=== count_monitor ===
==> count_monitor/gate_families.png <==
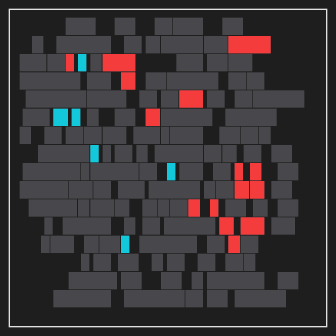

## config.mk

```make
export PLATFORM = sky130hd
export DESIGN_NAME = count_monitor
export DESIGN_NICKNAME = d
export VERILOG_FILES = /design/src/rtl/count_monitor_pkg.sv /design/src/rtl/cm_sync2.sv /design/src/rtl/count_monitor.sv
export SDC_FILE = /design/constraint.sdc
export NUM_CORES = 1
export LEC_CHECK = 0
export ABC_AREA = 0
export CORE_UTILIZATION = 44
export DETAILED_ROUTE_END_ITERATION = 12
export PLACE_DENSITY = 0.82
export SETUP_SLACK_MARGIN = 0.15
export SKIP_LAST_GASP = 1
export SLEW_MARGIN = 20
export SYNTH_ARGS = -nofsm -noshare
export SYNTH_HDL_FRONTEND = slang
export SYNTH_HIERARCHICAL = 1
export SYNTH_SLANG_ARGS = --single-unit
```

## constraint.sdc

```tcl
create_clock -name clk -period 1.5 [get_ports clk]
set_input_delay 0.3 -clock clk [delete_from_list [all_inputs] [get_ports clk]]
set_output_delay 0.3 -clock clk [all_outputs]
set_load 0.01 [all_outputs]
```

## src/rtl/count_monitor_pkg.sv

```systemverilog
// Shared types and constants for count_monitor: FSM states, step classes
// and the step classifier used by the tracking FSM.
package count_monitor_pkg;

   localparam int         WRAP_W_DEF = 8;
   localparam logic [3:0] CNT_MAX    = 4'd15;

   typedef enum logic [1:0] {
      SYNC  = 2'd0,
      TRACK = 2'd1,
      ERROR = 2'd2
   } state_t;

   typedef enum logic [2:0] {
      STEP_HOLD    = 3'd0,
      STEP_INC     = 3'd1,
      STEP_WRAP    = 3'd2,
      STEP_RESTART = 3'd3,
      STEP_BAD     = 3'd4
   } step_t;

   // Wrap and restart are tested before the +1 rule because 15->0 is also a +1 step mod 16.
   function automatic step_t classify_step(input logic [3:0] prev, input logic [3:0] cur);
      logic [3:0] delta;
      delta = cur - prev;
      if ((prev == CNT_MAX) && (cur == 4'd0)) begin
         return STEP_WRAP;
      end else if ((cur == 4'd0) && (prev != 4'd0)) begin
         return STEP_RESTART;
      end else if (delta == 4'd0) begin
         return STEP_HOLD;
      end else if (delta == 4'd1) begin
         return STEP_INC;
      end else begin
         return STEP_BAD;
      end
   endfunction

endpackage

```

## src/rtl/cm_sync2.sv

```systemverilog
// Two-flop synchronizer bringing the upstream count into the clk domain;
// both stages clear on the synchronous reset.
module cm_sync2 #(
   parameter int W = 4
) (
   input  logic         clk,
   input  logic         reset,
   input  logic [W-1:0] d,
   output logic [W-1:0] q
);

   logic [W-1:0] r_meta;
   logic [W-1:0] r_sync;

   // Two-stage capture chain.
   always_ff @(posedge clk) begin
      if (reset) begin
         r_meta <= {W{1'b0}};
         r_sync <= {W{1'b0}};
      end else begin
         r_meta <= d;
         r_sync <= r_meta;
      end
   end

   assign q = r_sync;

endmodule

```

## src/rtl/count_monitor.sv

```systemverilog
// Monitors a free-running 4-bit count for legal steps, flags wraps and restarts,
// and counts wraps. Define COUNT_MONITOR_SYNC_EN to insert the cm_sync2 synchronizer on q.
module count_monitor
   import count_monitor_pkg::*;
#(
   parameter int WRAP_W = WRAP_W_DEF
) (
   input  logic              clk,
   input  logic              reset,
   input  logic [3:0]        q,
   input  logic              err_clr,
   output logic              wrap_pulse,
   output logic              restart_pulse,
   output logic [WRAP_W-1:0] wrap_count,
   output logic              step_err,
   output logic [1:0]        state
);

   localparam logic [WRAP_W-1:0] CNT_SAT = {WRAP_W{1'b1}};
   localparam logic [WRAP_W-1:0] CNT_ONE = {{(WRAP_W-1){1'b0}}, 1'b1};

   logic [3:0]        w_q_s;
   step_t             w_step;
   state_t            r_state;
   state_t            w_state_nxt;
   logic [3:0]        r_prev;
   logic [3:0]        w_prev_nxt;
   logic              r_wrap_pulse;
   logic              w_wrap_pulse_nxt;
   logic              r_restart_pulse;
   logic              w_restart_pulse_nxt;
   logic [WRAP_W-1:0] r_wrap_count;
   logic [WRAP_W-1:0] w_wrap_count_nxt;
   logic              r_step_err;

`ifdef COUNT_MONITOR_SYNC_EN
   cm_sync2 #(.W(4)) u_sync (
      .clk   (clk),
      .reset (reset),
      .d     (q),
      .q     (w_q_s)
   );
`else
   assign w_q_s = q;
`endif

   assign w_step = classify_step(r_prev, w_q_s);

   // State register; also holds every registered output.
   always_ff @(posedge clk) begin
      if (reset) begin
         r_state         <= SYNC;
         r_prev          <= 4'd0;
         r_wrap_pulse    <= 1'b0;
         r_restart_pulse <= 1'b0;
         r_wrap_count    <= {WRAP_W{1'b0}};
         r_step_err      <= 1'b0;
      end else begin
         r_state         <= w_state_nxt;
         r_prev          <= w_prev_nxt;
         r_wrap_pulse    <= w_wrap_pulse_nxt;
         r_restart_pulse <= w_restart_pulse_nxt;
         r_wrap_count    <= w_wrap_count_nxt;
         r_step_err      <= (w_state_nxt == ERROR);
      end
   end

   // Next-state logic; the unused encoding falls back to SYNC.
   always_comb begin
      w_state_nxt = SYNC;
      case (r_state)
         SYNC: begin
            w_state_nxt = TRACK;
         end
         TRACK: begin
            if (w_step == STEP_BAD) begin
               w_state_nxt = ERROR;
            end else begin
               w_state_nxt = TRACK;
            end
         end
         ERROR: begin
            if (err_clr) begin
               w_state_nxt = SYNC;
            end else begin
               w_state_nxt = ERROR;
            end
         end
         default: begin
            w_state_nxt = SYNC;
         end
      endcase
   end

   // Next values of prev, the pulses and the saturating wrap counter.
   always_comb begin
      w_prev_nxt          = r_prev;
      w_wrap_pulse_nxt    = 1'b0;
      w_restart_pulse_nxt = 1'b0;
      w_wrap_count_nxt    = r_wrap_count;
      case (r_state)
         SYNC: begin
            w_prev_nxt = w_q_s;
         end
         TRACK: begin
            w_prev_nxt = w_q_s;
            if (w_step == STEP_WRAP) begin
               w_wrap_pulse_nxt = 1'b1;
               if (r_wrap_count != CNT_SAT) begin
                  w_wrap_count_nxt = r_wrap_count + CNT_ONE;
               end else begin
                  w_wrap_count_nxt = r_wrap_count;
               end
            end else if (w_step == STEP_RESTART) begin
               w_restart_pulse_nxt = 1'b1;
            end else begin
               w_restart_pulse_nxt = 1'b0;
            end
         end
         default: begin
            w_prev_nxt = r_prev;
         end
      endcase
   end

   assign wrap_pulse    = r_wrap_pulse;
   assign restart_pulse = r_restart_pulse;
   assign wrap_count    = r_wrap_count;
   assign step_err      = r_step_err;
   assign state         = r_state;

endmodule

```

=== alu_cmd_engine ===
**src/rtl/alu_pkg.sv**
```systemverilog
// Shared constants for the ALU and the command engine that drives it:
// opcode encodings, flag bit positions and counter widths.
package alu_pkg;

  localparam int OPCODE_W = 4;
  localparam int NUM_FLAGS = 5;

  // Opcode encodings; 0 and 10-15 are invalid.
  localparam logic [OPCODE_W-1:0] OP_ADD       = 4'd1;
  localparam logic [OPCODE_W-1:0] OP_ADD_CARRY = 4'd2;
  localparam logic [OPCODE_W-1:0] OP_SUB       = 4'd3;
  localparam logic [OPCODE_W-1:0] OP_INC       = 4'd4;
  localparam logic [OPCODE_W-1:0] OP_DEC       = 4'd5;
  localparam logic [OPCODE_W-1:0] OP_AND       = 4'd6;
  localparam logic [OPCODE_W-1:0] OP_NOT       = 4'd7;
  localparam logic [OPCODE_W-1:0] OP_ROL       = 4'd8;
  localparam logic [OPCODE_W-1:0] OP_ROR       = 4'd9;

  // Flag vector layout: {invalid_op, parity, zero, borrow, carry_out}.
  localparam int FLAG_CARRY   = 0;
  localparam int FLAG_BORROW  = 1;
  localparam int FLAG_ZERO    = 2;
  localparam int FLAG_PARITY  = 3;
  localparam int FLAG_INVALID = 4;

  localparam int OP_CNT_W  = 16;
  localparam int ERR_CNT_W = 8;
  localparam logic [ERR_CNT_W-1:0] ERR_CNT_MAX = '1;

endpackage : alu_pkg

```
**src/rtl/alu.sv**
```systemverilog
// Purely combinational ALU. Parity flag is 1 when the result holds an even
// number of ones. For SUB and DEC the carry_out reports the borrow, so the
// stored carry in the engine always reflects the last wrap-around.
module alu
  import alu_pkg::*;
#(
  parameter int BUS_WIDTH = 8
) (
  input  logic [OPCODE_W-1:0]  op,
  input  logic [BUS_WIDTH-1:0] a,
  input  logic [BUS_WIDTH-1:0] b,
  input  logic                 carry_in,
  output logic [BUS_WIDTH-1:0] y,
  output logic [NUM_FLAGS-1:0] flags
);

  localparam logic [BUS_WIDTH:0]   ONE_EXT = {{BUS_WIDTH{1'b0}}, 1'b1};
  localparam logic [BUS_WIDTH-1:0] ONE     = {{(BUS_WIDTH-1){1'b0}}, 1'b1};

  logic [BUS_WIDTH:0]   sum;
  logic [BUS_WIDTH-1:0] y_int;
  logic                 carry;
  logic                 borrow;
  logic                 invalid;

  // Opcode decode and arithmetic; flags derived from the result afterwards.
  always_comb begin
    // NOTE: every output of a combinational block gets a default first, so
    // no path through the case leaves a value unassigned and infers a latch.
    sum     = '0;
    y_int   = '0;
    carry   = 1'b0;
    borrow  = 1'b0;
    invalid = 1'b0;
    unique case (op)
      OP_ADD: begin
        sum   = {1'b0, a} + {1'b0, b};
        y_int = sum[BUS_WIDTH-1:0];
        carry = sum[BUS_WIDTH];
      end
      OP_ADD_CARRY: begin
        sum   = {1'b0, a} + {1'b0, b} + {{BUS_WIDTH{1'b0}}, carry_in};
        y_int = sum[BUS_WIDTH-1:0];
        carry = sum[BUS_WIDTH];
      end
      OP_SUB: begin
        y_int  = a - b;
        borrow = (a < b);
        carry  = borrow;
      end
      OP_INC: begin
        sum   = {1'b0, a} + ONE_EXT;
        y_int = sum[BUS_WIDTH-1:0];
        carry = sum[BUS_WIDTH];
      end
      OP_DEC: begin
        y_int  = a - ONE;
        borrow = (a == '0);
        carry  = borrow;
      end
      OP_AND: y_int = a & b;
      OP_NOT: y_int = ~a;
      OP_ROL: begin
        y_int = {a[BUS_WIDTH-2:0], a[BUS_WIDTH-1]};
        carry = a[BUS_WIDTH-1];
      end
      OP_ROR: begin
        y_int = {a[0], a[BUS_WIDTH-1:1]};
        carry = a[0];
      end
      default: invalid = 1'b1;
    endcase
  end

  assign y = y_int;

  always_comb begin
    flags               = '0;
    flags[FLAG_CARRY]   = carry;
    flags[FLAG_BORROW]  = borrow;
    flags[FLAG_ZERO]    = (y_int == '0);
    flags[FLAG_PARITY]  = ~(^y_int);
    flags[FLAG_INVALID] = invalid;
  end

endmodule : alu

```
**src/rtl/alu_cmd_engine.sv**
```systemverilog
// Command engine around the combinational ALU. One command at a time:
// accept in IDLE, evaluate in EXEC, hold the result in RESP until taken.
// Keeps a stored carry for chained multi-word arithmetic plus op/error counts.
module alu_cmd_engine
  import alu_pkg::*;
#(
  parameter int BUS_WIDTH = 8
) (
  input  logic                 clk,
  input  logic                 reset_n,
  input  logic                 req_valid,
  output logic                 req_ready,
  input  logic [OPCODE_W-1:0]  req_opcode,
  input  logic [BUS_WIDTH-1:0] req_a,
  input  logic [BUS_WIDTH-1:0] req_b,
  input  logic                 req_chain,
  input  logic                 req_carry_in,
  output logic                 rsp_valid,
  input  logic                 rsp_ready,
  output logic [BUS_WIDTH-1:0] rsp_y,
  output logic [NUM_FLAGS-1:0] rsp_flags,
  output logic [OP_CNT_W-1:0]  op_count,
  output logic [ERR_CNT_W-1:0] err_count
);

  typedef enum logic [1:0] {
    ST_IDLE,
    ST_EXEC,
    ST_RESP
  } state_e;

  state_e               state_q, state_d;
  logic [OPCODE_W-1:0]  op_q, op_d;
  logic [BUS_WIDTH-1:0] a_q, a_d;
  logic [BUS_WIDTH-1:0] b_q, b_d;
  logic                 cin_q, cin_d;
  logic [BUS_WIDTH-1:0] y_q, y_d;
  logic [NUM_FLAGS-1:0] flags_q, flags_d;
  logic                 carry_q, carry_d;
  logic [OP_CNT_W-1:0]  op_count_q, op_count_d;
  logic [ERR_CNT_W-1:0] err_count_q, err_count_d;

  logic [BUS_WIDTH-1:0] alu_y;
  logic [NUM_FLAGS-1:0] alu_flags;

  alu #(
    .BUS_WIDTH (BUS_WIDTH)
  ) u_alu (
    .op       (op_q),
    .a        (a_q),
    .b        (b_q),
    .carry_in (cin_q),
    .y        (alu_y),
    .flags    (alu_flags)
  );

  // Next-state logic: accept in IDLE, capture in EXEC, release in RESP.
  always_comb begin
    state_d     = state_q;
    op_d        = op_q;
    a_d         = a_q;
    b_d         = b_q;
    cin_d       = cin_q;
    y_d         = y_q;
    flags_d     = flags_q;
    carry_d     = carry_q;
    op_count_d  = op_count_q;
    err_count_d = err_count_q;
    unique case (state_q)
      ST_IDLE: begin
        if (req_valid) begin
          op_d    = req_opcode;
          a_d     = req_a;
          b_d     = req_b;
          cin_d   = req_chain ? carry_q : req_carry_in;
          state_d = ST_EXEC;
        end
      end
      ST_EXEC: begin
        y_d     = alu_y;
        flags_d = alu_flags;
        if (alu_flags[FLAG_INVALID]) begin
          // Invalid ops leave the stored carry alone and saturate the count.
          if (err_count_q != ERR_CNT_MAX) err_count_d = err_count_q + 1'b1;
        end else begin
          carry_d    = alu_flags[FLAG_CARRY];
          op_count_d = op_count_q + 1'b1;
        end
        state_d = ST_RESP;
      end
      ST_RESP: begin
        if (rsp_ready) state_d = ST_IDLE;
      end
      default: state_d = ST_IDLE;
    endcase
  end

  // State and datapath registers; reset aborts any op in flight.
  always_ff @(posedge clk or negedge reset_n) begin
    // NOTE: the operand registers are reset too, so the ALU never sees X
    // after reset and the outputs are fully defined from the first cycle.
    if (!reset_n) begin
      state_q     <= ST_IDLE;
      op_q        <= '0;
      a_q         <= '0;
      b_q         <= '0;
      cin_q       <= 1'b0;
      y_q         <= '0;
      flags_q     <= '0;
      carry_q     <= 1'b0;
      op_count_q  <= '0;
      err_count_q <= '0;
    end else begin
      // NOTE: non-blocking assignments here, so every flop samples the
      // pre-edge values no matter how the statements are ordered.
      state_q     <= state_d;
      op_q        <= op_d;
      a_q         <= a_d;
      b_q         <= b_d;
      cin_q       <= cin_d;
      y_q         <= y_d;
      flags_q     <= flags_d;
      carry_q     <= carry_d;
      op_count_q  <= op_count_d;
      err_count_q <= err_count_d;
    end
  end

  assign req_ready = (state_q == ST_IDLE);
  assign rsp_valid = (state_q == ST_RESP);
  assign rsp_y     = y_q;
  assign rsp_flags = flags_q;
  assign op_count  = op_count_q;
  assign err_count = err_count_q;

endmodule : alu_cmd_engine

```
**config.mk**
```make
export PLATFORM = sky130hd
export DESIGN_NAME = alu_cmd_engine
export DESIGN_NICKNAME = d
export VERILOG_FILES = /design/src/rtl/alu_pkg.sv /design/src/rtl/alu.sv /design/src/rtl/alu_cmd_engine.sv
export SDC_FILE = /design/constraint.sdc
export NUM_CORES = 1
export LEC_CHECK = 0
export CAP_MARGIN = 20
export CORE_MARGIN = 2
export CORE_UTILIZATION = 33
export DETAILED_ROUTE_END_ITERATION = 10
export GPL_TIMING_DRIVEN = 0
export PLACE_DENSITY = 0.57
export SYNTH_ARGS = -nofsm -noshare
export SYNTH_HDL_FRONTEND = slang
export SYNTH_SLANG_ARGS = --single-unit
```
**constraint.sdc**
```tcl
create_clock -name clk -period 4.35 [get_ports clk]
set_input_delay 0.87 -clock clk [delete_from_list [all_inputs] [get_ports clk]]
set_output_delay 0.87 -clock clk [all_outputs]
set_load 0.005 [all_outputs]
```
==> alu_cmd_engine/met1.png <==
Supply wires on this layer in grey.
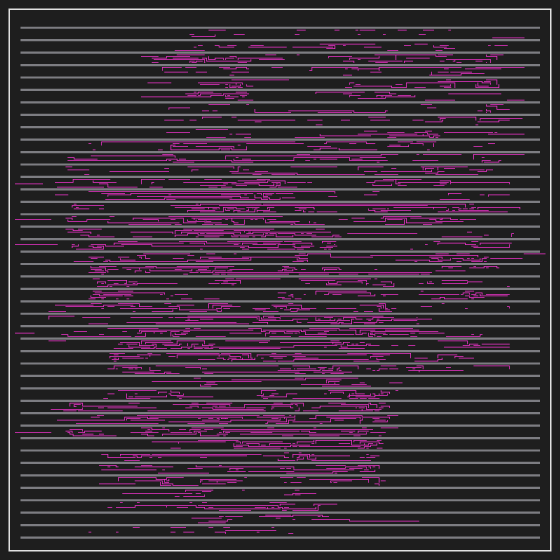
The layer holds 49% of the routed length. The layer carries 5,990 um of wire. 544 nets have wire on it.
met1 GRT Util: 25.11%
DRT Wirelength: 12.20 mm
routed via count: 3,739

==> alu_cmd_engine/gate_families.png <==
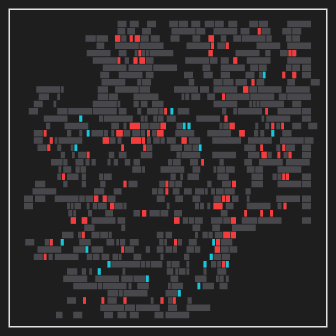
Cyan stands for inverters, cells 20. Red stands for NAND gates, cells 85, where spread over the die.
Post-Layout Cell Count: 725
Comb area share: 47.09%
Top cell excl fill/tap: clkdlybuf4s50_1

==> results_slide.txt, alu_cmd_engine <==
Key Metrics from the Run

Finish
  – Final instance area: 5492 um2
  – Fill cells: 1,279
  – Sequential share of cell area: 27.80%
  – Layout cell share with drive strength beyond 1: 8.499%
  – Buffers, non-clock: 90
  – Final clock-cell share: 6.197%
  – Buffering overhead: 13.62%
  – # clk buffers: 10

Hold path
  – Hold WC Path Type: reg2reg

Outcome
  – Status: complete, no violations

Final timing
  – Slew HR: 36.09%
  – Hold Vio Cnt, Final: 0
  – Max Freq: 253.4 MHz

Critical path
  – Worst path cell trace: inv_1 -> fa_1 -> or2_1 -> a211o_1 -> mux2i_1 -> o2111a_2 -> nand3_2 -> or3_4 -> and3_1 -> ha_1 -> xor2_1 -> xnor2_1 -> o21ai_0
  – CP startpoint kind: register
  – Slowest stage delay, CP: 0.59 ns
  – Stages on the worst setup path: 13

Global routing
  – Total GRT Usage: 18.16%
  – Met3 usage: 3.052%

Drt
  – Highest routed metal layer: met4
  – Metal-1 WL: 5.987 mm
  – Drt pass-1 iters: 5

Synth
  – Top-count cell post-synth: dfrtp_1
  – Cell Area, Synth: 4298 um2
  – AO/OA Area Share: 17.18%
  – Yosys Chip Area: 4298 um2

Pwr
  – Comb power frac: 63.3%
  – Comb. pwr: 3.09 mW
  – Pwr top: combinational logic

CTS
  – Clock sink total: 61

Placed design
  – Place WS: 0.4473 ns
## alu_cmd_engine: cell usage in the layout (no fill, tap or decap), types with 4 or more instances in the layout
cell,instances
o22ai_1,4
dfrtp_1,61
nor3_1,8
mux2i_1,7
mux2_2,13
xnor2_1,30
nand3b_1,4
nand3_1,12
xor2_1,15
buf_2,4
o21ai_1,4
nor2b_1,9
nor2_1,33
nand2b_1,9
o221ai_1,5
a211oi_1,4
ha_1,27
nand2_1,50
and3_1,9
a21oi_1,17
a221oi_1,4
clkbuf_16,9
nor3b_1,5
nand4_1,7
inv_1,20
o21ai_0,33
clkdlybuf4s50_1,63
clkbuf_1,19
==> count_monitor/final_clocks.png <==
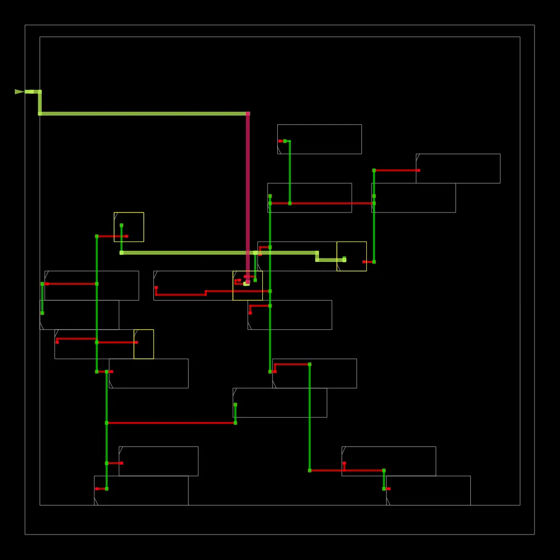
flip-flops: 17
clock network power: 0.250 mW
clk latency late pin: 0.30 ns
Worst Clk Skew: 0.01193 ns
clock sink total: 17

Notes on count_monitor/gate_families.png above:
Red stands for NAND gates, cells 15. Cyan stands for inverters, cells 6.

==> results_slide.txt, count_monitor <==
Key Metrics from the Run

Synth
  – Cells in synth_stat.txt: 100
  – Yosys Chip Area: 904.6 um2
  – Adder Area Share: 7.746%

Final timing
  – Final Max Tran Viols: 0
  – Final setup viols: 5
  – Final TNS setup: -0.3728 ns
  – Post-route setup slack: -0.1244 ns

Pwr
  – Pwr Density: 974.3 nW/um2
  – Total power draw: 1.326 mW
  – Cell leakage power: 0.5560 nW

Floorplan
  – Core Area: 1942 um2
  – Die Ht: 47.34 um
  – Std cell rows: 16

Drt
  – Drt pass-1 iters: 4

Finish
  – Final instance area: 1361 um2
  – Max reg flops: 8

Global routing
  – Vias in the first global route: 811
  – First-pass GRT wire length: 3.525 mm

Critical path
  – Reg2reg path depth: 7
  – WS Path Type: reg2reg
  – Worst EP arrival: 1.83 ns
  – Worst path required time: 1.70 ns

Outcome
  – Failing checks: negative setup slack
  – Status: finished, violations left

CTS
  – Postcts setup bufs: 2

Hold path
  – Hold WC Path Type: in2reg
-- count_monitor: routing by layer --
| metal | track usage (%) | routed length, um | vias to the layer above |
|---|---|---|---|
| li1 | - | - | 432 |
| met5 | 0 | 0 | - |
| met2 | 41.92 | 1244 | 16 |
| met4 | 8.571 | 34 | 0 |
| met3 | 5.769 | 80 | 4 |
| met1 | 25.41 | 914 | 438 |
-- count_monitor: final cells by class --
class,count,area [um2]
Tap cell,27,33.78
Clock buffer,3,22.52
Multi-Input combinational cell,74,633.1
Inverter,6,25.02
Fill cell,168,580.6
Sequential cell,17,364.1
Clock inverter,1,5.005
Timing Repair Buffer,32,277.8

=== mult_seq_ctrl ===
===== src/rtl/mult_defs_pkg.sv =====
// Shared definitions for the sequential multiply engine.
//   - state_t  : controller FSM encoding (IDLE / RUN / DONE)
//   - REQ0/REQ1: requester identifiers carried on res_id
//   - arb_pick : round-robin choice between the two requesters
package mult_defs_pkg;

  typedef enum logic [1:0] {
    ST_IDLE = 2'd0,
    ST_RUN  = 2'd1,
    ST_DONE = 2'd2
  } state_t;

  localparam logic REQ0 = 1'b0;
  localparam logic REQ1 = 1'b1;

  // Returns the requester to grant. With both valid, the one that did not
  // win last time is chosen; with only one valid, that one wins.
  function automatic logic arb_pick(input logic v0, input logic v1, input logic last);
    logic pick;
    if (v0 && v1) begin
      pick = ~last;
    end else if (v1) begin
      pick = REQ1;
    end else begin
      pick = REQ0;
    end
    return pick;
  endfunction

endpackage


===== src/rtl/mult_shift_add_dp.sv =====
// Shift-add datapath: one 2N-bit adder plus shift registers.
// Ports:
//   clock, reset   : system clock, async active-high reset
//   load           : capture a_in (zero-extended) into A, b_in into B, clear P
//   step           : one iteration: P += A when B[0], A <<= 1, B >>= 1
//   a_in, b_in     : operands (N bits)
//   p_sum          : P value after the current step (P + (B[0] ? A : 0))
module mult_shift_add_dp
  import mult_defs_pkg::*;
#(
  parameter int N = 4
) (
  input  logic             clock,
  input  logic             reset,
  input  logic             load,
  input  logic             step,
  input  logic [N-1:0]     a_in,
  input  logic [N-1:0]     b_in,
  output logic [2*N-1:0]   p_sum
);

  logic [2*N-1:0] r_a;
  logic [N-1:0]   r_b;
  logic [2*N-1:0] r_p;
  logic [2*N-1:0] w_addend;

  // Partial product for this iteration is A gated by the current multiplier bit.
  always_comb begin
    w_addend = '0;
    if (r_b[0]) begin
      w_addend = r_a;
    end else begin
      w_addend = '0;
    end
    // Product of two N-bit values fits in 2N bits, so no carry-out is kept.
    p_sum = r_p + w_addend;
  end

  // A/B/P registers: load on accept, advance one bit per step, otherwise hold.
  always_ff @(posedge clock or posedge reset) begin
    if (reset) begin
      r_a <= '0;
      r_b <= '0;
      r_p <= '0;
    end else if (load) begin
      r_a <= {{N{1'b0}}, a_in};
      r_b <= b_in;
      r_p <= '0;
    end else if (step) begin
      r_a <= r_a << 1;
      r_b <= r_b >> 1;
      r_p <= p_sum;
    end else begin
      r_a <= r_a;
      r_b <= r_b;
      r_p <= r_p;
    end
  end

endmodule


===== src/rtl/mult_seq_ctrl.sv =====
// Shared iterative multiplier with two round-robin requesters.
// A request is accepted in IDLE, the datapath runs exactly N shift-add steps
// in RUN, and the product is presented in DONE until the consumer takes it.
// Ports:
//   clock, reset            : system clock, async active-high reset
//   reqX_valid/ready/a/b    : requester X operand handshake (X = 0, 1)
//   res_valid/ready         : result handshake
//   res_p                   : 2N-bit unsigned product
//   res_id                  : requester that issued the product
module mult_seq_ctrl
  import mult_defs_pkg::*;
#(
  parameter int N = 4
) (
  input  logic             clock,
  input  logic             reset,
  input  logic             req0_valid,
  output logic             req0_ready,
  input  logic [N-1:0]     req0_a,
  input  logic [N-1:0]     req0_b,
  input  logic             req1_valid,
  output logic             req1_ready,
  input  logic [N-1:0]     req1_a,
  input  logic [N-1:0]     req1_b,
  output logic             res_valid,
  input  logic             res_ready,
  output logic [2*N-1:0]   res_p,
  output logic             res_id
);

  localparam int CW = (N > 1) ? $clog2(N) : 1;
  localparam logic [CW-1:0] LAST_COUNT = CW'(N - 1);

  state_t           r_state;
  state_t           w_state_next;
  logic [CW-1:0]    r_count;
  logic             r_last_grant;

  logic             w_grant_any;
  logic             w_grant_id;
  logic             w_accept;
  logic             w_step;
  logic             w_last_step;
  logic [N-1:0]     w_a_sel;
  logic [N-1:0]     w_b_sel;
  logic [2*N-1:0]   w_p_sum;

  mult_shift_add_dp #(.N(N)) u_dp (
    .clock (clock),
    .reset (reset),
    .load  (w_accept),
    .step  (w_step),
    .a_in  (w_a_sel),
    .b_in  (w_b_sel),
    .p_sum (w_p_sum)
  );

  // State register.
  always_ff @(posedge clock or posedge reset) begin
    if (reset) begin
      r_state <= ST_IDLE;
    end else begin
      r_state <= w_state_next;
    end
  end

  // Next-state logic.
  always_comb begin
    w_state_next = r_state;
    case (r_state)
      ST_IDLE: begin
        if (w_accept) begin
          w_state_next = ST_RUN;
        end else begin
          w_state_next = ST_IDLE;
        end
      end
      ST_RUN: begin
        if (w_last_step) begin
          w_state_next = ST_DONE;
        end else begin
          w_state_next = ST_RUN;
        end
      end
      ST_DONE: begin
        // Returning to IDLE here means the next accept is one cycle later,
        // never in the same cycle as the result handshake.
        if (res_ready) begin
          w_state_next = ST_IDLE;
        end else begin
          w_state_next = ST_DONE;
        end
      end
      default: begin
        w_state_next = ST_IDLE;
      end
    endcase
  end

  // Output/control decode: arbitration, readies, operand mux, datapath strobes.
  always_comb begin
    w_grant_id  = arb_pick(req0_valid, req1_valid, r_last_grant);
    // Readies are forced low while reset is held, not only after it.
    w_grant_any = (r_state == ST_IDLE) && !reset && (req0_valid || req1_valid);
    w_accept    = w_grant_any;
    req0_ready  = w_grant_any && (w_grant_id == REQ0);
    req1_ready  = w_grant_any && (w_grant_id == REQ1);
    if (w_grant_id == REQ1) begin
      w_a_sel = req1_a;
      w_b_sel = req1_b;
    end else begin
      w_a_sel = req0_a;
      w_b_sel = req0_b;
    end
    w_step      = (r_state == ST_RUN);
    w_last_step = (r_state == ST_RUN) && (r_count == LAST_COUNT);
  end

  // Step counter, arbitration history and registered result outputs.
  always_ff @(posedge clock or posedge reset) begin
    if (reset) begin
      r_count      <= '0;
      r_last_grant <= REQ1;
      res_valid    <= 1'b0;
      res_p        <= '0;
      res_id       <= REQ0;
    end else begin
      if (w_accept) begin
        r_count      <= '0;
        r_last_grant <= w_grant_id;
        res_id       <= w_grant_id;
      end else if (w_step) begin
        r_count <= r_count + {{(CW-1){1'b0}}, 1'b1};
      end else begin
        r_count <= r_count;
      end

      if (w_last_step) begin
        res_valid <= 1'b1;
        res_p     <= w_p_sum;
      end else if ((r_state == ST_DONE) && res_ready) begin
        // res_p intentionally keeps its value after the handshake.
        res_valid <= 1'b0;
      end else begin
        res_valid <= res_valid;
      end
    end
  end

endmodule


===== config.mk =====
export PLATFORM = sky130hd
export DESIGN_NAME = mult_seq_ctrl
export DESIGN_NICKNAME = d
export VERILOG_FILES = /design/src/rtl/mult_defs_pkg.sv /design/src/rtl/mult_shift_add_dp.sv /design/src/rtl/mult_seq_ctrl.sv
export SDC_FILE = /design/constraint.sdc
export NUM_CORES = 1
export LEC_CHECK = 0
export CORE_ASPECT_RATIO = 0.9
export CORE_MARGIN = 2
export CORE_UTILIZATION = 46
export CTS_BUF_LIST = sky130_fd_sc_hd__clkbuf_2 sky130_fd_sc_hd__clkbuf_4 sky130_fd_sc_hd__clkbuf_8
export CTS_CLUSTER_SIZE = 25
export DETAILED_ROUTE_END_ITERATION = 7
export PLACE_DENSITY = 0.71
export SYNTH_ARGS = -nofsm -noshare
export SYNTH_HDL_FRONTEND = slang
export SYNTH_HIERARCHICAL = 1
export SYNTH_SLANG_ARGS = --single-unit
export TNS_END_PERCENT = 30

===== constraint.sdc =====
create_clock -name clock -period 2.6 [get_ports clock]
set_input_delay 0.52 -clock clock [delete_from_list [all_inputs] [get_ports clock]]
set_output_delay 0.52 -clock clock [all_outputs]
set_load 0.03 [all_outputs]

=== decode_instruction_queue ===
File: config.mk
export PLATFORM = sky130hd
export DESIGN_NAME = decode_instruction_queue
export DESIGN_NICKNAME = d
export VERILOG_FILES = /design/src/rtl/decode_instruction_queue.sv
export SDC_FILE = /design/constraint.sdc
export NUM_CORES = 2
export LEC_CHECK = 0
export ABC_AREA = 1
export CAP_MARGIN = 10
export CORE_ASPECT_RATIO = 1.75
export CORE_MARGIN = 5
export CORE_UTILIZATION = 35
export CTS_BUF_LIST = sky130_fd_sc_hd__clkbuf_2 sky130_fd_sc_hd__clkbuf_4 sky130_fd_sc_hd__clkbuf_8
export DETAILED_ROUTE_END_ITERATION = 16
export SYNTH_ARGS = -nofsm -noshare
export SYNTH_HDL_FRONTEND = slang
export SYNTH_SLANG_ARGS = --single-unit
File: constraint.sdc
create_clock -name clock_i -period 30.5 [get_ports clock_i]
set_clock_uncertainty 0.2 [all_clocks]
set_input_delay 4.575 -clock clock_i [delete_from_list [all_inputs] [get_ports clock_i]]
set_output_delay 4.575 -clock clock_i [all_outputs]
set_load 0.03 [all_outputs]
File: src/rtl/decode_instruction_queue.sv
// Circular instruction queue between fetch and the format decoder.
// Each accepted fetch is stamped with a unique major ID and presented on registered outputs.
module decode_instruction_queue #(
    parameter int addressWidth            = 64,
    parameter int instructionWidth        = 32,
    parameter int PidSize                 = 20,
    parameter int TidSize                 = 16,
    parameter int instructionCounterWidth = 64,
    parameter int queueDepth              = 8,
    parameter int queueIndexWidth         = 3
) (
    input  logic                               clock_i,
    input  logic                               reset_i,
    input  logic                               flush_i,
    input  logic                               fetchValid_i,
    input  logic [instructionWidth-1:0]        instruction_i,
    input  logic [addressWidth-1:0]            instructionAddress_i,
    input  logic [PidSize-1:0]                 instructionPid_i,
    input  logic [TidSize-1:0]                 instructionTid_i,
    output logic                               fetchStall_o,
    input  logic                               stall_i,
    output logic                               enable_o,
    output logic [instructionWidth-1:0]        instruction_o,
    output logic [addressWidth-1:0]            instructionAddress_o,
    output logic [PidSize-1:0]                 instructionPid_o,
    output logic [TidSize-1:0]                 instructionTid_o,
    output logic [instructionCounterWidth-1:0] instructionMajId_o
);
    localparam logic [queueIndexWidth:0]           FULL_COUNT = (queueIndexWidth+1)'(queueDepth);
    localparam logic [queueIndexWidth:0]           CNT_ONE    = (queueIndexWidth+1)'(1);
    localparam logic [queueIndexWidth-1:0]         PTR_ONE    = queueIndexWidth'(1);
    localparam logic [instructionCounterWidth-1:0] ID_ONE     = instructionCounterWidth'(1);

    logic [instructionWidth-1:0]        entry_instr_q [queueDepth];
    logic [addressWidth-1:0]            entry_addr_q  [queueDepth];
    logic [PidSize-1:0]                 entry_pid_q   [queueDepth];
    logic [TidSize-1:0]                 entry_tid_q   [queueDepth];
    logic [instructionCounterWidth-1:0] entry_id_q    [queueDepth];

    logic [queueIndexWidth-1:0]         head_q, head_d;
    logic [queueIndexWidth-1:0]         tail_q, tail_d;
    logic [queueIndexWidth:0]           count_q, count_d;
    logic [instructionCounterWidth-1:0] maj_id_q, maj_id_d;
    logic                               enable_q, enable_d;
    logic [instructionWidth-1:0]        out_instr_q, out_instr_d;
    logic [addressWidth-1:0]            out_addr_q, out_addr_d;
    logic [PidSize-1:0]                 out_pid_q, out_pid_d;
    logic [TidSize-1:0]                 out_tid_q, out_tid_d;
    logic [instructionCounterWidth-1:0] out_id_q, out_id_d;

    logic full;
    logic push;
    logic pop;
    logic write_en;

    // Full is judged from the pre-edge count, so a pop in the same cycle does not free a slot.
    assign full         = (count_q == FULL_COUNT);
    assign fetchStall_o = full && !reset_i;
    assign push         = fetchValid_i && !full;
    assign pop          = !stall_i && (count_q != '0);
    assign write_en     = push && !flush_i && !reset_i;

    always_comb begin
        head_d      = head_q;
        tail_d      = tail_q;
        count_d     = count_q;
        maj_id_d    = maj_id_q;
        enable_d    = enable_q;
        out_instr_d = out_instr_q;
        out_addr_d  = out_addr_q;
        out_pid_d   = out_pid_q;
        out_tid_d   = out_tid_q;
        out_id_d    = out_id_q;

        if (flush_i) begin
            // The major ID counter keeps running so flushed IDs are never reissued.
            head_d   = '0;
            tail_d   = '0;
            count_d  = '0;
            enable_d = 1'b0;
        end else begin
            if (push) begin
                tail_d   = tail_q + PTR_ONE;
                maj_id_d = maj_id_q + ID_ONE;
            end
            if (!stall_i) begin
                if (pop) begin
                    out_instr_d = entry_instr_q[head_q];
                    out_addr_d  = entry_addr_q[head_q];
                    out_pid_d   = entry_pid_q[head_q];
                    out_tid_d   = entry_tid_q[head_q];
                    out_id_d    = entry_id_q[head_q];
                    enable_d    = 1'b1;
                    head_d      = head_q + PTR_ONE;
                end else begin
                    enable_d = 1'b0;
                end
            end
            case ({push, pop})
                2'b10:   count_d = count_q + CNT_ONE;
                2'b01:   count_d = count_q - CNT_ONE;
                default: count_d = count_q;
            endcase
        end
    end

    always_ff @(posedge clock_i) begin
        if (reset_i) begin
            head_q      <= '0;
            tail_q      <= '0;
            count_q     <= '0;
            maj_id_q    <= '0;
            enable_q    <= 1'b0;
            out_instr_q <= '0;
            out_addr_q  <= '0;
            out_pid_q   <= '0;
            out_tid_q   <= '0;
            out_id_q    <= '0;
        end else begin
            head_q      <= head_d;
            tail_q      <= tail_d;
            count_q     <= count_d;
            maj_id_q    <= maj_id_d;
            enable_q    <= enable_d;
            out_instr_q <= out_instr_d;
            out_addr_q  <= out_addr_d;
            out_pid_q   <= out_pid_d;
            out_tid_q   <= out_tid_d;
            out_id_q    <= out_id_d;
        end
    end

    // Queue storage carries no reset; validity is tracked entirely by the pointers and count.
    always_ff @(posedge clock_i) begin
        if (write_en) begin
            entry_instr_q[tail_q] <= instruction_i;
            entry_addr_q[tail_q]  <= instructionAddress_i;
            entry_pid_q[tail_q]   <= instructionPid_i;
            entry_tid_q[tail_q]   <= instructionTid_i;
            entry_id_q[tail_q]    <= maj_id_q;
        end
    end

    assign enable_o             = enable_q;
    assign instruction_o        = out_instr_q;
    assign instructionAddress_o = out_addr_q;
    assign instructionPid_o     = out_pid_q;
    assign instructionTid_o     = out_tid_q;
    assign instructionMajId_o   = out_id_q;

endmodule

=== cfg_chain_loader ===
`src/rtl/cfg_pkg.sv`:
```
// Shared definitions for the configuration chain loader: FSM encoding,
// error flag positions and frame sizing helper.
package cfg_pkg;

    typedef enum logic [1:0] {
        ST_IDLE  = 2'd0,
        ST_FILL  = 2'd1,
        ST_SHIFT = 2'd2,
        ST_DRAIN = 2'd3
    } state_t;

    localparam int ERR_UNDERRUN = 0;
    localparam int ERR_TIMEOUT  = 1;
    localparam int ERR_W        = 2;

    // Number of parallel words needed to carry len bits (ceil division).
    function automatic int words_in_frame(input int len, input int word_w);
        return (len + word_w - 1) / word_w;
    endfunction

endpackage

```
`src/rtl/cfg_word_serializer.sv`:
```
// One-word holding buffer feeding a shift register; emits one config bit per
// cycle LSB first and reports when the shifter starves.
module cfg_word_serializer
    import cfg_pkg::*;
#(
    parameter int WORD_W = 32,
    parameter int LEN_W  = 16
) (
    input  logic              clk,
    input  logic              rst,
    input  logic              start,
    input  logic [LEN_W-1:0]  len,
    input  logic              en,
    input  logic              s_valid,
    output logic              s_ready,
    input  logic [WORD_W-1:0] s_data,
    output logic              bit_out,
    output logic              first,
    output logic              last,
    output logic              word_ready,
    output logic              underrun
);

    localparam int WB_W = $clog2(WORD_W + 1);

    logic [WORD_W-1:0] buf_q;
    logic              buf_full;
    logic [WORD_W-1:0] sr_q;
    logic [WB_W-1:0]   wbits_q;
    logic [LEN_W-1:0]  bits_left;
    logic [LEN_W-1:0]  words_left;
    logic              active_q;
    logic              first_q;

    logic              accept;
    logic              word_end;
    logic              more;
    logic              fill_load;
    logic              reload;
    logic              load;
    logic [LEN_W-1:0]  bits_after;
    logic [WB_W-1:0]   load_bits;

    assign s_ready    = en && !buf_full && (words_left != '0);
    assign accept     = s_valid && s_ready;
    assign word_end   = active_q && (wbits_q == WB_W'(1));
    assign more       = (bits_left != LEN_W'(1));
    assign fill_load  = en && !active_q && buf_full;
    assign reload     = word_end && more && buf_full;
    assign underrun   = word_end && more && !buf_full;
    assign load       = fill_load || reload;
    assign last       = active_q && (bits_left == LEN_W'(1));
    assign word_ready = buf_full;
    assign bit_out    = active_q && sr_q[0];
    assign first      = active_q && first_q;

    // The final word of a frame only carries the remaining bit count.
    assign bits_after = active_q ? (bits_left - LEN_W'(1)) : bits_left;
    assign load_bits  = (bits_after >= LEN_W'(WORD_W)) ? WB_W'(WORD_W) : WB_W'(bits_after);

    always_ff @(posedge clk or posedge rst) begin
        if (rst) begin
            buf_q      <= '0;
            buf_full   <= 1'b0;
            sr_q       <= '0;
            wbits_q    <= '0;
            bits_left  <= '0;
            words_left <= '0;
            active_q   <= 1'b0;
            first_q    <= 1'b0;
        end else if (start) begin
            buf_full   <= 1'b0;
            active_q   <= 1'b0;
            first_q    <= 1'b0;
            bits_left  <= len;
            words_left <= LEN_W'(words_in_frame(int'(len), WORD_W));
        end else begin
            if (accept) begin
                buf_q      <= s_data;
                buf_full   <= 1'b1;
                words_left <= words_left - LEN_W'(1);
            end
            if (load) begin
                sr_q     <= buf_q;
                wbits_q  <= load_bits;
                active_q <= 1'b1;
                buf_full <= 1'b0;
            end else if (active_q) begin
                sr_q    <= sr_q >> 1;
                wbits_q <= wbits_q - WB_W'(1);
                if (wbits_q == WB_W'(1)) begin
                    active_q <= 1'b0;
                end
            end
            if (active_q) begin
                bits_left <= bits_left - LEN_W'(1);
            end
            first_q <= fill_load;
        end
    end

endmodule

```
`src/rtl/cfg_chain_loader.sv`:
```
// Frame-level controller for the CLB config chain: command handshake, FSM,
// return-strobe latency measurement and fault flags.
module cfg_chain_loader
    import cfg_pkg::*;
#(
    parameter int WORD_W  = 32,
    parameter int LEN_W   = 16,
    parameter int TIMEOUT = 4096
) (
    input  logic              clk,
    input  logic              crst,
    input  logic              cmd_valid,
    output logic              cmd_ready,
    input  logic [LEN_W-1:0]  cmd_len,
    input  logic              s_valid,
    output logic              s_ready,
    input  logic [WORD_W-1:0] s_data,
    output logic              chain_start,
    output logic              chain_bit,
    input  logic              chain_ret_start,
    output logic              busy,
    output logic              done,
    output logic              err_underrun,
    output logic              err_timeout,
    output logic [LEN_W-1:0]  ret_lat,
    output logic [1:0]        fsm_state
);

    // Handshakes: a transfer happens on a rising clk edge where valid and
    // ready are both high; ready never depends combinationally on valid.

    state_t             state_q, state_nxt;
    logic               ready_en_q;
    logic               done_q, done_nxt;
    logic [ERR_W-1:0]   err_q;
    logic [LEN_W-1:0]   ret_lat_q;
    logic [LEN_W-1:0]   cnt_q;
    logic               frozen_q;

    logic               cmd_hs;
    logic               counting;
    logic               ret_hit;
    logic               timed_out;
    logic               clr_err, set_under, set_to, ser_start, ser_en;
    logic               ser_first, ser_last, ser_word_ready, ser_underrun, ser_bit;

    assign cmd_ready    = (state_q == ST_IDLE) && ready_en_q;
    assign cmd_hs       = cmd_valid && cmd_ready;
    assign busy         = (state_q != ST_IDLE);
    assign done         = done_q;
    assign err_underrun = err_q[ERR_UNDERRUN];
    assign err_timeout  = err_q[ERR_TIMEOUT];
    assign ret_lat      = ret_lat_q;
    assign fsm_state    = state_q;
    assign chain_bit    = ser_bit;
    assign chain_start  = ser_first;
    assign ser_en       = (state_q == ST_FILL) || (state_q == ST_SHIFT);

    // Latency runs from the chain_start cycle until the first return strobe.
    assign counting  = (state_q == ST_SHIFT) || (state_q == ST_DRAIN);
    assign ret_hit   = counting && chain_ret_start && !frozen_q;
    assign timed_out = (state_q == ST_DRAIN) && !frozen_q && !ret_hit &&
                       (cnt_q >= LEN_W'(TIMEOUT));

    cfg_word_serializer #(
        .WORD_W (WORD_W),
        .LEN_W  (LEN_W)
    ) u_ser (
        .clk        (clk),
        .rst        (crst),
        .start      (ser_start),
        .len        (cmd_len),
        .en         (ser_en),
        .s_valid    (s_valid),
        .s_ready    (s_ready),
        .s_data     (s_data),
        .bit_out    (ser_bit),
        .first      (ser_first),
        .last       (ser_last),
        .word_ready (ser_word_ready),
        .underrun   (ser_underrun)
    );

    always_ff @(posedge clk or posedge crst) begin
        if (crst) begin
            state_q <= ST_IDLE;
        end else begin
            state_q <= state_nxt;
        end
    end

    always_comb begin
        state_nxt = state_q;
        done_nxt  = 1'b0;
        clr_err   = 1'b0;
        set_under = 1'b0;
        set_to    = 1'b0;
        ser_start = 1'b0;
        case (state_q)
            ST_IDLE: begin
                if (cmd_hs) begin
                    clr_err = 1'b1;
                    if (cmd_len == '0) begin
                        done_nxt = 1'b1;
                    end else begin
                        ser_start = 1'b1;
                        state_nxt = ST_FILL;
                    end
                end
            end
            ST_FILL: begin
                if (ser_word_ready) begin
                    state_nxt = ST_SHIFT;
                end
            end
            ST_SHIFT: begin
                if (ser_underrun) begin
                    set_under = 1'b1;
                    done_nxt  = 1'b1;
                    state_nxt = ST_IDLE;
                end else if (ser_last) begin
                    state_nxt = ST_DRAIN;
                end
            end
            ST_DRAIN: begin
                if (frozen_q || ret_hit) begin
                    done_nxt  = 1'b1;
                    state_nxt = ST_IDLE;
                end else if (timed_out) begin
                    set_to    = 1'b1;
                    done_nxt  = 1'b1;
                    state_nxt = ST_IDLE;
                end
            end
            default: state_nxt = ST_IDLE;
        endcase
    end

    always_ff @(posedge clk or posedge crst) begin
        if (crst) begin
            ready_en_q <= 1'b0;
            done_q     <= 1'b0;
            err_q      <= '0;
            ret_lat_q  <= '0;
            cnt_q      <= '0;
            frozen_q   <= 1'b0;
        end else begin
            ready_en_q <= 1'b1;
            done_q     <= done_nxt;
            if (clr_err) begin
                err_q <= '0;
            end
            if (set_under) begin
                err_q[ERR_UNDERRUN] <= 1'b1;
            end
            if (set_to) begin
                err_q[ERR_TIMEOUT] <= 1'b1;
            end
            if (cmd_hs) begin
                ret_lat_q <= '0;
                frozen_q  <= 1'b0;
            end
            if ((state_q == ST_FILL) && (state_nxt == ST_SHIFT)) begin
                cnt_q <= '0;
            end else if (counting && (cnt_q != '1)) begin
                cnt_q <= cnt_q + LEN_W'(1);
            end
            if (ret_hit) begin
                ret_lat_q <= cnt_q;
                frozen_q  <= 1'b1;
            end
            if (set_to) begin
                ret_lat_q <= LEN_W'(TIMEOUT);
            end
        end
    end

endmodule

```
`config.mk`:
```
export PLATFORM = sky130hd
export DESIGN_NAME = cfg_chain_loader
export DESIGN_NICKNAME = d
export VERILOG_FILES = /design/src/rtl/cfg_pkg.sv /design/src/rtl/cfg_word_serializer.sv /design/src/rtl/cfg_chain_loader.sv
export SDC_FILE = /design/constraint.sdc
export NUM_CORES = 1
export LEC_CHECK = 0
export ABC_AREA = 1
export CAP_MARGIN = 20
export CELL_PAD_IN_SITES_DETAIL_PLACEMENT = 1
export CELL_PAD_IN_SITES_GLOBAL_PLACEMENT = 2
export CORE_ASPECT_RATIO = 0.6
export CORE_UTILIZATION = 30
export CTS_BUF_LIST = sky130_fd_sc_hd__clkbuf_4
export DETAILED_ROUTE_END_ITERATION = 16
export GPL_ROUTABILITY_DRIVEN = 0
export HOLD_SLACK_MARGIN = 0.05
export PLACE_DENSITY = 0.81
export RECOVER_POWER = 50
export SYNTH_ARGS = -nofsm -noshare
export SYNTH_HDL_FRONTEND = slang
export SYNTH_SLANG_ARGS = --single-unit
```
`constraint.sdc`:
```
create_clock -name clk -period 6.4 [get_ports clk]
set_input_delay 1.28 -clock clk [delete_from_list [all_inputs] [get_ports clk]]
set_output_delay 1.28 -clock clk [all_outputs]
set_load 0.01 [all_outputs]
```
=== seq_detector_prog ===
--- src/rtl/seq_det_pkg.sv ---
// ============================================================================
//  Module      : seq_det_pkg
//  Description : Shared constants and helpers for the programmable detector.
//  Revision    : 1.0 - initial release
// ============================================================================
`default_nettype none

package seq_det_pkg;

    // Width needed to hold a pattern length in the range 0..max_len.
    function automatic int calc_len_w(input int max_len);
        return $clog2(max_len + 1);
    endfunction

    localparam logic [31:0] FLAG_0111110 = 32'h0000_003E;
    localparam int          FLAG_LEN     = 7;

    localparam logic OVL_ON  = 1'b1;
    localparam logic OVL_OFF = 1'b0;

endpackage

`default_nettype wire

--- src/rtl/seq_match_cmp.sv ---
// ============================================================================
//  Module      : seq_match_cmp
//  Description : Masked compare of the low len bits of history vs pattern.
//  Revision    : 1.0 - initial release
// ============================================================================
`default_nettype none

module seq_match_cmp #(
    parameter int MAX_LEN = 16,
    parameter int LEN_W   = 5
) (
    input  logic [MAX_LEN-1:0] sr,
    input  logic [MAX_LEN-1:0] pattern,
    input  logic [LEN_W-1:0]   len,
    output logic               match_raw
);

    logic [MAX_LEN-1:0] w_mask;

    for (genvar k = 0; k < MAX_LEN; k++) begin : g_mask
        assign w_mask[k] = (LEN_W'(k) < len);
    end

    assign match_raw = ~|((sr ^ pattern) & w_mask);

endmodule

`default_nettype wire

--- src/rtl/seq_detector_prog.sv ---
// ============================================================================
//  Module      : seq_detector_prog
//  Description : Runtime-programmable serial pattern detector with hit counter.
//  Revision    : 1.0 - initial release
// ============================================================================
`default_nettype none

module seq_detector_prog
    import seq_det_pkg::*;
#(
    parameter int                 MAX_LEN     = 16,
    parameter int                 CNT_W       = 8,
    parameter logic [MAX_LEN-1:0] DEF_PATTERN = MAX_LEN'(FLAG_0111110),
    parameter int                 DEF_LEN     = FLAG_LEN,
    parameter logic               DEF_OVL     = OVL_ON,
    localparam int                LEN_W       = calc_len_w(MAX_LEN)
) (
    input  logic               clk,
    input  logic               rst,
    input  logic               en,
    input  logic               i,
    input  logic               cfg_load,
    input  logic [MAX_LEN-1:0] cfg_pattern,
    input  logic [LEN_W-1:0]   cfg_len,
    input  logic               cfg_ovl,
    input  logic               cnt_clr,
    output logic               hit,
    output logic [CNT_W-1:0]   hit_cnt,
    output logic               cfg_err
);

    localparam logic [LEN_W-1:0] c_FILL_MAX = LEN_W'(MAX_LEN);
    localparam logic [CNT_W-1:0] c_CNT_MAX  = {CNT_W{1'b1}};

    logic [MAX_LEN-1:0] r_sr;
    logic [LEN_W-1:0]   r_fill;
    logic [MAX_LEN-1:0] r_pattern;
    logic [LEN_W-1:0]   r_len;
    logic               r_ovl;
    logic               r_cfg_err;
    logic               r_hit;
    logic [CNT_W-1:0]   r_hit_cnt;

    logic [MAX_LEN-1:0] w_sr_next;
    logic [LEN_W-1:0]   w_fill_next;
    logic               w_match_raw;
    logic               w_match;
    logic               w_fire;
    logic               w_len_bad;

    assign w_sr_next   = {r_sr[MAX_LEN-2:0], i};
    assign w_fill_next = (r_fill == c_FILL_MAX) ? r_fill : r_fill + 1'b1;
    assign w_len_bad   = (cfg_len == '0) || (cfg_len > c_FILL_MAX);

    seq_match_cmp #(
        .MAX_LEN (MAX_LEN),
        .LEN_W   (LEN_W)
    ) u_cmp (
        .sr        (w_sr_next),
        .pattern   (r_pattern),
        .len       (r_len),
        .match_raw (w_match_raw)
    );

    // The fill guard keeps stale zeros in the history from forming a match.
    assign w_match = !r_cfg_err && (w_fill_next >= r_len) && w_match_raw;
    assign w_fire  = en && !cfg_load && w_match;

    always_ff @(posedge clk or posedge rst) begin
        if (rst) begin
            r_sr      <= '0;
            r_fill    <= '0;
            r_pattern <= DEF_PATTERN;
            r_len     <= LEN_W'(DEF_LEN);
            r_ovl     <= DEF_OVL;
            r_cfg_err <= 1'b0;
            r_hit     <= 1'b0;
        end else if (cfg_load) begin
            r_sr      <= '0;
            r_fill    <= '0;
            r_pattern <= cfg_pattern;
            r_len     <= cfg_len;
            r_ovl     <= cfg_ovl;
            r_cfg_err <= w_len_bad;
            r_hit     <= 1'b0;
        end else if (en) begin
            r_sr   <= w_sr_next;
            r_fill <= (w_match && (r_ovl == OVL_OFF)) ? '0 : w_fill_next;
            r_hit  <= w_match;
        end else begin
            r_hit <= 1'b0;
        end
    end

    always_ff @(posedge clk or posedge rst) begin
        if (rst) begin
            r_hit_cnt <= '0;
        end else if (cnt_clr) begin
            r_hit_cnt <= w_fire ? CNT_W'(1) : '0;
        end else if (w_fire && (r_hit_cnt != c_CNT_MAX)) begin
            r_hit_cnt <= r_hit_cnt + 1'b1;
        end
    end

    assign hit     = r_hit;
    assign hit_cnt = r_hit_cnt;
    assign cfg_err = r_cfg_err;

endmodule

`default_nettype wire

--- config.mk ---
export PLATFORM = sky130hd
export DESIGN_NAME = seq_detector_prog
export DESIGN_NICKNAME = d
export VERILOG_FILES = /design/src/rtl/seq_det_pkg.sv /design/src/rtl/seq_match_cmp.sv /design/src/rtl/seq_detector_prog.sv
export SDC_FILE = /design/constraint.sdc
export NUM_CORES = 1
export LEC_CHECK = 0
export ABC_CLOCK_PERIOD_IN_PS = 7300
export CAP_MARGIN = 25
export CORE_ASPECT_RATIO = 0.9
export CORE_UTILIZATION = 55
export DETAILED_ROUTE_END_ITERATION = 10
export GPL_ROUTABILITY_DRIVEN = 0
export HOLD_SLACK_MARGIN = 0.15
export PLACE_DENSITY = 0.85
export SLEW_MARGIN = 20
export SYNTH_ARGS = -nofsm -noshare
export SYNTH_HDL_FRONTEND = slang
export SYNTH_SLANG_ARGS = --single-unit
--- constraint.sdc ---
create_clock -name clk -period 7.3 [get_ports clk]
set_input_delay 1.825 -clock clk [delete_from_list [all_inputs] [get_ports clk]]
set_output_delay 1.825 -clock clk [all_outputs]
set_load 0.01 [all_outputs]
==> cfg_chain_loader/pdn.png <==
Pins as bars on the die edge.
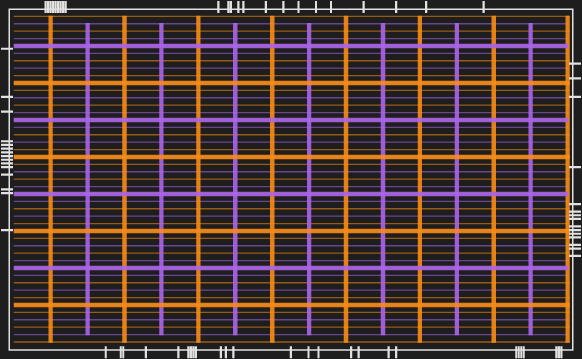
Purple stands for VDD. Orange stands for VSS.
The core has 44 rows. 8 straps on met5. 79 signal pins sit on the boundary. 15 straps on met4.

==> results_slide.txt, cfg_chain_loader <==
Key Metrics from the Run

Outcome
  – Status: finished, violations left
  – Failing checks: design-rule violations, max-capacitance violations, max-slew violations

Synth
  – Post-synth top cells: nand2_1 (245), dfrtp_1 (144), inv_1 (137), nor2_1 (130), o21ai_0 (72)
  – Synth Warn #: 0
  – Cells in synth_stat.txt: 985

Finish
  – # clk buffers: 20
  – Fill cells: 2,986
  – N_diodes: 1
  – Count of multi-input gates: 663
  – Comb area share: 36.17%
  – Flip-flops: 144

Job
  – Max Cap Viol: 1

Floorplan
  – Std cell rows: 44
  – Die Area: 25,770 um2

Global routing
  – Largest net degree at the start of global routing: 98
  – First-pass GRT wire length: 34.75 mm

Critical path
  – Family with the most delay on the worst path: buffers and inverters
  – Stages on the worst setup path: 3
  – Worst EP arrival: 4.47 ns
  – Crit. End Element: async pin

CTS
  – Clk pin slew, worst setup/hold paths: 0.11 ns

Placed design
  – Placed cell areas: 8577 um2
  – Port Buffers: 78

Drt
  – Drt drc: 1
  – Wire per inst: 15.05 um

Hold path
  – WHS Path Cells: 2

Pwr
  – Sw frac: 44.07%

Final timing
  – Final TNS setup: 0 ns
  – Final Max Tran Viols: 49
cfg_chain_loader: layer usage:
metal	GRT usage, %	vias up	part of all wire, %	routed length (um)
li1	-	3270	-	-
met1	27.31	3078	57	11970
met2	23.21	90	39	8101
met3	3.375	13	3.0	628
met4	3.503	0	0.83	174
met5	0	-	0	0
cfg_chain_loader: power groups by stage:
stage                     sequential, mW  clock (mW)  combinational [mW]
after detailed placement            1.67           0                1.79
after CTS                           1.66       0.659                1.80
after global routing                1.72       0.686                2.05
final                               1.66       0.631                1.79
after floorplan                     1.60           0                1.28
after global placement              1.66           0                1.75
==> decode_instruction_queue/pdn.png <==
Pins as bars on the die edge.
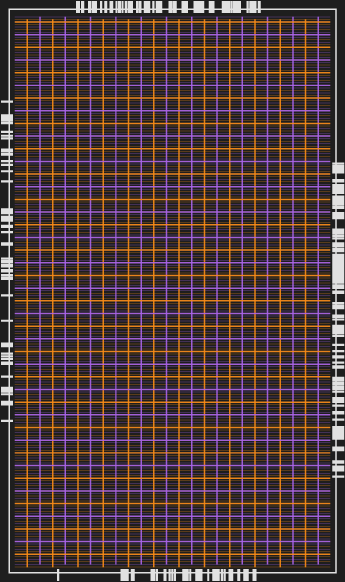
Purple stands for VDD. Orange stands for VSS.
218 met1 rails follow the rows. 335 signal pins sit on the boundary. 43 straps on met5. The core has 217 rows.

==> results_slide.txt, decode_instruction_queue <==
Key Metrics from the Run

Final timing
  – Final Max Tran Viols: 0

Outcome
  – Status: complete, no violations

Global routing
  – First-pass GRT wire length: 277.5 mm

CTS
  – Clock sink total: 1,839
  – Maximum clock path buffer count: 4

Synth
  – FF+latch count, synth: 1,839
  – Post-synth EDFFs: 1,568
  – Mean post-synth cell area: 12.54 um2

Finish
  – Flip-flops: 1,839
  – Synthesis-to-finish area growth: 15.85%
  – Layout cell share with drive strength beyond 1: 8.838%
  – Comb area share: 19.50%

Critical path
  – WS Path Type: in2out

Pwr
  – Clock network power: 2.05 mW
  – Cell leakage power: 25.62 nW
  – Pint: 3.944 mW

Hold path
  – Hold wc startpoint: enable_o$_SDFFE_PP0N_
decode_instruction_queue: logic make-up (layout without fill, tap and decap cells):
group / Yosys count / in the layout / synth area share, %
flops: 1839 / 1839 / 74.63
compound gates: 1827 / 1827 / 14.09
simple gates: 1472 / 1472 / 8.158
buf+inv: 455 / 954 / 2.868
xor+xnor: 12 / 12 / 0.1494
fa+ha+maj: 6 / 6 / 0.1067
other cells: 0 / 15 / 0
decode_instruction_queue: metal layers:
layer | vias up | global-route usage [%]
li1 | 21169 | -
met1 | 22787 | 20.50
met2 | 1324 | 29.56
met3 | 405 | 3.917
met4 | 24 | 6.532
met5 | - | 0
==> seq_detector_prog/final_clocks.png <==
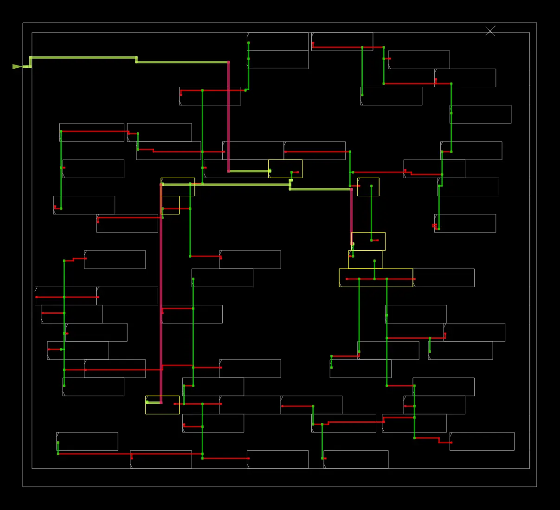
clk latency late pin: 0.31 ns
clock network power: 0.203 mW

==> results_slide.txt, seq_detector_prog <==
Key Metrics from the Run

Pwr
  – Total power draw: 0.6175 mW
  – Pwr top: registers

Global routing
  – Vias in the first global route: 2,011
  – GRT busiest layer: met2
  – GR Overflow Total: 0
  – Largest net degree at the start of global routing: 51

Synth
  – Asr flop ratio synth: 100.0%
  – AO/OA Area Share: 12.37%
  – Cells in synth_stat.txt: 262

Drt
  – WL met3: 223 um
  – Metal-1 WL: 2.788 mm
  – Drt drc: 1
  – DRT Wirelength: 5.602 mm

CTS
  – Clock root cell: clkbuf_8
  – Maximum clock path buffer count: 2
  – Clock sink total: 52
  – CTS Buf Count: 5

Critical path
  – CP startpoint kind: primary input
  – Slowest stage delay, CP: 0.50 ns

Outcome
  – Failing checks: design-rule violations
  – Status: finished, violations left

Placed design
  – Placed cell areas: 3213 um2

Finish
  – Max reg flops: 16
  – Buffering overhead: 12.03%

Floorplan
  – Tap cell count: 65
  – Floorplan Utilization: 57.18%

Hold path
  – Hold Path End: r_pattern[13]$_DFFE_PP0P_

Final timing
  – Max Freq: 274.4 MHz
  – Final Max Tran Viols: 0
  – Slew at the pin with the worst max-slew slack: 0.5865 ns
seq_detector_prog: Yosys cell counts, types with 2 or more instances:
cell type / instances
dfrtp_1: 43
nor2_1: 24
mux2_2: 18
mux2i_1: 15
inv_1: 14
xnor2_1: 14
a21oi_1: 11
nand3_1: 11
o21ai_0: 11
dfstp_2: 9
ha_1: 8
nand2_1: 8
nand2b_1: 6
xor2_1: 6
a31oi_1: 5
buf_1: 5
o32ai_1: 5
or4_1: 5
clkbuf_1: 4
nor3_1: 4
nor4_1: 4
o31ai_1: 4
a211oi_1: 3
and3_1: 2
and4bb_2: 2
o21a_1: 2
o22ai_1: 2
==> mult_seq_ctrl/final_clocks.png <==
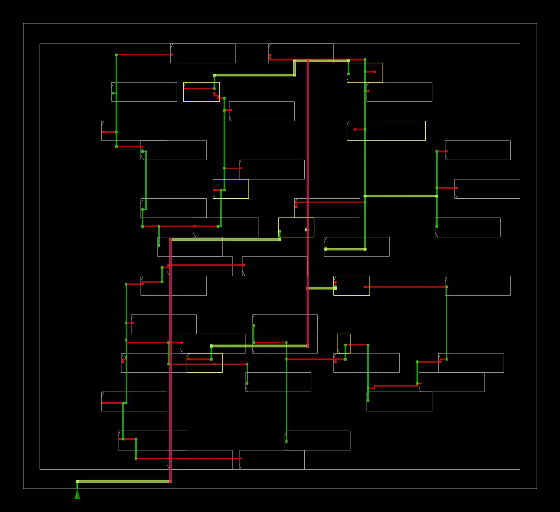
CTS Buf Count: 5
clock network power: 0.512 mW
# clk buffers: 6
flip-flops: 35

==> results_slide.txt, mult_seq_ctrl <==
Key Metrics from the Run

Outcome
  – Status: complete, no violations

Pwr
  – Pwr top: combinational logic
  – Peak supply drop: 0.0005012 V
  – Comb power frac: 46.6%

Floorplan
  – Die Area: 4729 um2
  – Floorplan Utilization: 47.68%
  – Core Area: 4046 um2

CTS
  – Clock root cell: clkbuf_8
  – Postcts setup bufs: 0
  – Clock sink total: 35
  – Hold-fix buffers, CTS: 0

Critical path
  – Slowest stage delay, CP: 0.45 ns
  – Buffer and inverter count on the worst path: 2

Final timing
  – Worst Clk Skew: 0.004506 ns
  – Hold Vio Cnt, Final: 0

Synth
  – AO/OA Area Share: 9.014%
  – Synth area leader: dfrtp_1
  – Cell area leaders: dfrtp_1 (44%), mux2_2 (9.3%), mux2i_1 (8.3%)
  – Top-count cell post-synth: dfrtp_1
  – Asr flop ratio synth: 100.0%
  – Cells after synthesis: 184
  – Area share of and/or/nand/nor cells after synthesis: 13.16%
  – Seq/Total Area, Yosys: 45.46%

Drt
  – Drt drc: 0
  – DRT Wirelength: 3.883 mm
  – Vias per Instance: 5.250
  – Routed via count: 1,428
  – Highest routed metal layer: met4

Finish
  – Synthesis-to-finish area growth: 26.65%
  – Nets: 253

Global routing
  – M2 GR Usage: 30.05%
  – GR Overflow Total: 0
  – GRT busiest layer: met2

Placed design
  – Place WS: 0.1469 ns
mult_seq_ctrl: registers in the layout (all words and copies together), names as in the netlist:
signal	flops
res_id	1
res_valid	1
r_state	2
r_count	2
u_dp/r_p	8
r_last_grant	1
u_dp/r_b	4
u_dp/r_a	8
res_p	8
mult_seq_ctrl: area by class of cell:
cell class                 count  area (um2)  area share [%]
sequential                    35       877.1           35.89
multi-input combinational    134       991.0           40.55
timing repair buffer          39       367.9           15.05
inverter                       8       30.03           1.229
tap                           48       60.06           2.458
clock inverter                 2       35.03           1.434
clock buffer                   6       82.58           3.379

=== rom_arbiter_flat ===
`src/rtl/rom_arb_pkg.sv`:
```
// rom_arb_pkg: shared types and constants for the code-ROM arbiter.
//   owner_e          - response owner encoding (NONE / I / D)
//   ROM_ADDR_W       - default ROM word-address width
//   ROM_DATA_W       - default ROM data width
//   STARVE_LIMIT_MAX - largest starvation limit the 4-bit streak counter supports
package rom_arb_pkg;

  typedef enum logic [1:0] {
    OWN_NONE = 2'd0,
    OWN_I    = 2'd1,
    OWN_D    = 2'd2
  } owner_e;

  localparam int ROM_ADDR_W       = 10;
  localparam int ROM_DATA_W       = 32;
  localparam int STARVE_LIMIT_MAX = 15;

endpackage

```
`src/rtl/rom_arbiter_if.sv`:
```
// rom_arbiter_if: bundles the fetch (i_*), load (d_*) and ROM (rom_*) signals.
//   modport slave  - arbiter side: takes requests and rom_q, drives acks,
//                    responses and rom_addr.
//   modport master - requester/ROM side: the mirror image.
interface rom_arbiter_if
  import rom_arb_pkg::*;
#(
  parameter int ADDR_W = ROM_ADDR_W,
  parameter int DATA_W = ROM_DATA_W
);

  logic              i_req;
  logic [31:0]       i_addr;
  logic              i_ack;
  logic              i_valid;
  logic [DATA_W-1:0] i_rdata;
  logic              i_err;

  logic              d_req;
  logic [31:0]       d_addr;
  logic              d_ack;
  logic              d_valid;
  logic [DATA_W-1:0] d_rdata;
  logic              d_err;

  logic [ADDR_W-1:0] rom_addr;
  logic [DATA_W-1:0] rom_q;

  modport slave (
    input  i_req, i_addr, d_req, d_addr, rom_q,
    output i_ack, i_valid, i_rdata, i_err,
    output d_ack, d_valid, d_rdata, d_err,
    output rom_addr
  );

  modport master (
    output i_req, i_addr, d_req, d_addr, rom_q,
    input  i_ack, i_valid, i_rdata, i_err,
    input  d_ack, d_valid, d_rdata, d_err,
    input  rom_addr
  );

endinterface

```
`src/rtl/rom_arb_starve_cnt.sv`:
```
// rom_arb_starve_cnt: 4-bit saturating streak counter.
//   m_clock  - clock
//   rst_n    - async active-low reset, clears the count
//   inc      - count up (stops at LIMIT)
//   clr      - clear to zero, dominates inc
//   at_limit - count equals LIMIT
module rom_arb_starve_cnt #(
  parameter logic [3:0] LIMIT = 4'd4
) (
  input  logic m_clock,
  input  logic rst_n,
  input  logic inc,
  input  logic clr,
  output logic at_limit
);

  logic [3:0] count_q;

  always_ff @(posedge m_clock or negedge rst_n) begin
    if (!rst_n) begin
      count_q <= 4'd0;
    end else if (clr) begin
      count_q <= 4'd0;
    end else if (inc && (count_q != LIMIT)) begin
      count_q <= count_q + 4'd1;
    end
  end

  assign at_limit = (count_q == LIMIT);

endmodule

```
`src/rtl/rom_arbiter.sv`:
```
// rom_arbiter: shares one synchronous code ROM (1-cycle read latency) between
// instruction fetch (I) and data load (D). D wins conflicts until it has won
// STARVE_LIMIT times in a row against a waiting I, then I is forced through.
//   m_clock - system clock
//   rst_n   - async active-low reset
//   bus     - rom_arbiter_if.slave: i_*/d_* request/ack/response, rom_addr/rom_q
// Optional build macro ROM_ARB_RANGE_CHK_EN: flags addresses beyond the ROM
// (x_err with zero data) instead of aliasing them, and leaves rom_addr alone.
module rom_arbiter
  import rom_arb_pkg::*;
#(
  parameter int ADDR_W       = ROM_ADDR_W,
  parameter int DATA_W       = ROM_DATA_W,
  parameter int STARVE_LIMIT = 4
) (
  input  logic          m_clock,
  input  logic          rst_n,
  rom_arbiter_if.slave  bus
);

  owner_e            owner_q;
  logic [ADDR_W-1:0] rom_addr_q;
  logic              at_limit;
  logic              gnt_i;
  logic              gnt_d;
  logic              gnt_any;
  logic [31:0]       gnt_addr;
  logic              oor;
  logic              upd;
  logic              err_q;
  logic              unused_addr_bits;

  // D wins unless I is waiting and D has already used up its streak.
  assign gnt_d   = bus.d_req & ~(bus.i_req & at_limit);
  assign gnt_i   = bus.i_req & ~gnt_d;
  assign gnt_any = gnt_i | gnt_d;

  rom_arb_starve_cnt #(
    .LIMIT (4'(STARVE_LIMIT))
  ) u_starve_cnt (
    .m_clock  (m_clock),
    .rst_n    (rst_n),
    .inc      (gnt_d & bus.i_req),
    .clr      (gnt_i | ~bus.i_req),
    .at_limit (at_limit)
  );

  assign bus.i_ack = gnt_i;
  assign bus.d_ack = gnt_d;

  assign gnt_addr = gnt_d ? bus.d_addr : bus.i_addr;

`ifdef ROM_ARB_RANGE_CHK_EN
  assign oor = |gnt_addr[31:ADDR_W+2];
  assign unused_addr_bits = ^{bus.i_addr[1:0], bus.d_addr[1:0]};
`else
  // Upper bits alias onto the ROM.
  assign oor = 1'b0;
  assign unused_addr_bits = ^{bus.i_addr[1:0], bus.d_addr[1:0],
                              bus.i_addr[31:ADDR_W+2], bus.d_addr[31:ADDR_W+2]};
`endif

  assign upd = gnt_any & ~oor;

  // Holding the last address on idle cycles keeps the ROM address bus quiet.
  assign bus.rom_addr = upd ? gnt_addr[ADDR_W+1:2] : rom_addr_q;

  always_ff @(posedge m_clock or negedge rst_n) begin
    if (!rst_n) begin
      owner_q    <= OWN_NONE;
      rom_addr_q <= '0;
    end else begin
      if (gnt_d) begin
        owner_q <= OWN_D;
      end else if (gnt_i) begin
        owner_q <= OWN_I;
      end else begin
        owner_q <= OWN_NONE;
      end
      if (upd) begin
        rom_addr_q <= gnt_addr[ADDR_W+1:2];
      end
    end
  end

`ifdef ROM_ARB_RANGE_CHK_EN
  always_ff @(posedge m_clock or negedge rst_n) begin
    if (!rst_n) begin
      err_q <= 1'b0;
    end else begin
      err_q <= gnt_any & oor;
    end
  end
`else
  assign err_q = 1'b0;
`endif

  assign bus.i_valid = (owner_q == OWN_I);
  assign bus.d_valid = (owner_q == OWN_D);
  assign bus.i_err   = bus.i_valid & err_q;
  assign bus.d_err   = bus.d_valid & err_q;
  assign bus.i_rdata = (bus.i_valid & ~err_q) ? bus.rom_q : '0;
  assign bus.d_rdata = (bus.d_valid & ~err_q) ? bus.rom_q : '0;

endmodule

```
`src/flat_wrapper.sv`:
```
// flat-port wrapper written by rule: the top's interface ports become plain ports
module rom_arbiter_flat import rom_arb_pkg::*;
#(
  parameter int ADDR_W       = ROM_ADDR_W,
  parameter int DATA_W       = ROM_DATA_W,
  parameter int STARVE_LIMIT = 4
)
  (m_clock, rst_n, bus_i_req, bus_i_addr, bus_d_req, bus_d_addr, bus_rom_q, bus_i_ack, bus_i_valid, bus_i_rdata, bus_i_err, bus_d_ack, bus_d_valid, bus_d_rdata, bus_d_err, bus_rom_addr);
  rom_arbiter_if #(.ADDR_W(ADDR_W), .DATA_W(DATA_W)) bus_i ();
  input  logic m_clock;
  input  logic rst_n;
  input wire logic [$bits(bus_i.i_req)-1:0] bus_i_req;
  input wire logic [$bits(bus_i.i_addr)-1:0] bus_i_addr;
  input wire logic [$bits(bus_i.d_req)-1:0] bus_d_req;
  input wire logic [$bits(bus_i.d_addr)-1:0] bus_d_addr;
  input wire logic [$bits(bus_i.rom_q)-1:0] bus_rom_q;
  output wire logic [$bits(bus_i.i_ack)-1:0] bus_i_ack;
  output wire logic [$bits(bus_i.i_valid)-1:0] bus_i_valid;
  output wire logic [$bits(bus_i.i_rdata)-1:0] bus_i_rdata;
  output wire logic [$bits(bus_i.i_err)-1:0] bus_i_err;
  output wire logic [$bits(bus_i.d_ack)-1:0] bus_d_ack;
  output wire logic [$bits(bus_i.d_valid)-1:0] bus_d_valid;
  output wire logic [$bits(bus_i.d_rdata)-1:0] bus_d_rdata;
  output wire logic [$bits(bus_i.d_err)-1:0] bus_d_err;
  output wire logic [$bits(bus_i.rom_addr)-1:0] bus_rom_addr;
  assign bus_i.i_req = bus_i_req;
  assign bus_i.i_addr = bus_i_addr;
  assign bus_i.d_req = bus_d_req;
  assign bus_i.d_addr = bus_d_addr;
  assign bus_i.rom_q = bus_rom_q;
  assign bus_i_ack = bus_i.i_ack;
  assign bus_i_valid = bus_i.i_valid;
  assign bus_i_rdata = bus_i.i_rdata;
  assign bus_i_err = bus_i.i_err;
  assign bus_d_ack = bus_i.d_ack;
  assign bus_d_valid = bus_i.d_valid;
  assign bus_d_rdata = bus_i.d_rdata;
  assign bus_d_err = bus_i.d_err;
  assign bus_rom_addr = bus_i.rom_addr;
  rom_arbiter #(.ADDR_W(ADDR_W), .DATA_W(DATA_W), .STARVE_LIMIT(STARVE_LIMIT)) u_core (.m_clock(m_clock), .rst_n(rst_n), .bus(bus_i));
endmodule
```
`config.mk`:
```
export PLATFORM = sky130hd
export DESIGN_NAME = rom_arbiter_flat
export DESIGN_NICKNAME = d
export VERILOG_FILES = /design/src/rtl/rom_arb_pkg.sv /design/src/rtl/rom_arbiter_if.sv /design/src/rtl/rom_arb_starve_cnt.sv /design/src/rtl/rom_arbiter.sv /design/src/flat_wrapper.sv
export SDC_FILE = /design/constraint.sdc
export NUM_CORES = 1
export LEC_CHECK = 0
export CAP_MARGIN = 20
export CORE_MARGIN = 3
export CORE_UTILIZATION = 24
export CTS_CLUSTER_SIZE = 12
export DETAILED_ROUTE_END_ITERATION = 8
export PLACE_DENSITY = 0.78
export SYNTH_ARGS = -nofsm -noshare
export SYNTH_HDL_FRONTEND = slang
export SYNTH_SLANG_ARGS = --single-unit
```
`constraint.sdc`:
```
create_clock -name m_clock -period 1.8 [get_ports m_clock]
set_clock_uncertainty 0.1 [all_clocks]
set_input_delay 0.36 -clock m_clock [delete_from_list [all_inputs] [get_ports m_clock]]
set_output_delay 0.36 -clock m_clock [all_outputs]
set_load 0.005 [all_outputs]
```
=== regfile_writeback_arbiter ===
[src/rtl/wb_pkg.sv]
// -----------------------------------------------------------------------------
// wb_pkg
// Shared constants and types for the register-file writeback arbiter.
//   XLEN        : register data width
//   REG_ADDR_W  : register address width
//   wb_req_t    : one pending register write {rd, data}
// -----------------------------------------------------------------------------
package wb_pkg;

   localparam int XLEN       = 32;
   localparam int REG_ADDR_W = 5;

   typedef struct packed {
      logic [REG_ADDR_W-1:0] rd;
      logic [XLEN-1:0]       data;
   } wb_req_t;

endpackage

[src/rtl/wb_fifo.sv]
// -----------------------------------------------------------------------------
// wb_fifo
// Small synchronous FIFO of wb_req_t used to park ALU results that lose the
// write port to a load. It also exposes per-entry valid/rd vectors so the
// top level can scan every queued destination for hazard queries.
// Ports:
//   clk, rst       : clock, asynchronous active-high reset
//   push_i, pushReq_i : enqueue request and payload (ignored when full)
//   pop_i          : dequeue request (ignored when empty)
//   head_o         : entry at the read pointer
//   count_o        : number of queued entries
//   entryValid_o   : per-slot occupancy
//   entryRd_o      : per-slot destination register
// -----------------------------------------------------------------------------
module wb_fifo
   import wb_pkg::*;
#(
   parameter int DEPTH = 2
) (
   input  logic                                 clk,
   input  logic                                 rst,
   input  logic                                 push_i,
   input  wb_req_t                              pushReq_i,
   input  logic                                 pop_i,
   output wb_req_t                              head_o,
   output logic [$clog2(DEPTH):0]               count_o,
   output logic [DEPTH-1:0]                     entryValid_o,
   output logic [DEPTH-1:0][REG_ADDR_W-1:0]     entryRd_o
);

   localparam int PW = $clog2(DEPTH);
   localparam int CW = PW + 1;

   wb_req_t         mem_q [DEPTH];
   logic [PW-1:0]   rdPtr_q, rdPtr_d;
   logic [PW-1:0]   wrPtr_q, wrPtr_d;
   logic [CW-1:0]   count_q, count_d;
   logic            doPush;
   logic            doPop;

   // Guard the raw requests against overflow/underflow so the pointers can
   // never run past each other, whatever the caller does.
   always_comb begin
      doPush  = push_i && (count_q != CW'(DEPTH));
      doPop   = pop_i && (count_q != '0);
      rdPtr_d = doPop  ? rdPtr_q + PW'(1) : rdPtr_q;
      wrPtr_d = doPush ? wrPtr_q + PW'(1) : wrPtr_q;
      count_d = count_q;
      if (doPush && !doPop) begin
         count_d = count_q + CW'(1);
      end else if (doPop && !doPush) begin
         count_d = count_q - CW'(1);
      end
   end

   // Pointer and count state; reset empties the queue instantly, so any
   // parked writes are simply forgotten.
   always_ff @(posedge clk or posedge rst) begin
      if (rst) begin
         rdPtr_q <= '0;
         wrPtr_q <= '0;
         count_q <= '0;
      end else begin
         rdPtr_q <= rdPtr_d;
         wrPtr_q <= wrPtr_d;
         count_q <= count_d;
      end
   end

   // Storage needs no reset: occupancy is tracked by the count alone.
   always_ff @(posedge clk) begin
      if (doPush) begin
         mem_q[wrPtr_q] <= pushReq_i;
      end
   end

   // A slot is occupied when its distance from the read pointer (modulo the
   // depth) is below the count; the power-of-2 depth makes the wrap free.
   always_comb begin
      logic [PW-1:0] offset;
      offset       = '0;
      entryValid_o = '0;
      entryRd_o    = '0;
      for (int i = 0; i < DEPTH; i++) begin
         offset          = PW'(i) - rdPtr_q;
         entryValid_o[i] = ({1'b0, offset} < count_q);
         entryRd_o[i]    = mem_q[i].rd;
      end
   end

   assign head_o  = mem_q[rdPtr_q];
   assign count_o = count_q;

endmodule

[src/rtl/regfile_writeback_arbiter.sv]
// -----------------------------------------------------------------------------
// regfile_writeback_arbiter
// Merges load (LSU) and ALU results onto the register file's single write
// port. Loads always win; ALU results that lose are parked in a skid FIFO
// and drained in order. The write port outputs are registered. Hazard
// queries report whether a write to a register is still pending.
// Ports:
//   clk, rst                     : clock, asynchronous active-high reset
//   alu_valid/alu_ready          : ALU result handshake
//   alu_rd, alu_data             : ALU destination and result
//   lsu_valid, lsu_rd, lsu_data  : load result (always accepted)
//   rf_we, rf_waddr, rf_wdata    : registered register-file write port
//   query_addr1/2, query_busy1/2 : combinational pending-write queries
//   fifo_count                   : number of queued ALU results
// -----------------------------------------------------------------------------
module regfile_writeback_arbiter
   import wb_pkg::*;
#(
   parameter int DEPTH = 2
) (
   input  logic                    clk,
   input  logic                    rst,
   input  logic                    alu_valid,
   output logic                    alu_ready,
   input  logic [REG_ADDR_W-1:0]   alu_rd,
   input  logic [XLEN-1:0]         alu_data,
   input  logic                    lsu_valid,
   input  logic [REG_ADDR_W-1:0]   lsu_rd,
   input  logic [XLEN-1:0]         lsu_data,
   output logic                    rf_we,
   output logic [REG_ADDR_W-1:0]   rf_waddr,
   output logic [XLEN-1:0]         rf_wdata,
   input  logic [REG_ADDR_W-1:0]   query_addr1,
   input  logic [REG_ADDR_W-1:0]   query_addr2,
   output logic                    query_busy1,
   output logic                    query_busy2,
   output logic [$clog2(DEPTH):0]  fifo_count
);

   localparam int CW = $clog2(DEPTH) + 1;

   wb_req_t                             fifoHead;
   wb_req_t                             aluReq;
   logic [CW-1:0]                       fifoCount;
   logic [DEPTH-1:0]                    entryValid;
   logic [DEPTH-1:0][REG_ADDR_W-1:0]    entryRd;

   logic                    fifoEmpty;
   logic                    fifoFull;
   logic                    aluFire;
   logic                    lsuSel;
   logic                    popSel;
   logic                    bypassSel;
   logic                    pushEn;

   logic                    rfWe_q, rfWe_d;
   logic [REG_ADDR_W-1:0]   rfWaddr_q, rfWaddr_d;
   logic [XLEN-1:0]         rfWdata_q, rfWdata_d;

   assign aluReq = '{rd: alu_rd, data: alu_data};

   wb_fifo #(
      .DEPTH        (DEPTH)
   ) uFifo (
      .clk          (clk),
      .rst          (rst),
      .push_i       (pushEn),
      .pushReq_i    (aluReq),
      .pop_i        (popSel),
      .head_o       (fifoHead),
      .count_o      (fifoCount),
      .entryValid_o (entryValid),
      .entryRd_o    (entryRd)
   );

   // Selection: a load with a real destination wins, then the FIFO head,
   // then a direct bypass of the ALU input. The bypass only happens on an
   // empty FIFO so ALU results stay in acceptance order. ALU results to x0
   // are accepted but never queued or written, and an x0 load does not
   // count as a winner, so the FIFO still drains that cycle. Ready is taken
   // from the registered count only, so a full FIFO refuses new results even
   // in a cycle where it pops.
   always_comb begin
      fifoEmpty = (fifoCount == '0);
      fifoFull  = (fifoCount == CW'(DEPTH));
      alu_ready = !fifoFull && !rst;
      aluFire   = alu_valid && alu_ready;
      lsuSel    = lsu_valid && (lsu_rd != '0);
      popSel    = !lsuSel && !fifoEmpty;
      bypassSel = !lsuSel && fifoEmpty && aluFire && (alu_rd != '0);
      pushEn    = aluFire && (alu_rd != '0) && (lsuSel || !fifoEmpty);

      rfWe_d    = 1'b0;
      rfWaddr_d = rfWaddr_q;
      rfWdata_d = rfWdata_q;
      if (lsuSel) begin
         rfWe_d    = 1'b1;
         rfWaddr_d = lsu_rd;
         rfWdata_d = lsu_data;
      end else if (popSel) begin
         rfWe_d    = 1'b1;
         rfWaddr_d = fifoHead.rd;
         rfWdata_d = fifoHead.data;
      end else if (bypassSel) begin
         rfWe_d    = 1'b1;
         rfWaddr_d = alu_rd;
         rfWdata_d = alu_data;
      end
   end

   // Output register: the enable pulses for one cycle per write while the
   // address and data keep their last value between writes.
   always_ff @(posedge clk or posedge rst) begin
      if (rst) begin
         rfWe_q    <= 1'b0;
         rfWaddr_q <= '0;
         rfWdata_q <= '0;
      end else begin
         rfWe_q    <= rfWe_d;
         rfWaddr_q <= rfWaddr_d;
         rfWdata_q <= rfWdata_d;
      end
   end

   // Hazard query: a register is busy while it sits in any occupied FIFO
   // slot or is being presented on the write port right now. x0 is never
   // busy because it is never written.
   always_comb begin
      query_busy1 = 1'b0;
      query_busy2 = 1'b0;
      for (int i = 0; i < DEPTH; i++) begin
         if (entryValid[i] && (entryRd[i] == query_addr1)) begin
            query_busy1 = 1'b1;
         end
         if (entryValid[i] && (entryRd[i] == query_addr2)) begin
            query_busy2 = 1'b1;
         end
      end
      if (rfWe_q && (rfWaddr_q == query_addr1)) begin
         query_busy1 = 1'b1;
      end
      if (rfWe_q && (rfWaddr_q == query_addr2)) begin
         query_busy2 = 1'b1;
      end
      if (query_addr1 == '0) begin
         query_busy1 = 1'b0;
      end
      if (query_addr2 == '0) begin
         query_busy2 = 1'b0;
      end
   end

   assign rf_we      = rfWe_q;
   assign rf_waddr   = rfWaddr_q;
   assign rf_wdata   = rfWdata_q;
   assign fifo_count = fifoCount;

endmodule

[config.mk]
export PLATFORM = sky130hd
export DESIGN_NAME = regfile_writeback_arbiter
export DESIGN_NICKNAME = d
export VERILOG_FILES = /design/src/rtl/wb_pkg.sv /design/src/rtl/wb_fifo.sv /design/src/rtl/regfile_writeback_arbiter.sv
export SDC_FILE = /design/constraint.sdc
export NUM_CORES = 1
export LEC_CHECK = 0
export CAP_MARGIN = 20
export CORE_MARGIN = 3
export CORE_UTILIZATION = 50
export CTS_BUF_LIST = sky130_fd_sc_hd__clkbuf_4 sky130_fd_sc_hd__clkbuf_8 sky130_fd_sc_hd__clkbuf_16
export CTS_CLUSTER_DIAMETER = 50
export DETAILED_ROUTE_END_ITERATION = 16
export PLACE_DENSITY = 0.81
export SYNTH_ARGS = -nofsm -noshare
export SYNTH_HDL_FRONTEND = slang
export SYNTH_SLANG_ARGS = --single-unit
[constraint.sdc]
create_clock -name clk -period 3.56 [get_ports clk]
set_input_delay 0.712 -clock clk [delete_from_list [all_inputs] [get_ports clk]]
set_output_delay 0.712 -clock clk [all_outputs]
set_load 0.05 [all_outputs]
=== mmio_uart_console ===
**config.mk**
```make
export PLATFORM = sky130hd
export DESIGN_NAME = mmio_uart_console
export DESIGN_NICKNAME = d
export VERILOG_FILES = /design/src/rtl/mmio_uart_console.sv
export SDC_FILE = /design/constraint.sdc
export NUM_CORES = 1
export LEC_CHECK = 0
export ABC_AREA = 1
export ABC_CLOCK_PERIOD_IN_PS = 3410
export CAP_MARGIN = 10
export CORE_UTILIZATION = 30
export CTS_CLUSTER_DIAMETER = 100
export DETAILED_ROUTE_END_ITERATION = 8
export DONT_BUFFER_PORTS = 1
export SLEW_MARGIN = 20
export SYNTH_ARGS = -nofsm -noshare
export SYNTH_HDL_FRONTEND = slang
export SYNTH_SLANG_ARGS = --single-unit
```
**constraint.sdc**
```tcl
create_clock -name clk -period 3.41 [get_ports clk]
set_clock_uncertainty 0.2 [all_clocks]
set_input_delay 0.682 -clock clk [delete_from_list [all_inputs] [get_ports clk]]
set_output_delay 0.682 -clock clk [all_outputs]
set_load 0.03 [all_outputs]
```
**src/rtl/mmio_uart_console.sv**
```systemverilog
// mmio_uart_console: data-port MMIO console. Byte stores to LOG_ADDR are queued
// and sent as UART frames on uart_tx; STATUS sits at LOG_ADDR+4; a store to
// EXIT_ADDR latches sticky done/pass flags.
// Optional build macro MMIO_UART_CONSOLE_PARITY_EN inserts an even-parity bit
// between the data bits and the stop bit (11-bit frames instead of 10).
//
// Bus handshake: no valid/ready. mem_we is a one-cycle store strobe that is
// always accepted. Reads are address-only: mem_rdata presents, one cycle later,
// the register addressed in the previous cycle.
module mmio_uart_console #(
  parameter int unsigned CLKS_PER_BIT = 16,
  parameter int unsigned FIFO_DEPTH   = 8,
  parameter logic [31:0] LOG_ADDR     = 32'h1000_0000,
  parameter logic [31:0] EXIT_ADDR    = 32'h2000_0000,
  parameter logic [31:0] PASS_CODE    = 32'h075B_CD15
) (
  input  logic        clk,
  input  logic        rst,
  input  logic [31:0] mem_addr,
  input  logic [31:0] mem_wdata,
  input  logic        mem_we,
  output logic [31:0] mem_rdata,
  output logic        uart_tx,
  output logic        sim_done,
  output logic        sim_pass
);

  localparam int unsigned AW = $clog2(FIFO_DEPTH);
  localparam int unsigned PW = AW + 1;
  localparam int unsigned CW = (CLKS_PER_BIT > 1) ? $clog2(CLKS_PER_BIT) : 1;
  localparam logic [31:0]   STATUS_ADDR = LOG_ADDR + 32'd4;
  localparam logic [CW-1:0] CNT_LAST    = CW'(CLKS_PER_BIT - 1);

  typedef enum logic [2:0] {
    S_IDLE,
    S_START,
    S_DATA,
`ifdef MMIO_UART_CONSOLE_PARITY_EN
    S_PARITY,
`endif
    S_STOP
  } tx_state_e;

  // Address decode
  logic log_we, status_we, exit_we;
  assign log_we    = mem_we && (mem_addr == LOG_ADDR);
  assign status_we = mem_we && (mem_addr == STATUS_ADDR);
  assign exit_we   = mem_we && (mem_addr == EXIT_ADDR);

  // Log FIFO: pointers carry one extra wrap bit to tell full from empty
  logic [PW-1:0] wr_ptr_q, wr_ptr_d, rd_ptr_q, rd_ptr_d;
  logic [7:0]    fifo_mem_q [FIFO_DEPTH];
  logic [7:0]    fifo_head;
  logic          full, empty, push, pop;
  logic [7:0]    occupancy;

  // TX state
  tx_state_e     state_q, state_d;
  logic [CW-1:0] cnt_q, cnt_d;
  logic [2:0]    bit_idx_q, bit_idx_d;
  logic [7:0]    shift_q, shift_d;
  logic          uart_tx_q, uart_tx_d;
  logic          cnt_last, tx_busy;
`ifdef MMIO_UART_CONSOLE_PARITY_EN
  logic          parity_q, parity_d;
`endif

  // Control/status registers
  logic          ovf_q, ovf_d;
  logic          done_q, done_d;
  logic          pass_q, pass_d;
  logic [31:0]   rdata_q, rdata_d;
  logic [31:0]   status_word;

  assign full      = (wr_ptr_q[PW-1] != rd_ptr_q[PW-1]) &&
                     (wr_ptr_q[AW-1:0] == rd_ptr_q[AW-1:0]);
  assign empty     = (wr_ptr_q == rd_ptr_q);
  assign fifo_head = fifo_mem_q[rd_ptr_q[AW-1:0]];
  assign occupancy = 8'(wr_ptr_q - rd_ptr_q);
  assign tx_busy   = (state_q != S_IDLE);
  assign cnt_last  = (cnt_q == CNT_LAST);

  // The transmitter takes the head whenever it is idle; a push into a full
  // FIFO is still accepted when that same cycle frees a slot.
  assign pop  = (state_q == S_IDLE) && !empty;
  assign push = log_we && (!full || pop);

  assign status_word = {16'b0, occupancy, 4'b0, ovf_q, tx_busy, empty, full};

  // FIFO pointers, overflow flag, exit flags and read-data mux
  always_comb begin
    wr_ptr_d = wr_ptr_q;
    rd_ptr_d = rd_ptr_q;
    ovf_d    = ovf_q;
    done_d   = done_q;
    pass_d   = pass_q;
    rdata_d  = 32'b0;
    if (push) wr_ptr_d = wr_ptr_q + 1'b1;
    if (pop)  rd_ptr_d = rd_ptr_q + 1'b1;
    if (log_we && full && !pop)          ovf_d = 1'b1;
    else if (status_we && mem_wdata[3])  ovf_d = 1'b0;
    // Only the first exit store counts; later ones leave the verdict alone.
    if (exit_we && !done_q) begin
      done_d = 1'b1;
      pass_d = (mem_wdata == PASS_CODE);
    end
    if (mem_addr == STATUS_ADDR)     rdata_d = status_word;
    else if (mem_addr == EXIT_ADDR)  rdata_d = {31'b0, done_q};
  end

  // Register bank for FIFO control, flags and read data
  always_ff @(posedge clk) begin
    if (rst) begin
      wr_ptr_q <= '0;
      rd_ptr_q <= '0;
      ovf_q    <= 1'b0;
      done_q   <= 1'b0;
      pass_q   <= 1'b0;
      rdata_q  <= 32'b0;
    end else begin
      wr_ptr_q <= wr_ptr_d;
      rd_ptr_q <= rd_ptr_d;
      ovf_q    <= ovf_d;
      done_q   <= done_d;
      pass_q   <= pass_d;
      rdata_q  <= rdata_d;
    end
  end

  // FIFO storage; contents need no reset since the pointers define validity
  always_ff @(posedge clk) begin
    if (push) fifo_mem_q[wr_ptr_q[AW-1:0]] <= mem_wdata[7:0];
  end

  // TX next state; the line level is a function of the current state and is
  // registered, so the wire follows the state by one cycle
  always_comb begin
    state_d   = state_q;
    cnt_d     = cnt_q;
    bit_idx_d = bit_idx_q;
    shift_d   = shift_q;
    uart_tx_d = 1'b1;
`ifdef MMIO_UART_CONSOLE_PARITY_EN
    parity_d  = parity_q;
`endif
    case (state_q)
      S_IDLE: begin
        uart_tx_d = 1'b1;
        cnt_d     = '0;
        bit_idx_d = 3'd0;
        if (!empty) begin
          shift_d = fifo_head;
`ifdef MMIO_UART_CONSOLE_PARITY_EN
          parity_d = ^fifo_head;
`endif
          state_d = S_START;
        end
      end
      S_START: begin
        uart_tx_d = 1'b0;
        if (cnt_last) begin
          cnt_d   = '0;
          state_d = S_DATA;
        end else begin
          cnt_d = cnt_q + 1'b1;
        end
      end
      S_DATA: begin
        uart_tx_d = shift_q[0];
        if (cnt_last) begin
          cnt_d   = '0;
          shift_d = {1'b0, shift_q[7:1]};
          if (bit_idx_q == 3'd7) begin
`ifdef MMIO_UART_CONSOLE_PARITY_EN
            state_d = S_PARITY;
`else
            state_d = S_STOP;
`endif
          end else begin
            bit_idx_d = bit_idx_q + 3'd1;
          end
        end else begin
          cnt_d = cnt_q + 1'b1;
        end
      end
`ifdef MMIO_UART_CONSOLE_PARITY_EN
      S_PARITY: begin
        uart_tx_d = parity_q;
        if (cnt_last) begin
          cnt_d   = '0;
          state_d = S_STOP;
        end else begin
          cnt_d = cnt_q + 1'b1;
        end
      end
`endif
      S_STOP: begin
        uart_tx_d = 1'b1;
        if (cnt_last) begin
          cnt_d   = '0;
          state_d = S_IDLE;
        end else begin
          cnt_d = cnt_q + 1'b1;
        end
      end
      default: begin
        state_d = S_IDLE;
        cnt_d   = '0;
      end
    endcase
  end

  // TX FSM registers; reset aborts any frame in flight and idles the line
  always_ff @(posedge clk) begin
    if (rst) begin
      state_q   <= S_IDLE;
      cnt_q     <= '0;
      bit_idx_q <= 3'd0;
      shift_q   <= 8'h00;
      uart_tx_q <= 1'b1;
`ifdef MMIO_UART_CONSOLE_PARITY_EN
      parity_q  <= 1'b0;
`endif
    end else begin
      state_q   <= state_d;
      cnt_q     <= cnt_d;
      bit_idx_q <= bit_idx_d;
      shift_q   <= shift_d;
      uart_tx_q <= uart_tx_d;
`ifdef MMIO_UART_CONSOLE_PARITY_EN
      parity_q  <= parity_d;
`endif
    end
  end

  assign mem_rdata = rdata_q;
  assign uart_tx   = uart_tx_q;
  assign sim_done  = done_q;
  assign sim_pass  = pass_q;

endmodule

```

==> notes/layouts.md <==
Pictures saved along the way, in no particular order.

M1 wires.
Supply wires on this layer in grey.
Plate I
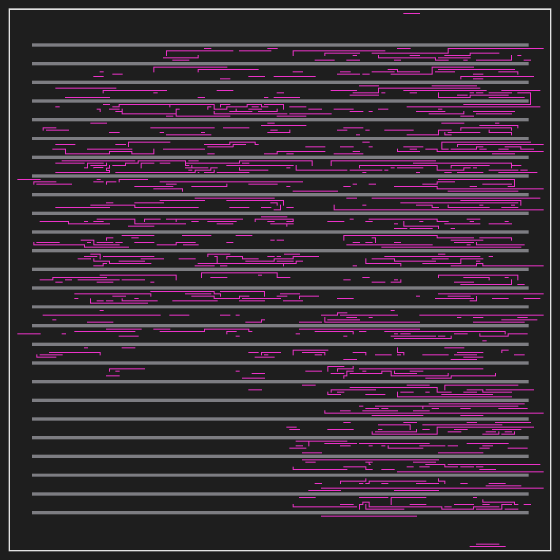
Plate II
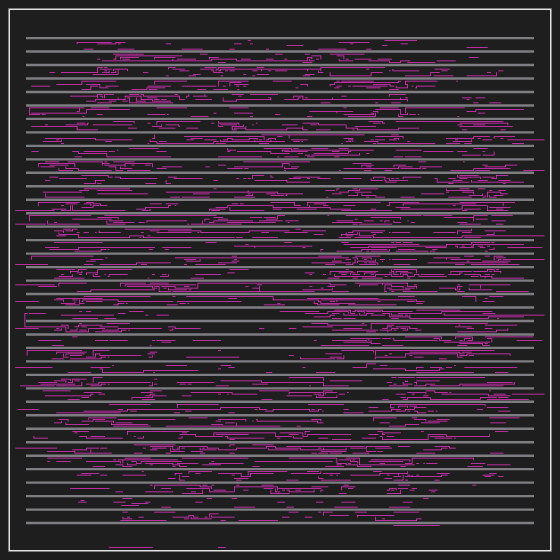
Plate III
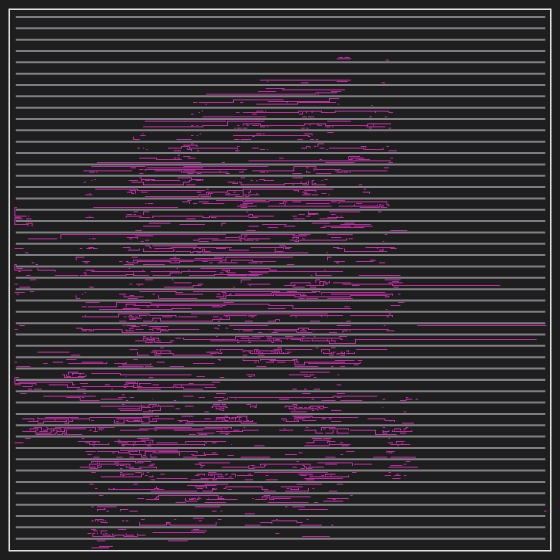
regfile_writeback_arbiter is Plate II.
mmio_uart_console is Plate III.
rom_arbiter_flat is Plate I.

==> regfile_writeback_arbiter/gate_families.png <==
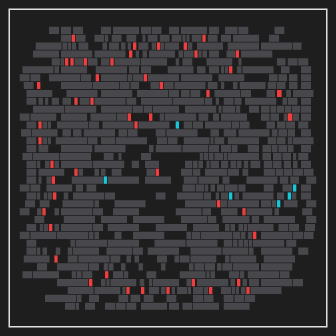
Cyan stands for inverters, cells 6. Red stands for NAND gates, cells 47.

==> results_slide.txt, regfile_writeback_arbiter <==
Key Metrics from the Run

Finish
  – # clk buffers: 22
  – Layout cell share with drive strength beyond 1: 10.66%
  – Comb area share: 25.48%
  – Buffering overhead: 19.19%

Drt
  – DRT Wirelength: 13.58 mm
  – Antenna-violating nets left: 0

Final timing
  – Hold Vio Cnt, Final: 0

Synth
  – Yosys Chip Area: 5308 um2
  – Cell area leaders: edfxtp_1 (42%), dfrtp_1 (20%), mux2i_1 (6.6%)
  – Post-synth top cells: edfxtp_1 (74), nor2_1 (46), nand2_1 (45), a21oi_1 (43), dfrtp_1 (42)

Outcome
  – Status: complete, no violations

Floorplan
  – Tap cell count: 133

Critical path
  – Reg2reg start: uFifo.count_o[0]$_DFFE_PP0P_

Pwr
  – Switch Pwr: 2.095 mW

Placed design
  – Gpl congestion: 0.8433

Job
  – Max Cap Viol: 0
-- regfile_writeback_arbiter: worst max-delay path, delay by kind of cell --
kind            cells  cell delay (ns)
compound gates      2             0.31
xor+xnor            1             0.19
buf+inv             2             0.69
simple gates        2             0.70
-- regfile_writeback_arbiter: metal layers --
layer	wire, um	GRT usage, %	vias up	part of all wire, %
li1	-	-	1894	-
met1	5555	28.91	1949	41
met2	6801	39.87	174	50
met3	906	6.098	30	6.7
met4	314	9.017	0	2.3
met5	0	0	-	0
==> rom_arbiter_flat/pdn.png <==
Pins as bars on the die edge.
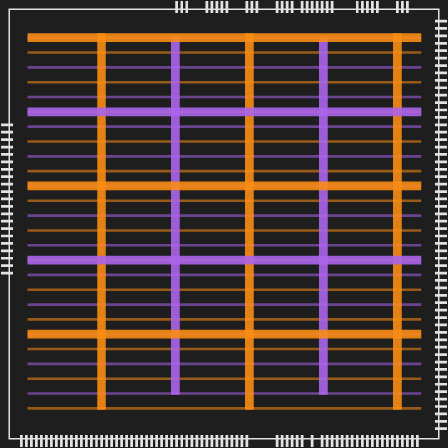
Orange stands for VSS. Purple stands for VDD.
5 straps on met5. 5 straps on met4.

==> results_slide.txt, rom_arbiter_flat <==
Key Metrics from the Run

Outcome
  – Status: finished, violations left
  – Failing checks: negative setup slack

Drt
  – Highest routed metal layer: met4
  – Routed via count: 1,727

Global routing
  – First-pass GRT wire length: 9.135 mm
  – Met1 GRT Util: 21.59%
  – Met3 usage: 5.390%

Synth
  – Synth Warn #: 0

Finish
  – Sequential share of cell area: 11.79%
  – Flip-flops: 16
  – Buffering overhead: 55.31%
  – Buffers, non-clock: 189
  – Non-CTS inverters: 2
  – # clk buffers: 4

Pwr
  – Sw frac: 27.39%
  – Switch Pwr: 0.3732 mW

CTS
  – CTS tree: yes
  – H-tree levels: 1

Final timing
  – Post-route setup slack: -0.2398 ns
  – Hold Vio Cnt, Final: 0
  – Final setup viols: 65

Placed design
  – Place WS: -0.6582 ns

Critical path
  – Setup crit start: u_core.u_starve_cnt.count_q[1]$_DFFE_PN0P_
  – Worst path required time: 1.34 ns
[rom_arbiter_flat: cells in the mapped netlist]
master	number	area, um2
buf_12	1	20.02
nand4b_4	1	23.77
and2_1	64	400.4
ha_1	2	25.02
xnor2_1	1	8.760
and2_4	1	8.760
buf_4	2	15.01
buf_6	2	22.52
clkbuf_1	8	30.03
dfrtp_1	16	400.4
nand3_1	11	55.05
o21ai_1	1	5.000
inv_1	2	7.510
nor2b_1	3	18.77
and3_1	4	25.02
o21ai_2	9	78.83
mux2i_1	10	100.1
buf_2	1	5.000
conb_1	1	3.750
xor2_1	1	8.760
==> mmio_uart_console/final_clocks.png <==
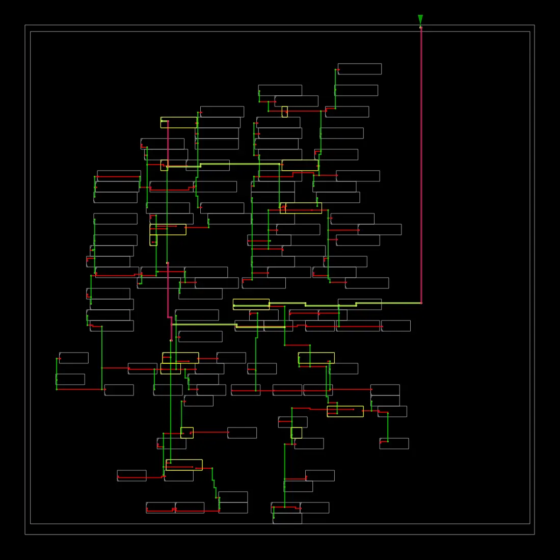
clock sink total: 105
flip-flops: 105
CTS Buf Count: 9
clk latency late pin: 0.34 ns

==> results_slide.txt, mmio_uart_console <==
Key Metrics from the Run

Outcome
  – Status: complete, no violations

Critical path
  – WS Path Type: reg2reg
  – CP startpoint kind: register
  – CP endpoint: fifo_mem_q[7][4]$_DFFE_PP_
  – Worst path required time: 3.18 ns
  – Critical path's slowest cell: nor2_1
  – Setup crit start: wr_ptr_q[0]$_SDFFE_PP0P_

Pwr
  – Cell leakage power: 1.905 nW
  – Clock network power: 0.939 mW

Placed design
  – Detail Placement HPWL: 6.993 mm
  – Gpl congestion: 0.8578

Synth
  – Adder Area Share: 4.259%
  – Mux area share: 0%
  – Yosys Chip Area: 4877 um2
  – Synth area leader: edfxtp_1

Finish
  – # clk buffers: 14
  – Post-Layout Cell Count: 729
  – Comb area share: 34.29%
  – Most frequent cells in the layout: nor2_1 (101), edfxtp_1 (64), nand2_1 (56)
  – Max reg flops: 64
  – Final instance area: 5305 um2
  – Sequential share of cell area: 51.72%

Floorplan
  – Die Wd: 129.5 um

Global routing
  – GR Overflow Total: 0

Drt
  – Wire per inst: 13.64 um
  – DRT Wirelength: 9.942 mm
  – Antenna-violating nets left: 0
  – Drt drc: 0
  – Routed via count: 3,416

Final timing
  – Final TNS setup: 0 ns
  – Unrepaired setup endpoints after global routing: no
  – Final setup viols: 0

CTS
  – Clk pin slew, worst setup/hold paths: 0.07 ns
mmio_uart_console: metal layers:
| metal | wire length (um) | vias up | global-route usage, % |
|---|---|---|---|
| met3 | 549 | 13 | 3.179 |
| met2 | 4904 | 113 | 22.30 |
| li1 | - | 1683 | - |
| met1 | 4317 | 1607 | 14.81 |
| met5 | 0 | - | 0 |
| met4 | 170 | 0 | 6.293 |
mmio_uart_console: worst max-delay path, delay by kind of cell, from the launching register on:
| family | cells | cell delay [ns] |
|---|---|---|
| buffers and inverters | 1 | 0.12 |
| and+or+nand+nor | 7 | 1.28 |
| DFF | 1 | 0.43 |
| adders and majority gates | 1 | 0.33 |

=== rom_burst_arbiter ===
`config.mk`:
```
export PLATFORM = sky130hd
export DESIGN_NAME = rom_burst_arbiter
export DESIGN_NICKNAME = d
export VERILOG_FILES = /design/src/rtl/rom_ctrl_pkg.sv /design/src/rtl/rr_arbiter.sv /design/src/rtl/rom_burst_arbiter.sv
export SDC_FILE = /design/constraint.sdc
export NUM_CORES = 1
export LEC_CHECK = 0
export CORE_ASPECT_RATIO = 0.7
export CORE_MARGIN = 2
export CORE_UTILIZATION = 45
export CTS_CLUSTER_DIAMETER = 80
export DETAILED_ROUTE_END_ITERATION = 8
export PLACE_DENSITY = 0.93
export SLEW_MARGIN = 5
export SYNTH_ARGS = -nofsm -noshare
export SYNTH_HDL_FRONTEND = slang
export SYNTH_SLANG_ARGS = --single-unit
```
`constraint.sdc`:
```
create_clock -name clk -period 3.3 [get_ports clk]
set_input_delay 0.99 -clock clk [delete_from_list [all_inputs] [get_ports clk]]
set_output_delay 0.99 -clock clk [all_outputs]
set_load 0.02 [all_outputs]
```
`src/rtl/rom_ctrl_pkg.sv`:
```
// Shared types and defaults for the burst ROM arbiter slice.
// Holds the controller state encoding and the burst length helper.
package rom_ctrl_pkg;

  typedef enum logic [0:0] {
    StIdle  = 1'b0,
    StBurst = 1'b1
  } state_e;

  localparam int unsigned DefDataWidth = 8;
  localparam int unsigned DefAddrWidth = 8;
  localparam int unsigned DefLenWidth  = 4;

  // The length field encodes beats-1.
  function automatic int unsigned beat_count(input int unsigned len);
    return len + 1;
  endfunction

endpackage

```
`src/rtl/rr_arbiter.sv`:
```
// Combinational round-robin arbiter: the search starts just above the pointer and wraps,
// returning a one-hot grant and its encoded index.
module rr_arbiter #(
  parameter int unsigned NUM_REQ  = 2,
  parameter int unsigned ID_WIDTH = 1
) (
  input  logic [NUM_REQ-1:0]  req,
  input  logic [ID_WIDTH-1:0] ptr,
  output logic [NUM_REQ-1:0]  gnt,
  output logic [ID_WIDTH-1:0] idx,
  output logic                any
);

  always_comb begin
    gnt = '0;
    idx = '0;
    any = 1'b0;
    // Requesters above the last winner go first, then the search wraps to the bottom.
    for (int j = 0; j < NUM_REQ; j++) begin
      if (!any && req[j] && (j > int'(ptr))) begin
        gnt[j] = 1'b1;
        idx    = ID_WIDTH'(j);
        any    = 1'b1;
      end
    end
    for (int j = 0; j < NUM_REQ; j++) begin
      if (!any && req[j] && (j <= int'(ptr))) begin
        gnt[j] = 1'b1;
        idx    = ID_WIDTH'(j);
        any    = 1'b1;
      end
    end
  end

endmodule

```
`src/rtl/rom_burst_arbiter.sv`:
```
// Shares one combinational ROM between several burst readers. A round-robin winner is served
// one beat per cycle through a registered response channel with back-pressure.
module rom_burst_arbiter
  import rom_ctrl_pkg::*;
#(
  parameter int unsigned DATA_WIDTH = DefDataWidth,
  parameter int unsigned ADDR_WIDTH = DefAddrWidth,
  parameter int unsigned NUM_REQ    = 2,
  parameter int unsigned LEN_WIDTH  = DefLenWidth,
  parameter int unsigned ID_WIDTH   = 1
) (
  input  logic                            clk,
  input  logic                            rst,
  input  logic [NUM_REQ-1:0]              req_valid,
  input  logic [NUM_REQ*ADDR_WIDTH-1:0]   req_addr,
  input  logic [NUM_REQ*LEN_WIDTH-1:0]    req_len,
  output logic [NUM_REQ-1:0]              req_ready,
  output logic [ADDR_WIDTH-1:0]           rom_addr,
  input  logic [DATA_WIDTH-1:0]           rom_data,
  output logic                            rsp_valid,
  input  logic                            rsp_ready,
  output logic [DATA_WIDTH-1:0]           rsp_data,
  output logic [ID_WIDTH-1:0]             rsp_id,
  output logic                            rsp_last,
  output logic                            busy
);

  state_e                state_q, state_d;
  logic [ID_WIDTH-1:0]   ptr_q, ptr_d;
  logic [ID_WIDTH-1:0]   id_q, id_d;
  logic [LEN_WIDTH-1:0]  cnt_q, cnt_d;
  logic [ADDR_WIDTH-1:0] addr_q, addr_d;
  logic                  rsp_valid_q, rsp_valid_d;
  logic [DATA_WIDTH-1:0] rsp_data_q, rsp_data_d;
  logic [ID_WIDTH-1:0]   rsp_id_q, rsp_id_d;
  logic                  rsp_last_q, rsp_last_d;

  logic [NUM_REQ-1:0]    gnt;
  logic [ID_WIDTH-1:0]   gnt_idx;
  logic                  gnt_any;
  logic [ADDR_WIDTH-1:0] sel_addr;
  logic [LEN_WIDTH-1:0]  sel_len;
  logic                  beat;

  rr_arbiter #(
    .NUM_REQ  (NUM_REQ),
    .ID_WIDTH (ID_WIDTH)
  ) u_arb (
    .req (req_valid),
    .ptr (ptr_q),
    .gnt (gnt),
    .idx (gnt_idx),
    .any (gnt_any)
  );

  always_comb begin
    sel_addr = '0;
    sel_len  = '0;
    for (int i = 0; i < NUM_REQ; i++) begin
      if (gnt[i]) begin
        sel_addr = req_addr[i*ADDR_WIDTH +: ADDR_WIDTH];
        sel_len  = req_len[i*LEN_WIDTH +: LEN_WIDTH];
      end
    end
  end

  // The output register is free when empty or being drained this cycle.
  assign beat = (state_q == StBurst) && (!rsp_valid_q || rsp_ready);

  always_comb begin
    state_d     = state_q;
    ptr_d       = ptr_q;
    id_d        = id_q;
    cnt_d       = cnt_q;
    addr_d      = addr_q;
    rsp_valid_d = rsp_valid_q;
    rsp_data_d  = rsp_data_q;
    rsp_id_d    = rsp_id_q;
    rsp_last_d  = rsp_last_q;

    if (rsp_valid_q && rsp_ready) begin
      rsp_valid_d = 1'b0;
    end

    unique case (state_q)
      StIdle: begin
        if (gnt_any) begin
          addr_d  = sel_addr;
          cnt_d   = sel_len;
          id_d    = gnt_idx;
          ptr_d   = gnt_idx;
          state_d = StBurst;
        end
      end
      StBurst: begin
        if (beat) begin
          rsp_valid_d = 1'b1;
          rsp_data_d  = rom_data;
          rsp_id_d    = id_q;
          rsp_last_d  = (cnt_q == '0);
          addr_d      = addr_q + 1'b1;
          cnt_d       = cnt_q - 1'b1;
          if (cnt_q == '0) begin
            state_d = StIdle;
          end
        end
      end
      default: state_d = StIdle;
    endcase
  end

  always_ff @(posedge clk) begin
    if (rst) begin
      state_q     <= StIdle;
      ptr_q       <= ID_WIDTH'(NUM_REQ - 1);
      id_q        <= '0;
      cnt_q       <= '0;
      addr_q      <= '0;
      rsp_valid_q <= 1'b0;
      rsp_data_q  <= '0;
      rsp_id_q    <= '0;
      rsp_last_q  <= 1'b0;
    end else begin
      state_q     <= state_d;
      ptr_q       <= ptr_d;
      id_q        <= id_d;
      cnt_q       <= cnt_d;
      addr_q      <= addr_d;
      rsp_valid_q <= rsp_valid_d;
      rsp_data_q  <= rsp_data_d;
      rsp_id_q    <= rsp_id_d;
      rsp_last_q  <= rsp_last_d;
    end
  end

  // Accept is blocked while reset is held so the strobe never promises a lost transfer.
  assign req_ready = ((state_q == StIdle) && !rst) ? gnt : '0;
  assign rom_addr  = addr_q;
  assign rsp_valid = rsp_valid_q;
  assign rsp_data  = rsp_data_q;
  assign rsp_id    = rsp_id_q;
  assign rsp_last  = rsp_last_q;
  assign busy      = (state_q == StBurst);

endmodule
```
=== nw_fill_ctrl ===
$ cat src/rtl/nw_fill_ctrl.sv
// Needleman-Wunsch score matrix fill sequencer: boundary init, neighbour fetch, Max handshake, write-back.
// Optional Max-handshake watchdog with err output: define NW_TIMEOUT_EN.
module nw_fill_ctrl #(
  parameter int        N        = 8,
  parameter int        W        = 9,
  parameter int signed MATCH    = 1,
  parameter int signed MISMATCH = -1,
  parameter int signed GAP      = -2
) (
  input  logic                clk,
  input  logic                rst,
  input  logic                start,
  output logic                busy,
  output logic                done,
  output logic [3:0]          row,
  output logic [3:0]          col,
  output logic                rd_en,
  input  logic signed [W-1:0] diag_s,
  input  logic signed [W-1:0] up_s,
  input  logic signed [W-1:0] lx_s,
  output logic [3:0]          a_addr,
  output logic [3:0]          b_addr,
  input  logic [1:0]          char_a,
  input  logic [1:0]          char_b,
  output logic                value,
  output logic signed [W-1:0] m_diag,
  output logic signed [W-1:0] m_up,
  output logic signed [W-1:0] m_lx,
  input  logic signed [W-1:0] max,
  input  logic [2:0]          symbol,
  input  logic                calculated,
  output logic                wr_en,
  output logic signed [W-1:0] wr_score,
  output logic [2:0]          wr_sym
`ifdef NW_TIMEOUT_EN
  ,
  output logic                err
`endif
);

  localparam logic [3:0] S_IDLE     = 4'd0;
  localparam logic [3:0] S_INIT_ROW = 4'd1;
  localparam logic [3:0] S_INIT_COL = 4'd2;
  localparam logic [3:0] S_READ     = 4'd3;
  localparam logic [3:0] S_LOAD     = 4'd4;
  localparam logic [3:0] S_ISSUE    = 4'd5;
  localparam logic [3:0] S_WAIT     = 4'd6;
  localparam logic [3:0] S_WRITE    = 4'd7;
  localparam logic [3:0] S_DONE     = 4'd8;

  localparam logic [3:0]          LAST       = 4'(N);
  localparam logic signed [W-1:0] GAP_W      = W'(GAP);
  localparam logic signed [W-1:0] MATCH_W    = W'(MATCH);
  localparam logic signed [W-1:0] MISMATCH_W = W'(MISMATCH);

  logic [3:0]          state_q, state_d;
  logic [3:0]          row_q, row_d, col_q, col_d;
  logic signed [W-1:0] mdiag_q, mdiag_d, mup_q, mup_d, mlx_q, mlx_d;
  logic signed [W-1:0] res_score_q, res_score_d;
  logic [2:0]          res_sym_q, res_sym_d;
  logic [3:0]          init_idx;
  logic [W-1:0]        init_idx_w;
  logic signed [W-1:0] init_score;
  logic signed [W-1:0] bonus;
`ifdef NW_TIMEOUT_EN
  logic [3:0]          wd_q, wd_d;
  logic                err_q, err_d;
`endif

  // Widen by one bit, then clamp on sign disagreement instead of wrapping.
  function automatic logic signed [W-1:0] sat_add(input logic signed [W-1:0] a,
                                                  input logic signed [W-1:0] b);
    logic signed [W:0] s;
    s = {a[W-1], a} + {b[W-1], b};
    if (s[W] != s[W-1])
      sat_add = s[W] ? {1'b1, {(W-1){1'b0}}} : {1'b0, {(W-1){1'b1}}};
    else
      sat_add = s[W-1:0];
  endfunction

  always_comb begin
    init_idx   = (state_q == S_INIT_ROW) ? col_q : row_q;
    init_idx_w = W'(init_idx);
    init_score = GAP_W * $signed(init_idx_w);
    bonus      = (char_a == char_b) ? MATCH_W : MISMATCH_W;
  end

  always_comb begin
    state_d     = state_q;
    row_d       = row_q;
    col_d       = col_q;
    mdiag_d     = mdiag_q;
    mup_d       = mup_q;
    mlx_d       = mlx_q;
    res_score_d = res_score_q;
    res_sym_d   = res_sym_q;
`ifdef NW_TIMEOUT_EN
    wd_d        = wd_q;
    err_d       = 1'b0;
`endif
    case (state_q)
      S_IDLE: if (start) begin
        state_d = S_INIT_ROW;
        row_d   = '0;
        col_d   = '0;
      end
      S_INIT_ROW: if (col_q == LAST) begin
        state_d = S_INIT_COL;
        row_d   = 4'd1;
        col_d   = '0;
      end else begin
        col_d = col_q + 4'd1;
      end
      S_INIT_COL: if (row_q == LAST) begin
        state_d = S_READ;
        row_d   = 4'd1;
        col_d   = 4'd1;
      end else begin
        row_d = row_q + 4'd1;
      end
      S_READ: state_d = S_LOAD;
      S_LOAD: begin
        mdiag_d = sat_add(diag_s, bonus);
        mup_d   = sat_add(up_s, GAP_W);
        mlx_d   = sat_add(lx_s, GAP_W);
        state_d = S_ISSUE;
      end
      S_ISSUE: begin
        state_d = S_WAIT;
`ifdef NW_TIMEOUT_EN
        wd_d    = '0;
`endif
      end
      S_WAIT: if (calculated) begin
        res_score_d = max;
        res_sym_d   = symbol;
        state_d     = S_WRITE;
      end
`ifdef NW_TIMEOUT_EN
      else if (wd_q == 4'd14) begin
        state_d = S_IDLE;
        row_d   = '0;
        col_d   = '0;
        err_d   = 1'b1;
      end else begin
        wd_d = wd_q + 4'd1;
      end
`endif
      S_WRITE: if (col_q == LAST) begin
        if (row_q == LAST) begin
          state_d = S_DONE;
        end else begin
          state_d = S_READ;
          row_d   = row_q + 4'd1;
          col_d   = 4'd1;
        end
      end else begin
        state_d = S_READ;
        col_d   = col_q + 4'd1;
      end
      S_DONE: begin
        state_d = S_IDLE;
        row_d   = '0;
        col_d   = '0;
      end
      default: state_d = S_IDLE;
    endcase
  end

  always_ff @(posedge clk) begin
    if (rst) begin
      state_q     <= S_IDLE;
      row_q       <= '0;
      col_q       <= '0;
      mdiag_q     <= '0;
      mup_q       <= '0;
      mlx_q       <= '0;
      res_score_q <= '0;
      res_sym_q   <= '0;
`ifdef NW_TIMEOUT_EN
      wd_q        <= '0;
      err_q       <= 1'b0;
`endif
    end else begin
      state_q     <= state_d;
      row_q       <= row_d;
      col_q       <= col_d;
      mdiag_q     <= mdiag_d;
      mup_q       <= mup_d;
      mlx_q       <= mlx_d;
      res_score_q <= res_score_d;
      res_sym_q   <= res_sym_d;
`ifdef NW_TIMEOUT_EN
      wd_q        <= wd_d;
      err_q       <= err_d;
`endif
    end
  end

  always_comb begin
    busy   = (state_q != S_IDLE);
    done   = (state_q == S_DONE);
    rd_en  = (state_q == S_READ);
    value  = (state_q == S_ISSUE) || (state_q == S_WAIT);
    wr_en  = (state_q == S_INIT_ROW) || (state_q == S_INIT_COL) || (state_q == S_WRITE);
    a_addr = (state_q == S_LOAD) ? row_q - 4'd1 : '0;
    b_addr = (state_q == S_LOAD) ? col_q - 4'd1 : '0;
    wr_score = '0;
    wr_sym   = '0;
    case (state_q)
      S_INIT_ROW: begin
        wr_score = init_score;
        wr_sym   = (col_q == 4'd0) ? 3'b000 : 3'b001;
      end
      S_INIT_COL: begin
        wr_score = init_score;
        wr_sym   = 3'b010;
      end
      S_WRITE: begin
        wr_score = res_score_q;
        wr_sym   = res_sym_q;
      end
      default: ;
    endcase
  end

  assign row    = row_q;
  assign col    = col_q;
  assign m_diag = mdiag_q;
  assign m_up   = mup_q;
  assign m_lx   = mlx_q;
`ifdef NW_TIMEOUT_EN
  assign err    = err_q;
`endif

endmodule

$ cat config.mk
export PLATFORM = sky130hd
export DESIGN_NAME = nw_fill_ctrl
export DESIGN_NICKNAME = d
export VERILOG_FILES = /design/src/rtl/nw_fill_ctrl.sv
export SDC_FILE = /design/constraint.sdc
export NUM_CORES = 1
export LEC_CHECK = 0
export ABC_AREA = 1
export CAP_MARGIN = 40
export CORE_ASPECT_RATIO = 1.75
export CORE_MARGIN = 2
export CORE_UTILIZATION = 23
export DETAILED_ROUTE_END_ITERATION = 7
export PLACE_DENSITY = 0.47
export SLEW_MARGIN = 20
export SYNTH_ARGS = -nofsm -noshare
export SYNTH_HDL_FRONTEND = slang
export SYNTH_SLANG_ARGS = --single-unit
$ cat constraint.sdc
create_clock -name clk -period 3.87 [get_ports clk]
set_input_delay 0.774 -clock clk [delete_from_list [all_inputs] [get_ports clk]]
set_output_delay 0.774 -clock clk [all_outputs]
set_load 0.01 [all_outputs]
==> nw_fill_ctrl/gate_families.png <==
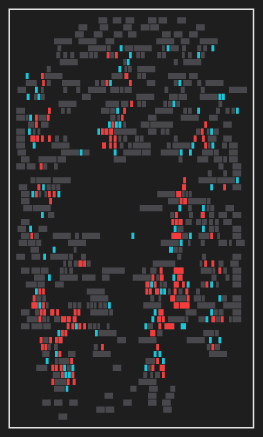
Cyan stands for inverters, cells 83, where spread over the die. Red stands for NAND gates, cells 128.
Top cell excl fill/tap: clkdlybuf4s50_1
Comb area share: 40.74%
Post-Layout Cell Count: 789

==> nw_fill_ctrl/pdn.png <==
Pins as bars on the die edge.
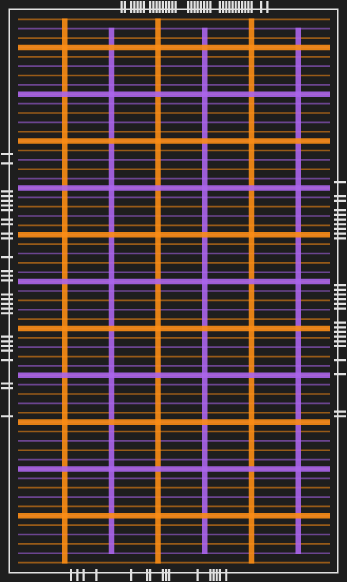
Purple stands for VDD. Orange stands for VSS.
59 met1 rails follow the rows. 6 straps on met4. 11 straps on met5. 107 signal pins sit on the boundary. The core has 58 rows.
peak supply drop: 0.0001947 V
Die Ht: 163.2 um
Core Area: 14,300 um2
Die Wd: 94.97 um

==> results_slide.txt, nw_fill_ctrl <==
Key Metrics from the Run

Finish
  – Nets: 672
  – Sequential share of cell area: 21.49%
  – Count of multi-input gates: 357
  – Flop area: 1021 um2
  – # clk buffers: 6
  – Layout cell share with drive strength beyond 1: 9.360%

Synth
  – Syn nets: 568
  – Asr flop ratio synth: 0%
  – Synth Warn #: 0
  – Post-synth top cells: nand2_1 (95), inv_1 (69), a21oi_1 (52), dfxtp_1 (51), o21ai_0 (51)
  – Xor+xnor area frac: 3.381%

Critical path
  – Crit path max fanout: 9
  – Worst EP arrival: 2.60 ns
  – Buffer and inverter count on the worst path: 3
  – Reg2reg path depth: 7
  – Worst path cell trace: inv_2 -> nor2_2 -> nand2_4 -> inv_4 -> nor2_1 -> a21oi_1 -> ha_1 -> nand2_1 -> o21ai_1 -> o21ai_0 -> clkdlybuf4s50_1
  – Family with the most delay on the worst path: buffers and inverters

Drt
  – WL met3: 316 um
  – Drt drc: 0
  – Antenna-violating nets left: 0
  – Wire per inst: 12.92 um
  – DRT Wirelength: 10.19 mm

Placed design
  – Placed cell areas: 4596 um2
  – Port Buffers: 106

Pwr
  – Sequential power: 0.636 mW

Hold path
  – Hold wc startpoint: res_score_q[5]$_SDFFE_PP0P_

Floorplan
  – Die Area: 15,500 um2

Job
  – Max Cap Viol: 0

Outcome
  – Status: complete, no violations

Global routing
  – Met1 GRT Util: 12.88%
  – Vias in the first global route: 3,528

Final timing
  – Final TNS setup: 0 ns
==> nw_fill_ctrl: worst paths after layout <==
path	end	slack [ns]
worst max-delay path	wr_score[7]	0.49
worst min-delay path	res_score_q[5]$_SDFFE_PP0P_	0.45
worst max register to register	m_up[1]$_SDFFE_PP0P_	1.86
worst min register to register	res_score_q[5]$_SDFFE_PP0P_	0.45
==> nw_fill_ctrl: state kept, by name, indices dropped and copies added, names as in the netlist <==
signal       count
m_up             9
row              4
col              4
res_score_q      9
m_diag           9
m_lx             9
res_sym_q        3
state_q          4
==> rom_burst_arbiter/gate_families.png <==
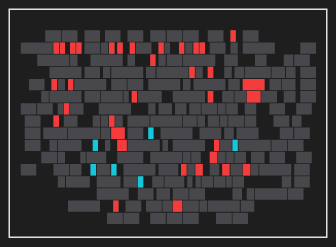
Cyan stands for inverters, cells 6. Red stands for NAND gates, cells 34.
Post-Layout Cell Count: 260
Comb area share: 38.42%

==> results_slide.txt, rom_burst_arbiter <==
Key Metrics from the Run

CTS
  – Clk pin slew, worst setup/hold paths: 0.08 ns
  – Clock sink total: 26

Critical path
  – Critical path's slowest cell: clkdlybuf4s50_1
  – Reg2reg start: busy$_SDFF_PP0_
  – Reg-to-reg endpoint: rsp_id$_SDFFE_PP0P_
  – Buffer and inverter count on the worst path: 2

Floorplan
  – Die Ht: 50.69 um
  – # IOs: 59

Drt
  – WL met3: 292 um

Synth
  – Synth Warn #: 0
  – FF+latch count, synth: 26
  – Cell area leaders: dfxtp_1 (37%), nand2_1 (6.7%), a21oi_1 (6.1%)
  – Asr flop ratio synth: 0%
  – Cells after synthesis: 162

Pwr
  – Clock network power: 0.178 mW

Finish
  – Core Util, Final: 72.31%
  – Final instance area: 2085 um2
  – Synthesis-to-finish area growth: 48.75%

Hold path
  – Hold Path End: rsp_data[7]$_SDFFE_PP0P_
  – Hold wc startpoint: rsp_data[7]$_SDFFE_PP0P_

Final timing
  – Worst hold slack: 0.4588 ns
  – Unrepaired setup endpoints after global routing: no
  – Post-route setup slack: 0.05976 ns

Global routing
  – First-pass GRT wire length: 6.561 mm
  – M2 GR Usage: 36.76%

Outcome
  – Status: complete, no violations
[rom_burst_arbiter: area by class of cell]
type                            instances  area [um2]  area share (%)
Clock buffer                            3       41.29           1.981
Inverter                                6       22.52           1.080
Multi-Input combinational cell        121       800.8           38.42
Sequential cell                        26       520.5           24.97
Tap cell                               36       45.04           2.161
Timing Repair Buffer                   68       654.4           31.39
[rom_burst_arbiter: flip-flops by register name, indices dropped and copies added (netlist names)]
name	count
rsp_valid	1
busy	1
ptr_q	1
cnt_q	4
rsp_last	1
id_q	1
rsp_data	8
rom_addr	8
rsp_id	1


==> gallery <==
Floorplan with the power grid.
Pins as bars on the die edge.
panel A
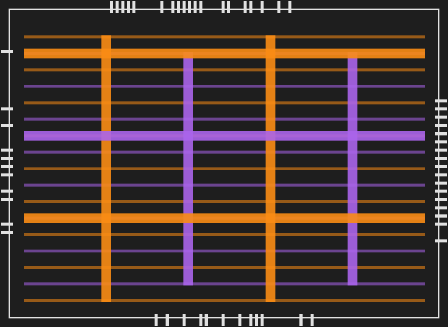
panel B
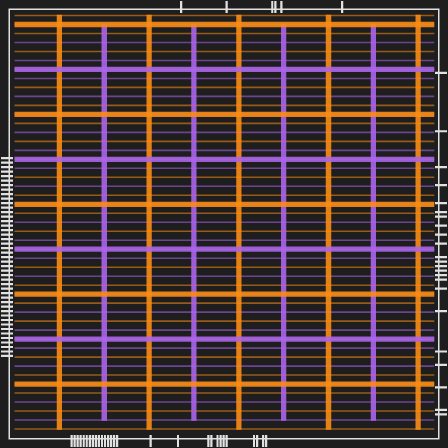
panel C
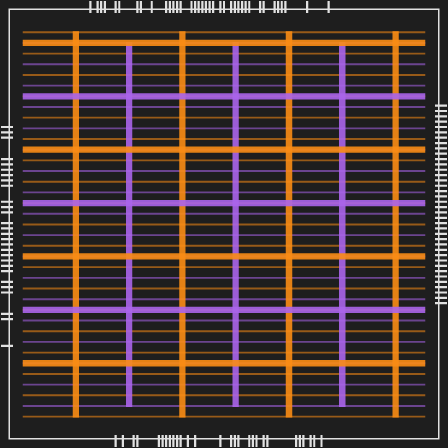
panel D
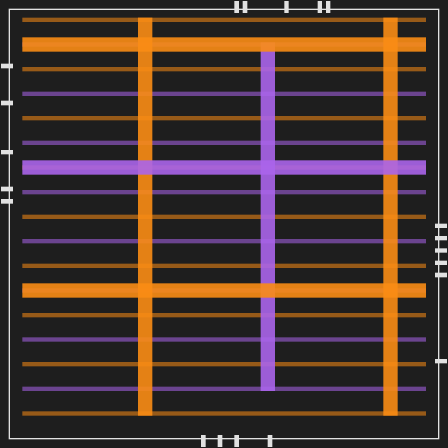
panel E
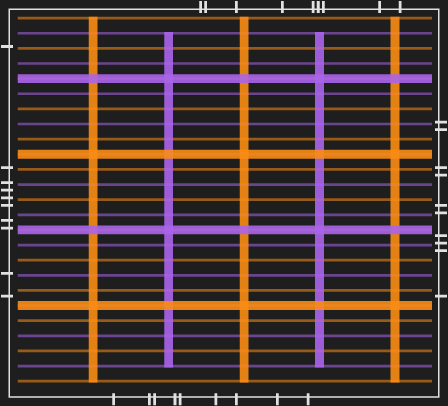
panel F
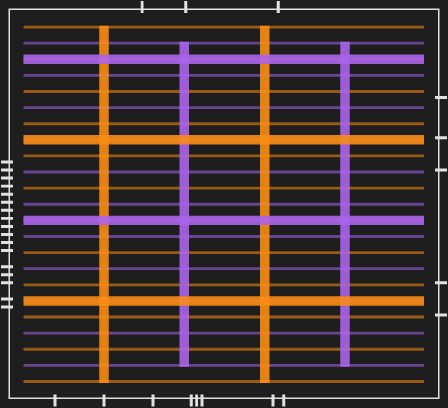
The one with the fewest pins is panel D.
The one with the smallest die is panel D.
mmio_uart_console is panel B.
count_monitor is panel D.
mult_seq_ctrl is panel F.
regfile_writeback_arbiter is panel C.
seq_detector_prog is panel E.
rom_burst_arbiter is panel A.

Key to panel A:
Orange stands for VSS. Purple stands for VDD.
3 straps on met5. 4 straps on met4. 17 met1 rails follow the rows. The core has 16 rows.


==> screenshots <==
Gate families picked out.
(a)
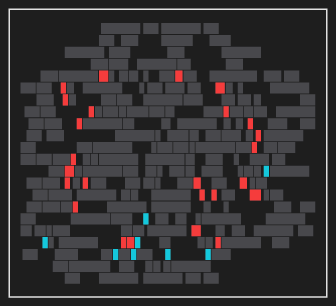
(b)
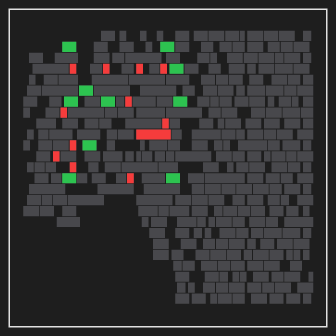
(c)
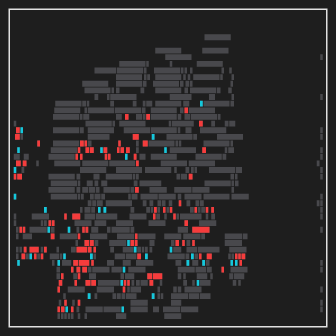
(d)
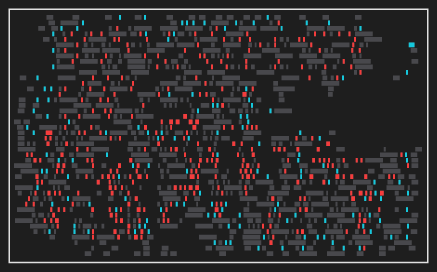
(e)
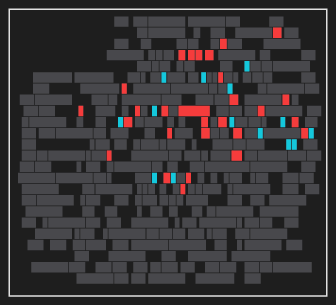
- most cells: (d)
- fewest cells: (a)
| from | picture |
|---|---|
| mmio_uart_console | (c) |
| seq_detector_prog | (e) |
| rom_arbiter_flat | (b) |
| mult_seq_ctrl | (a) |
| cfg_chain_loader | (d) |

Power figures rest on the tool's default switching activity, not on a simulated workload.
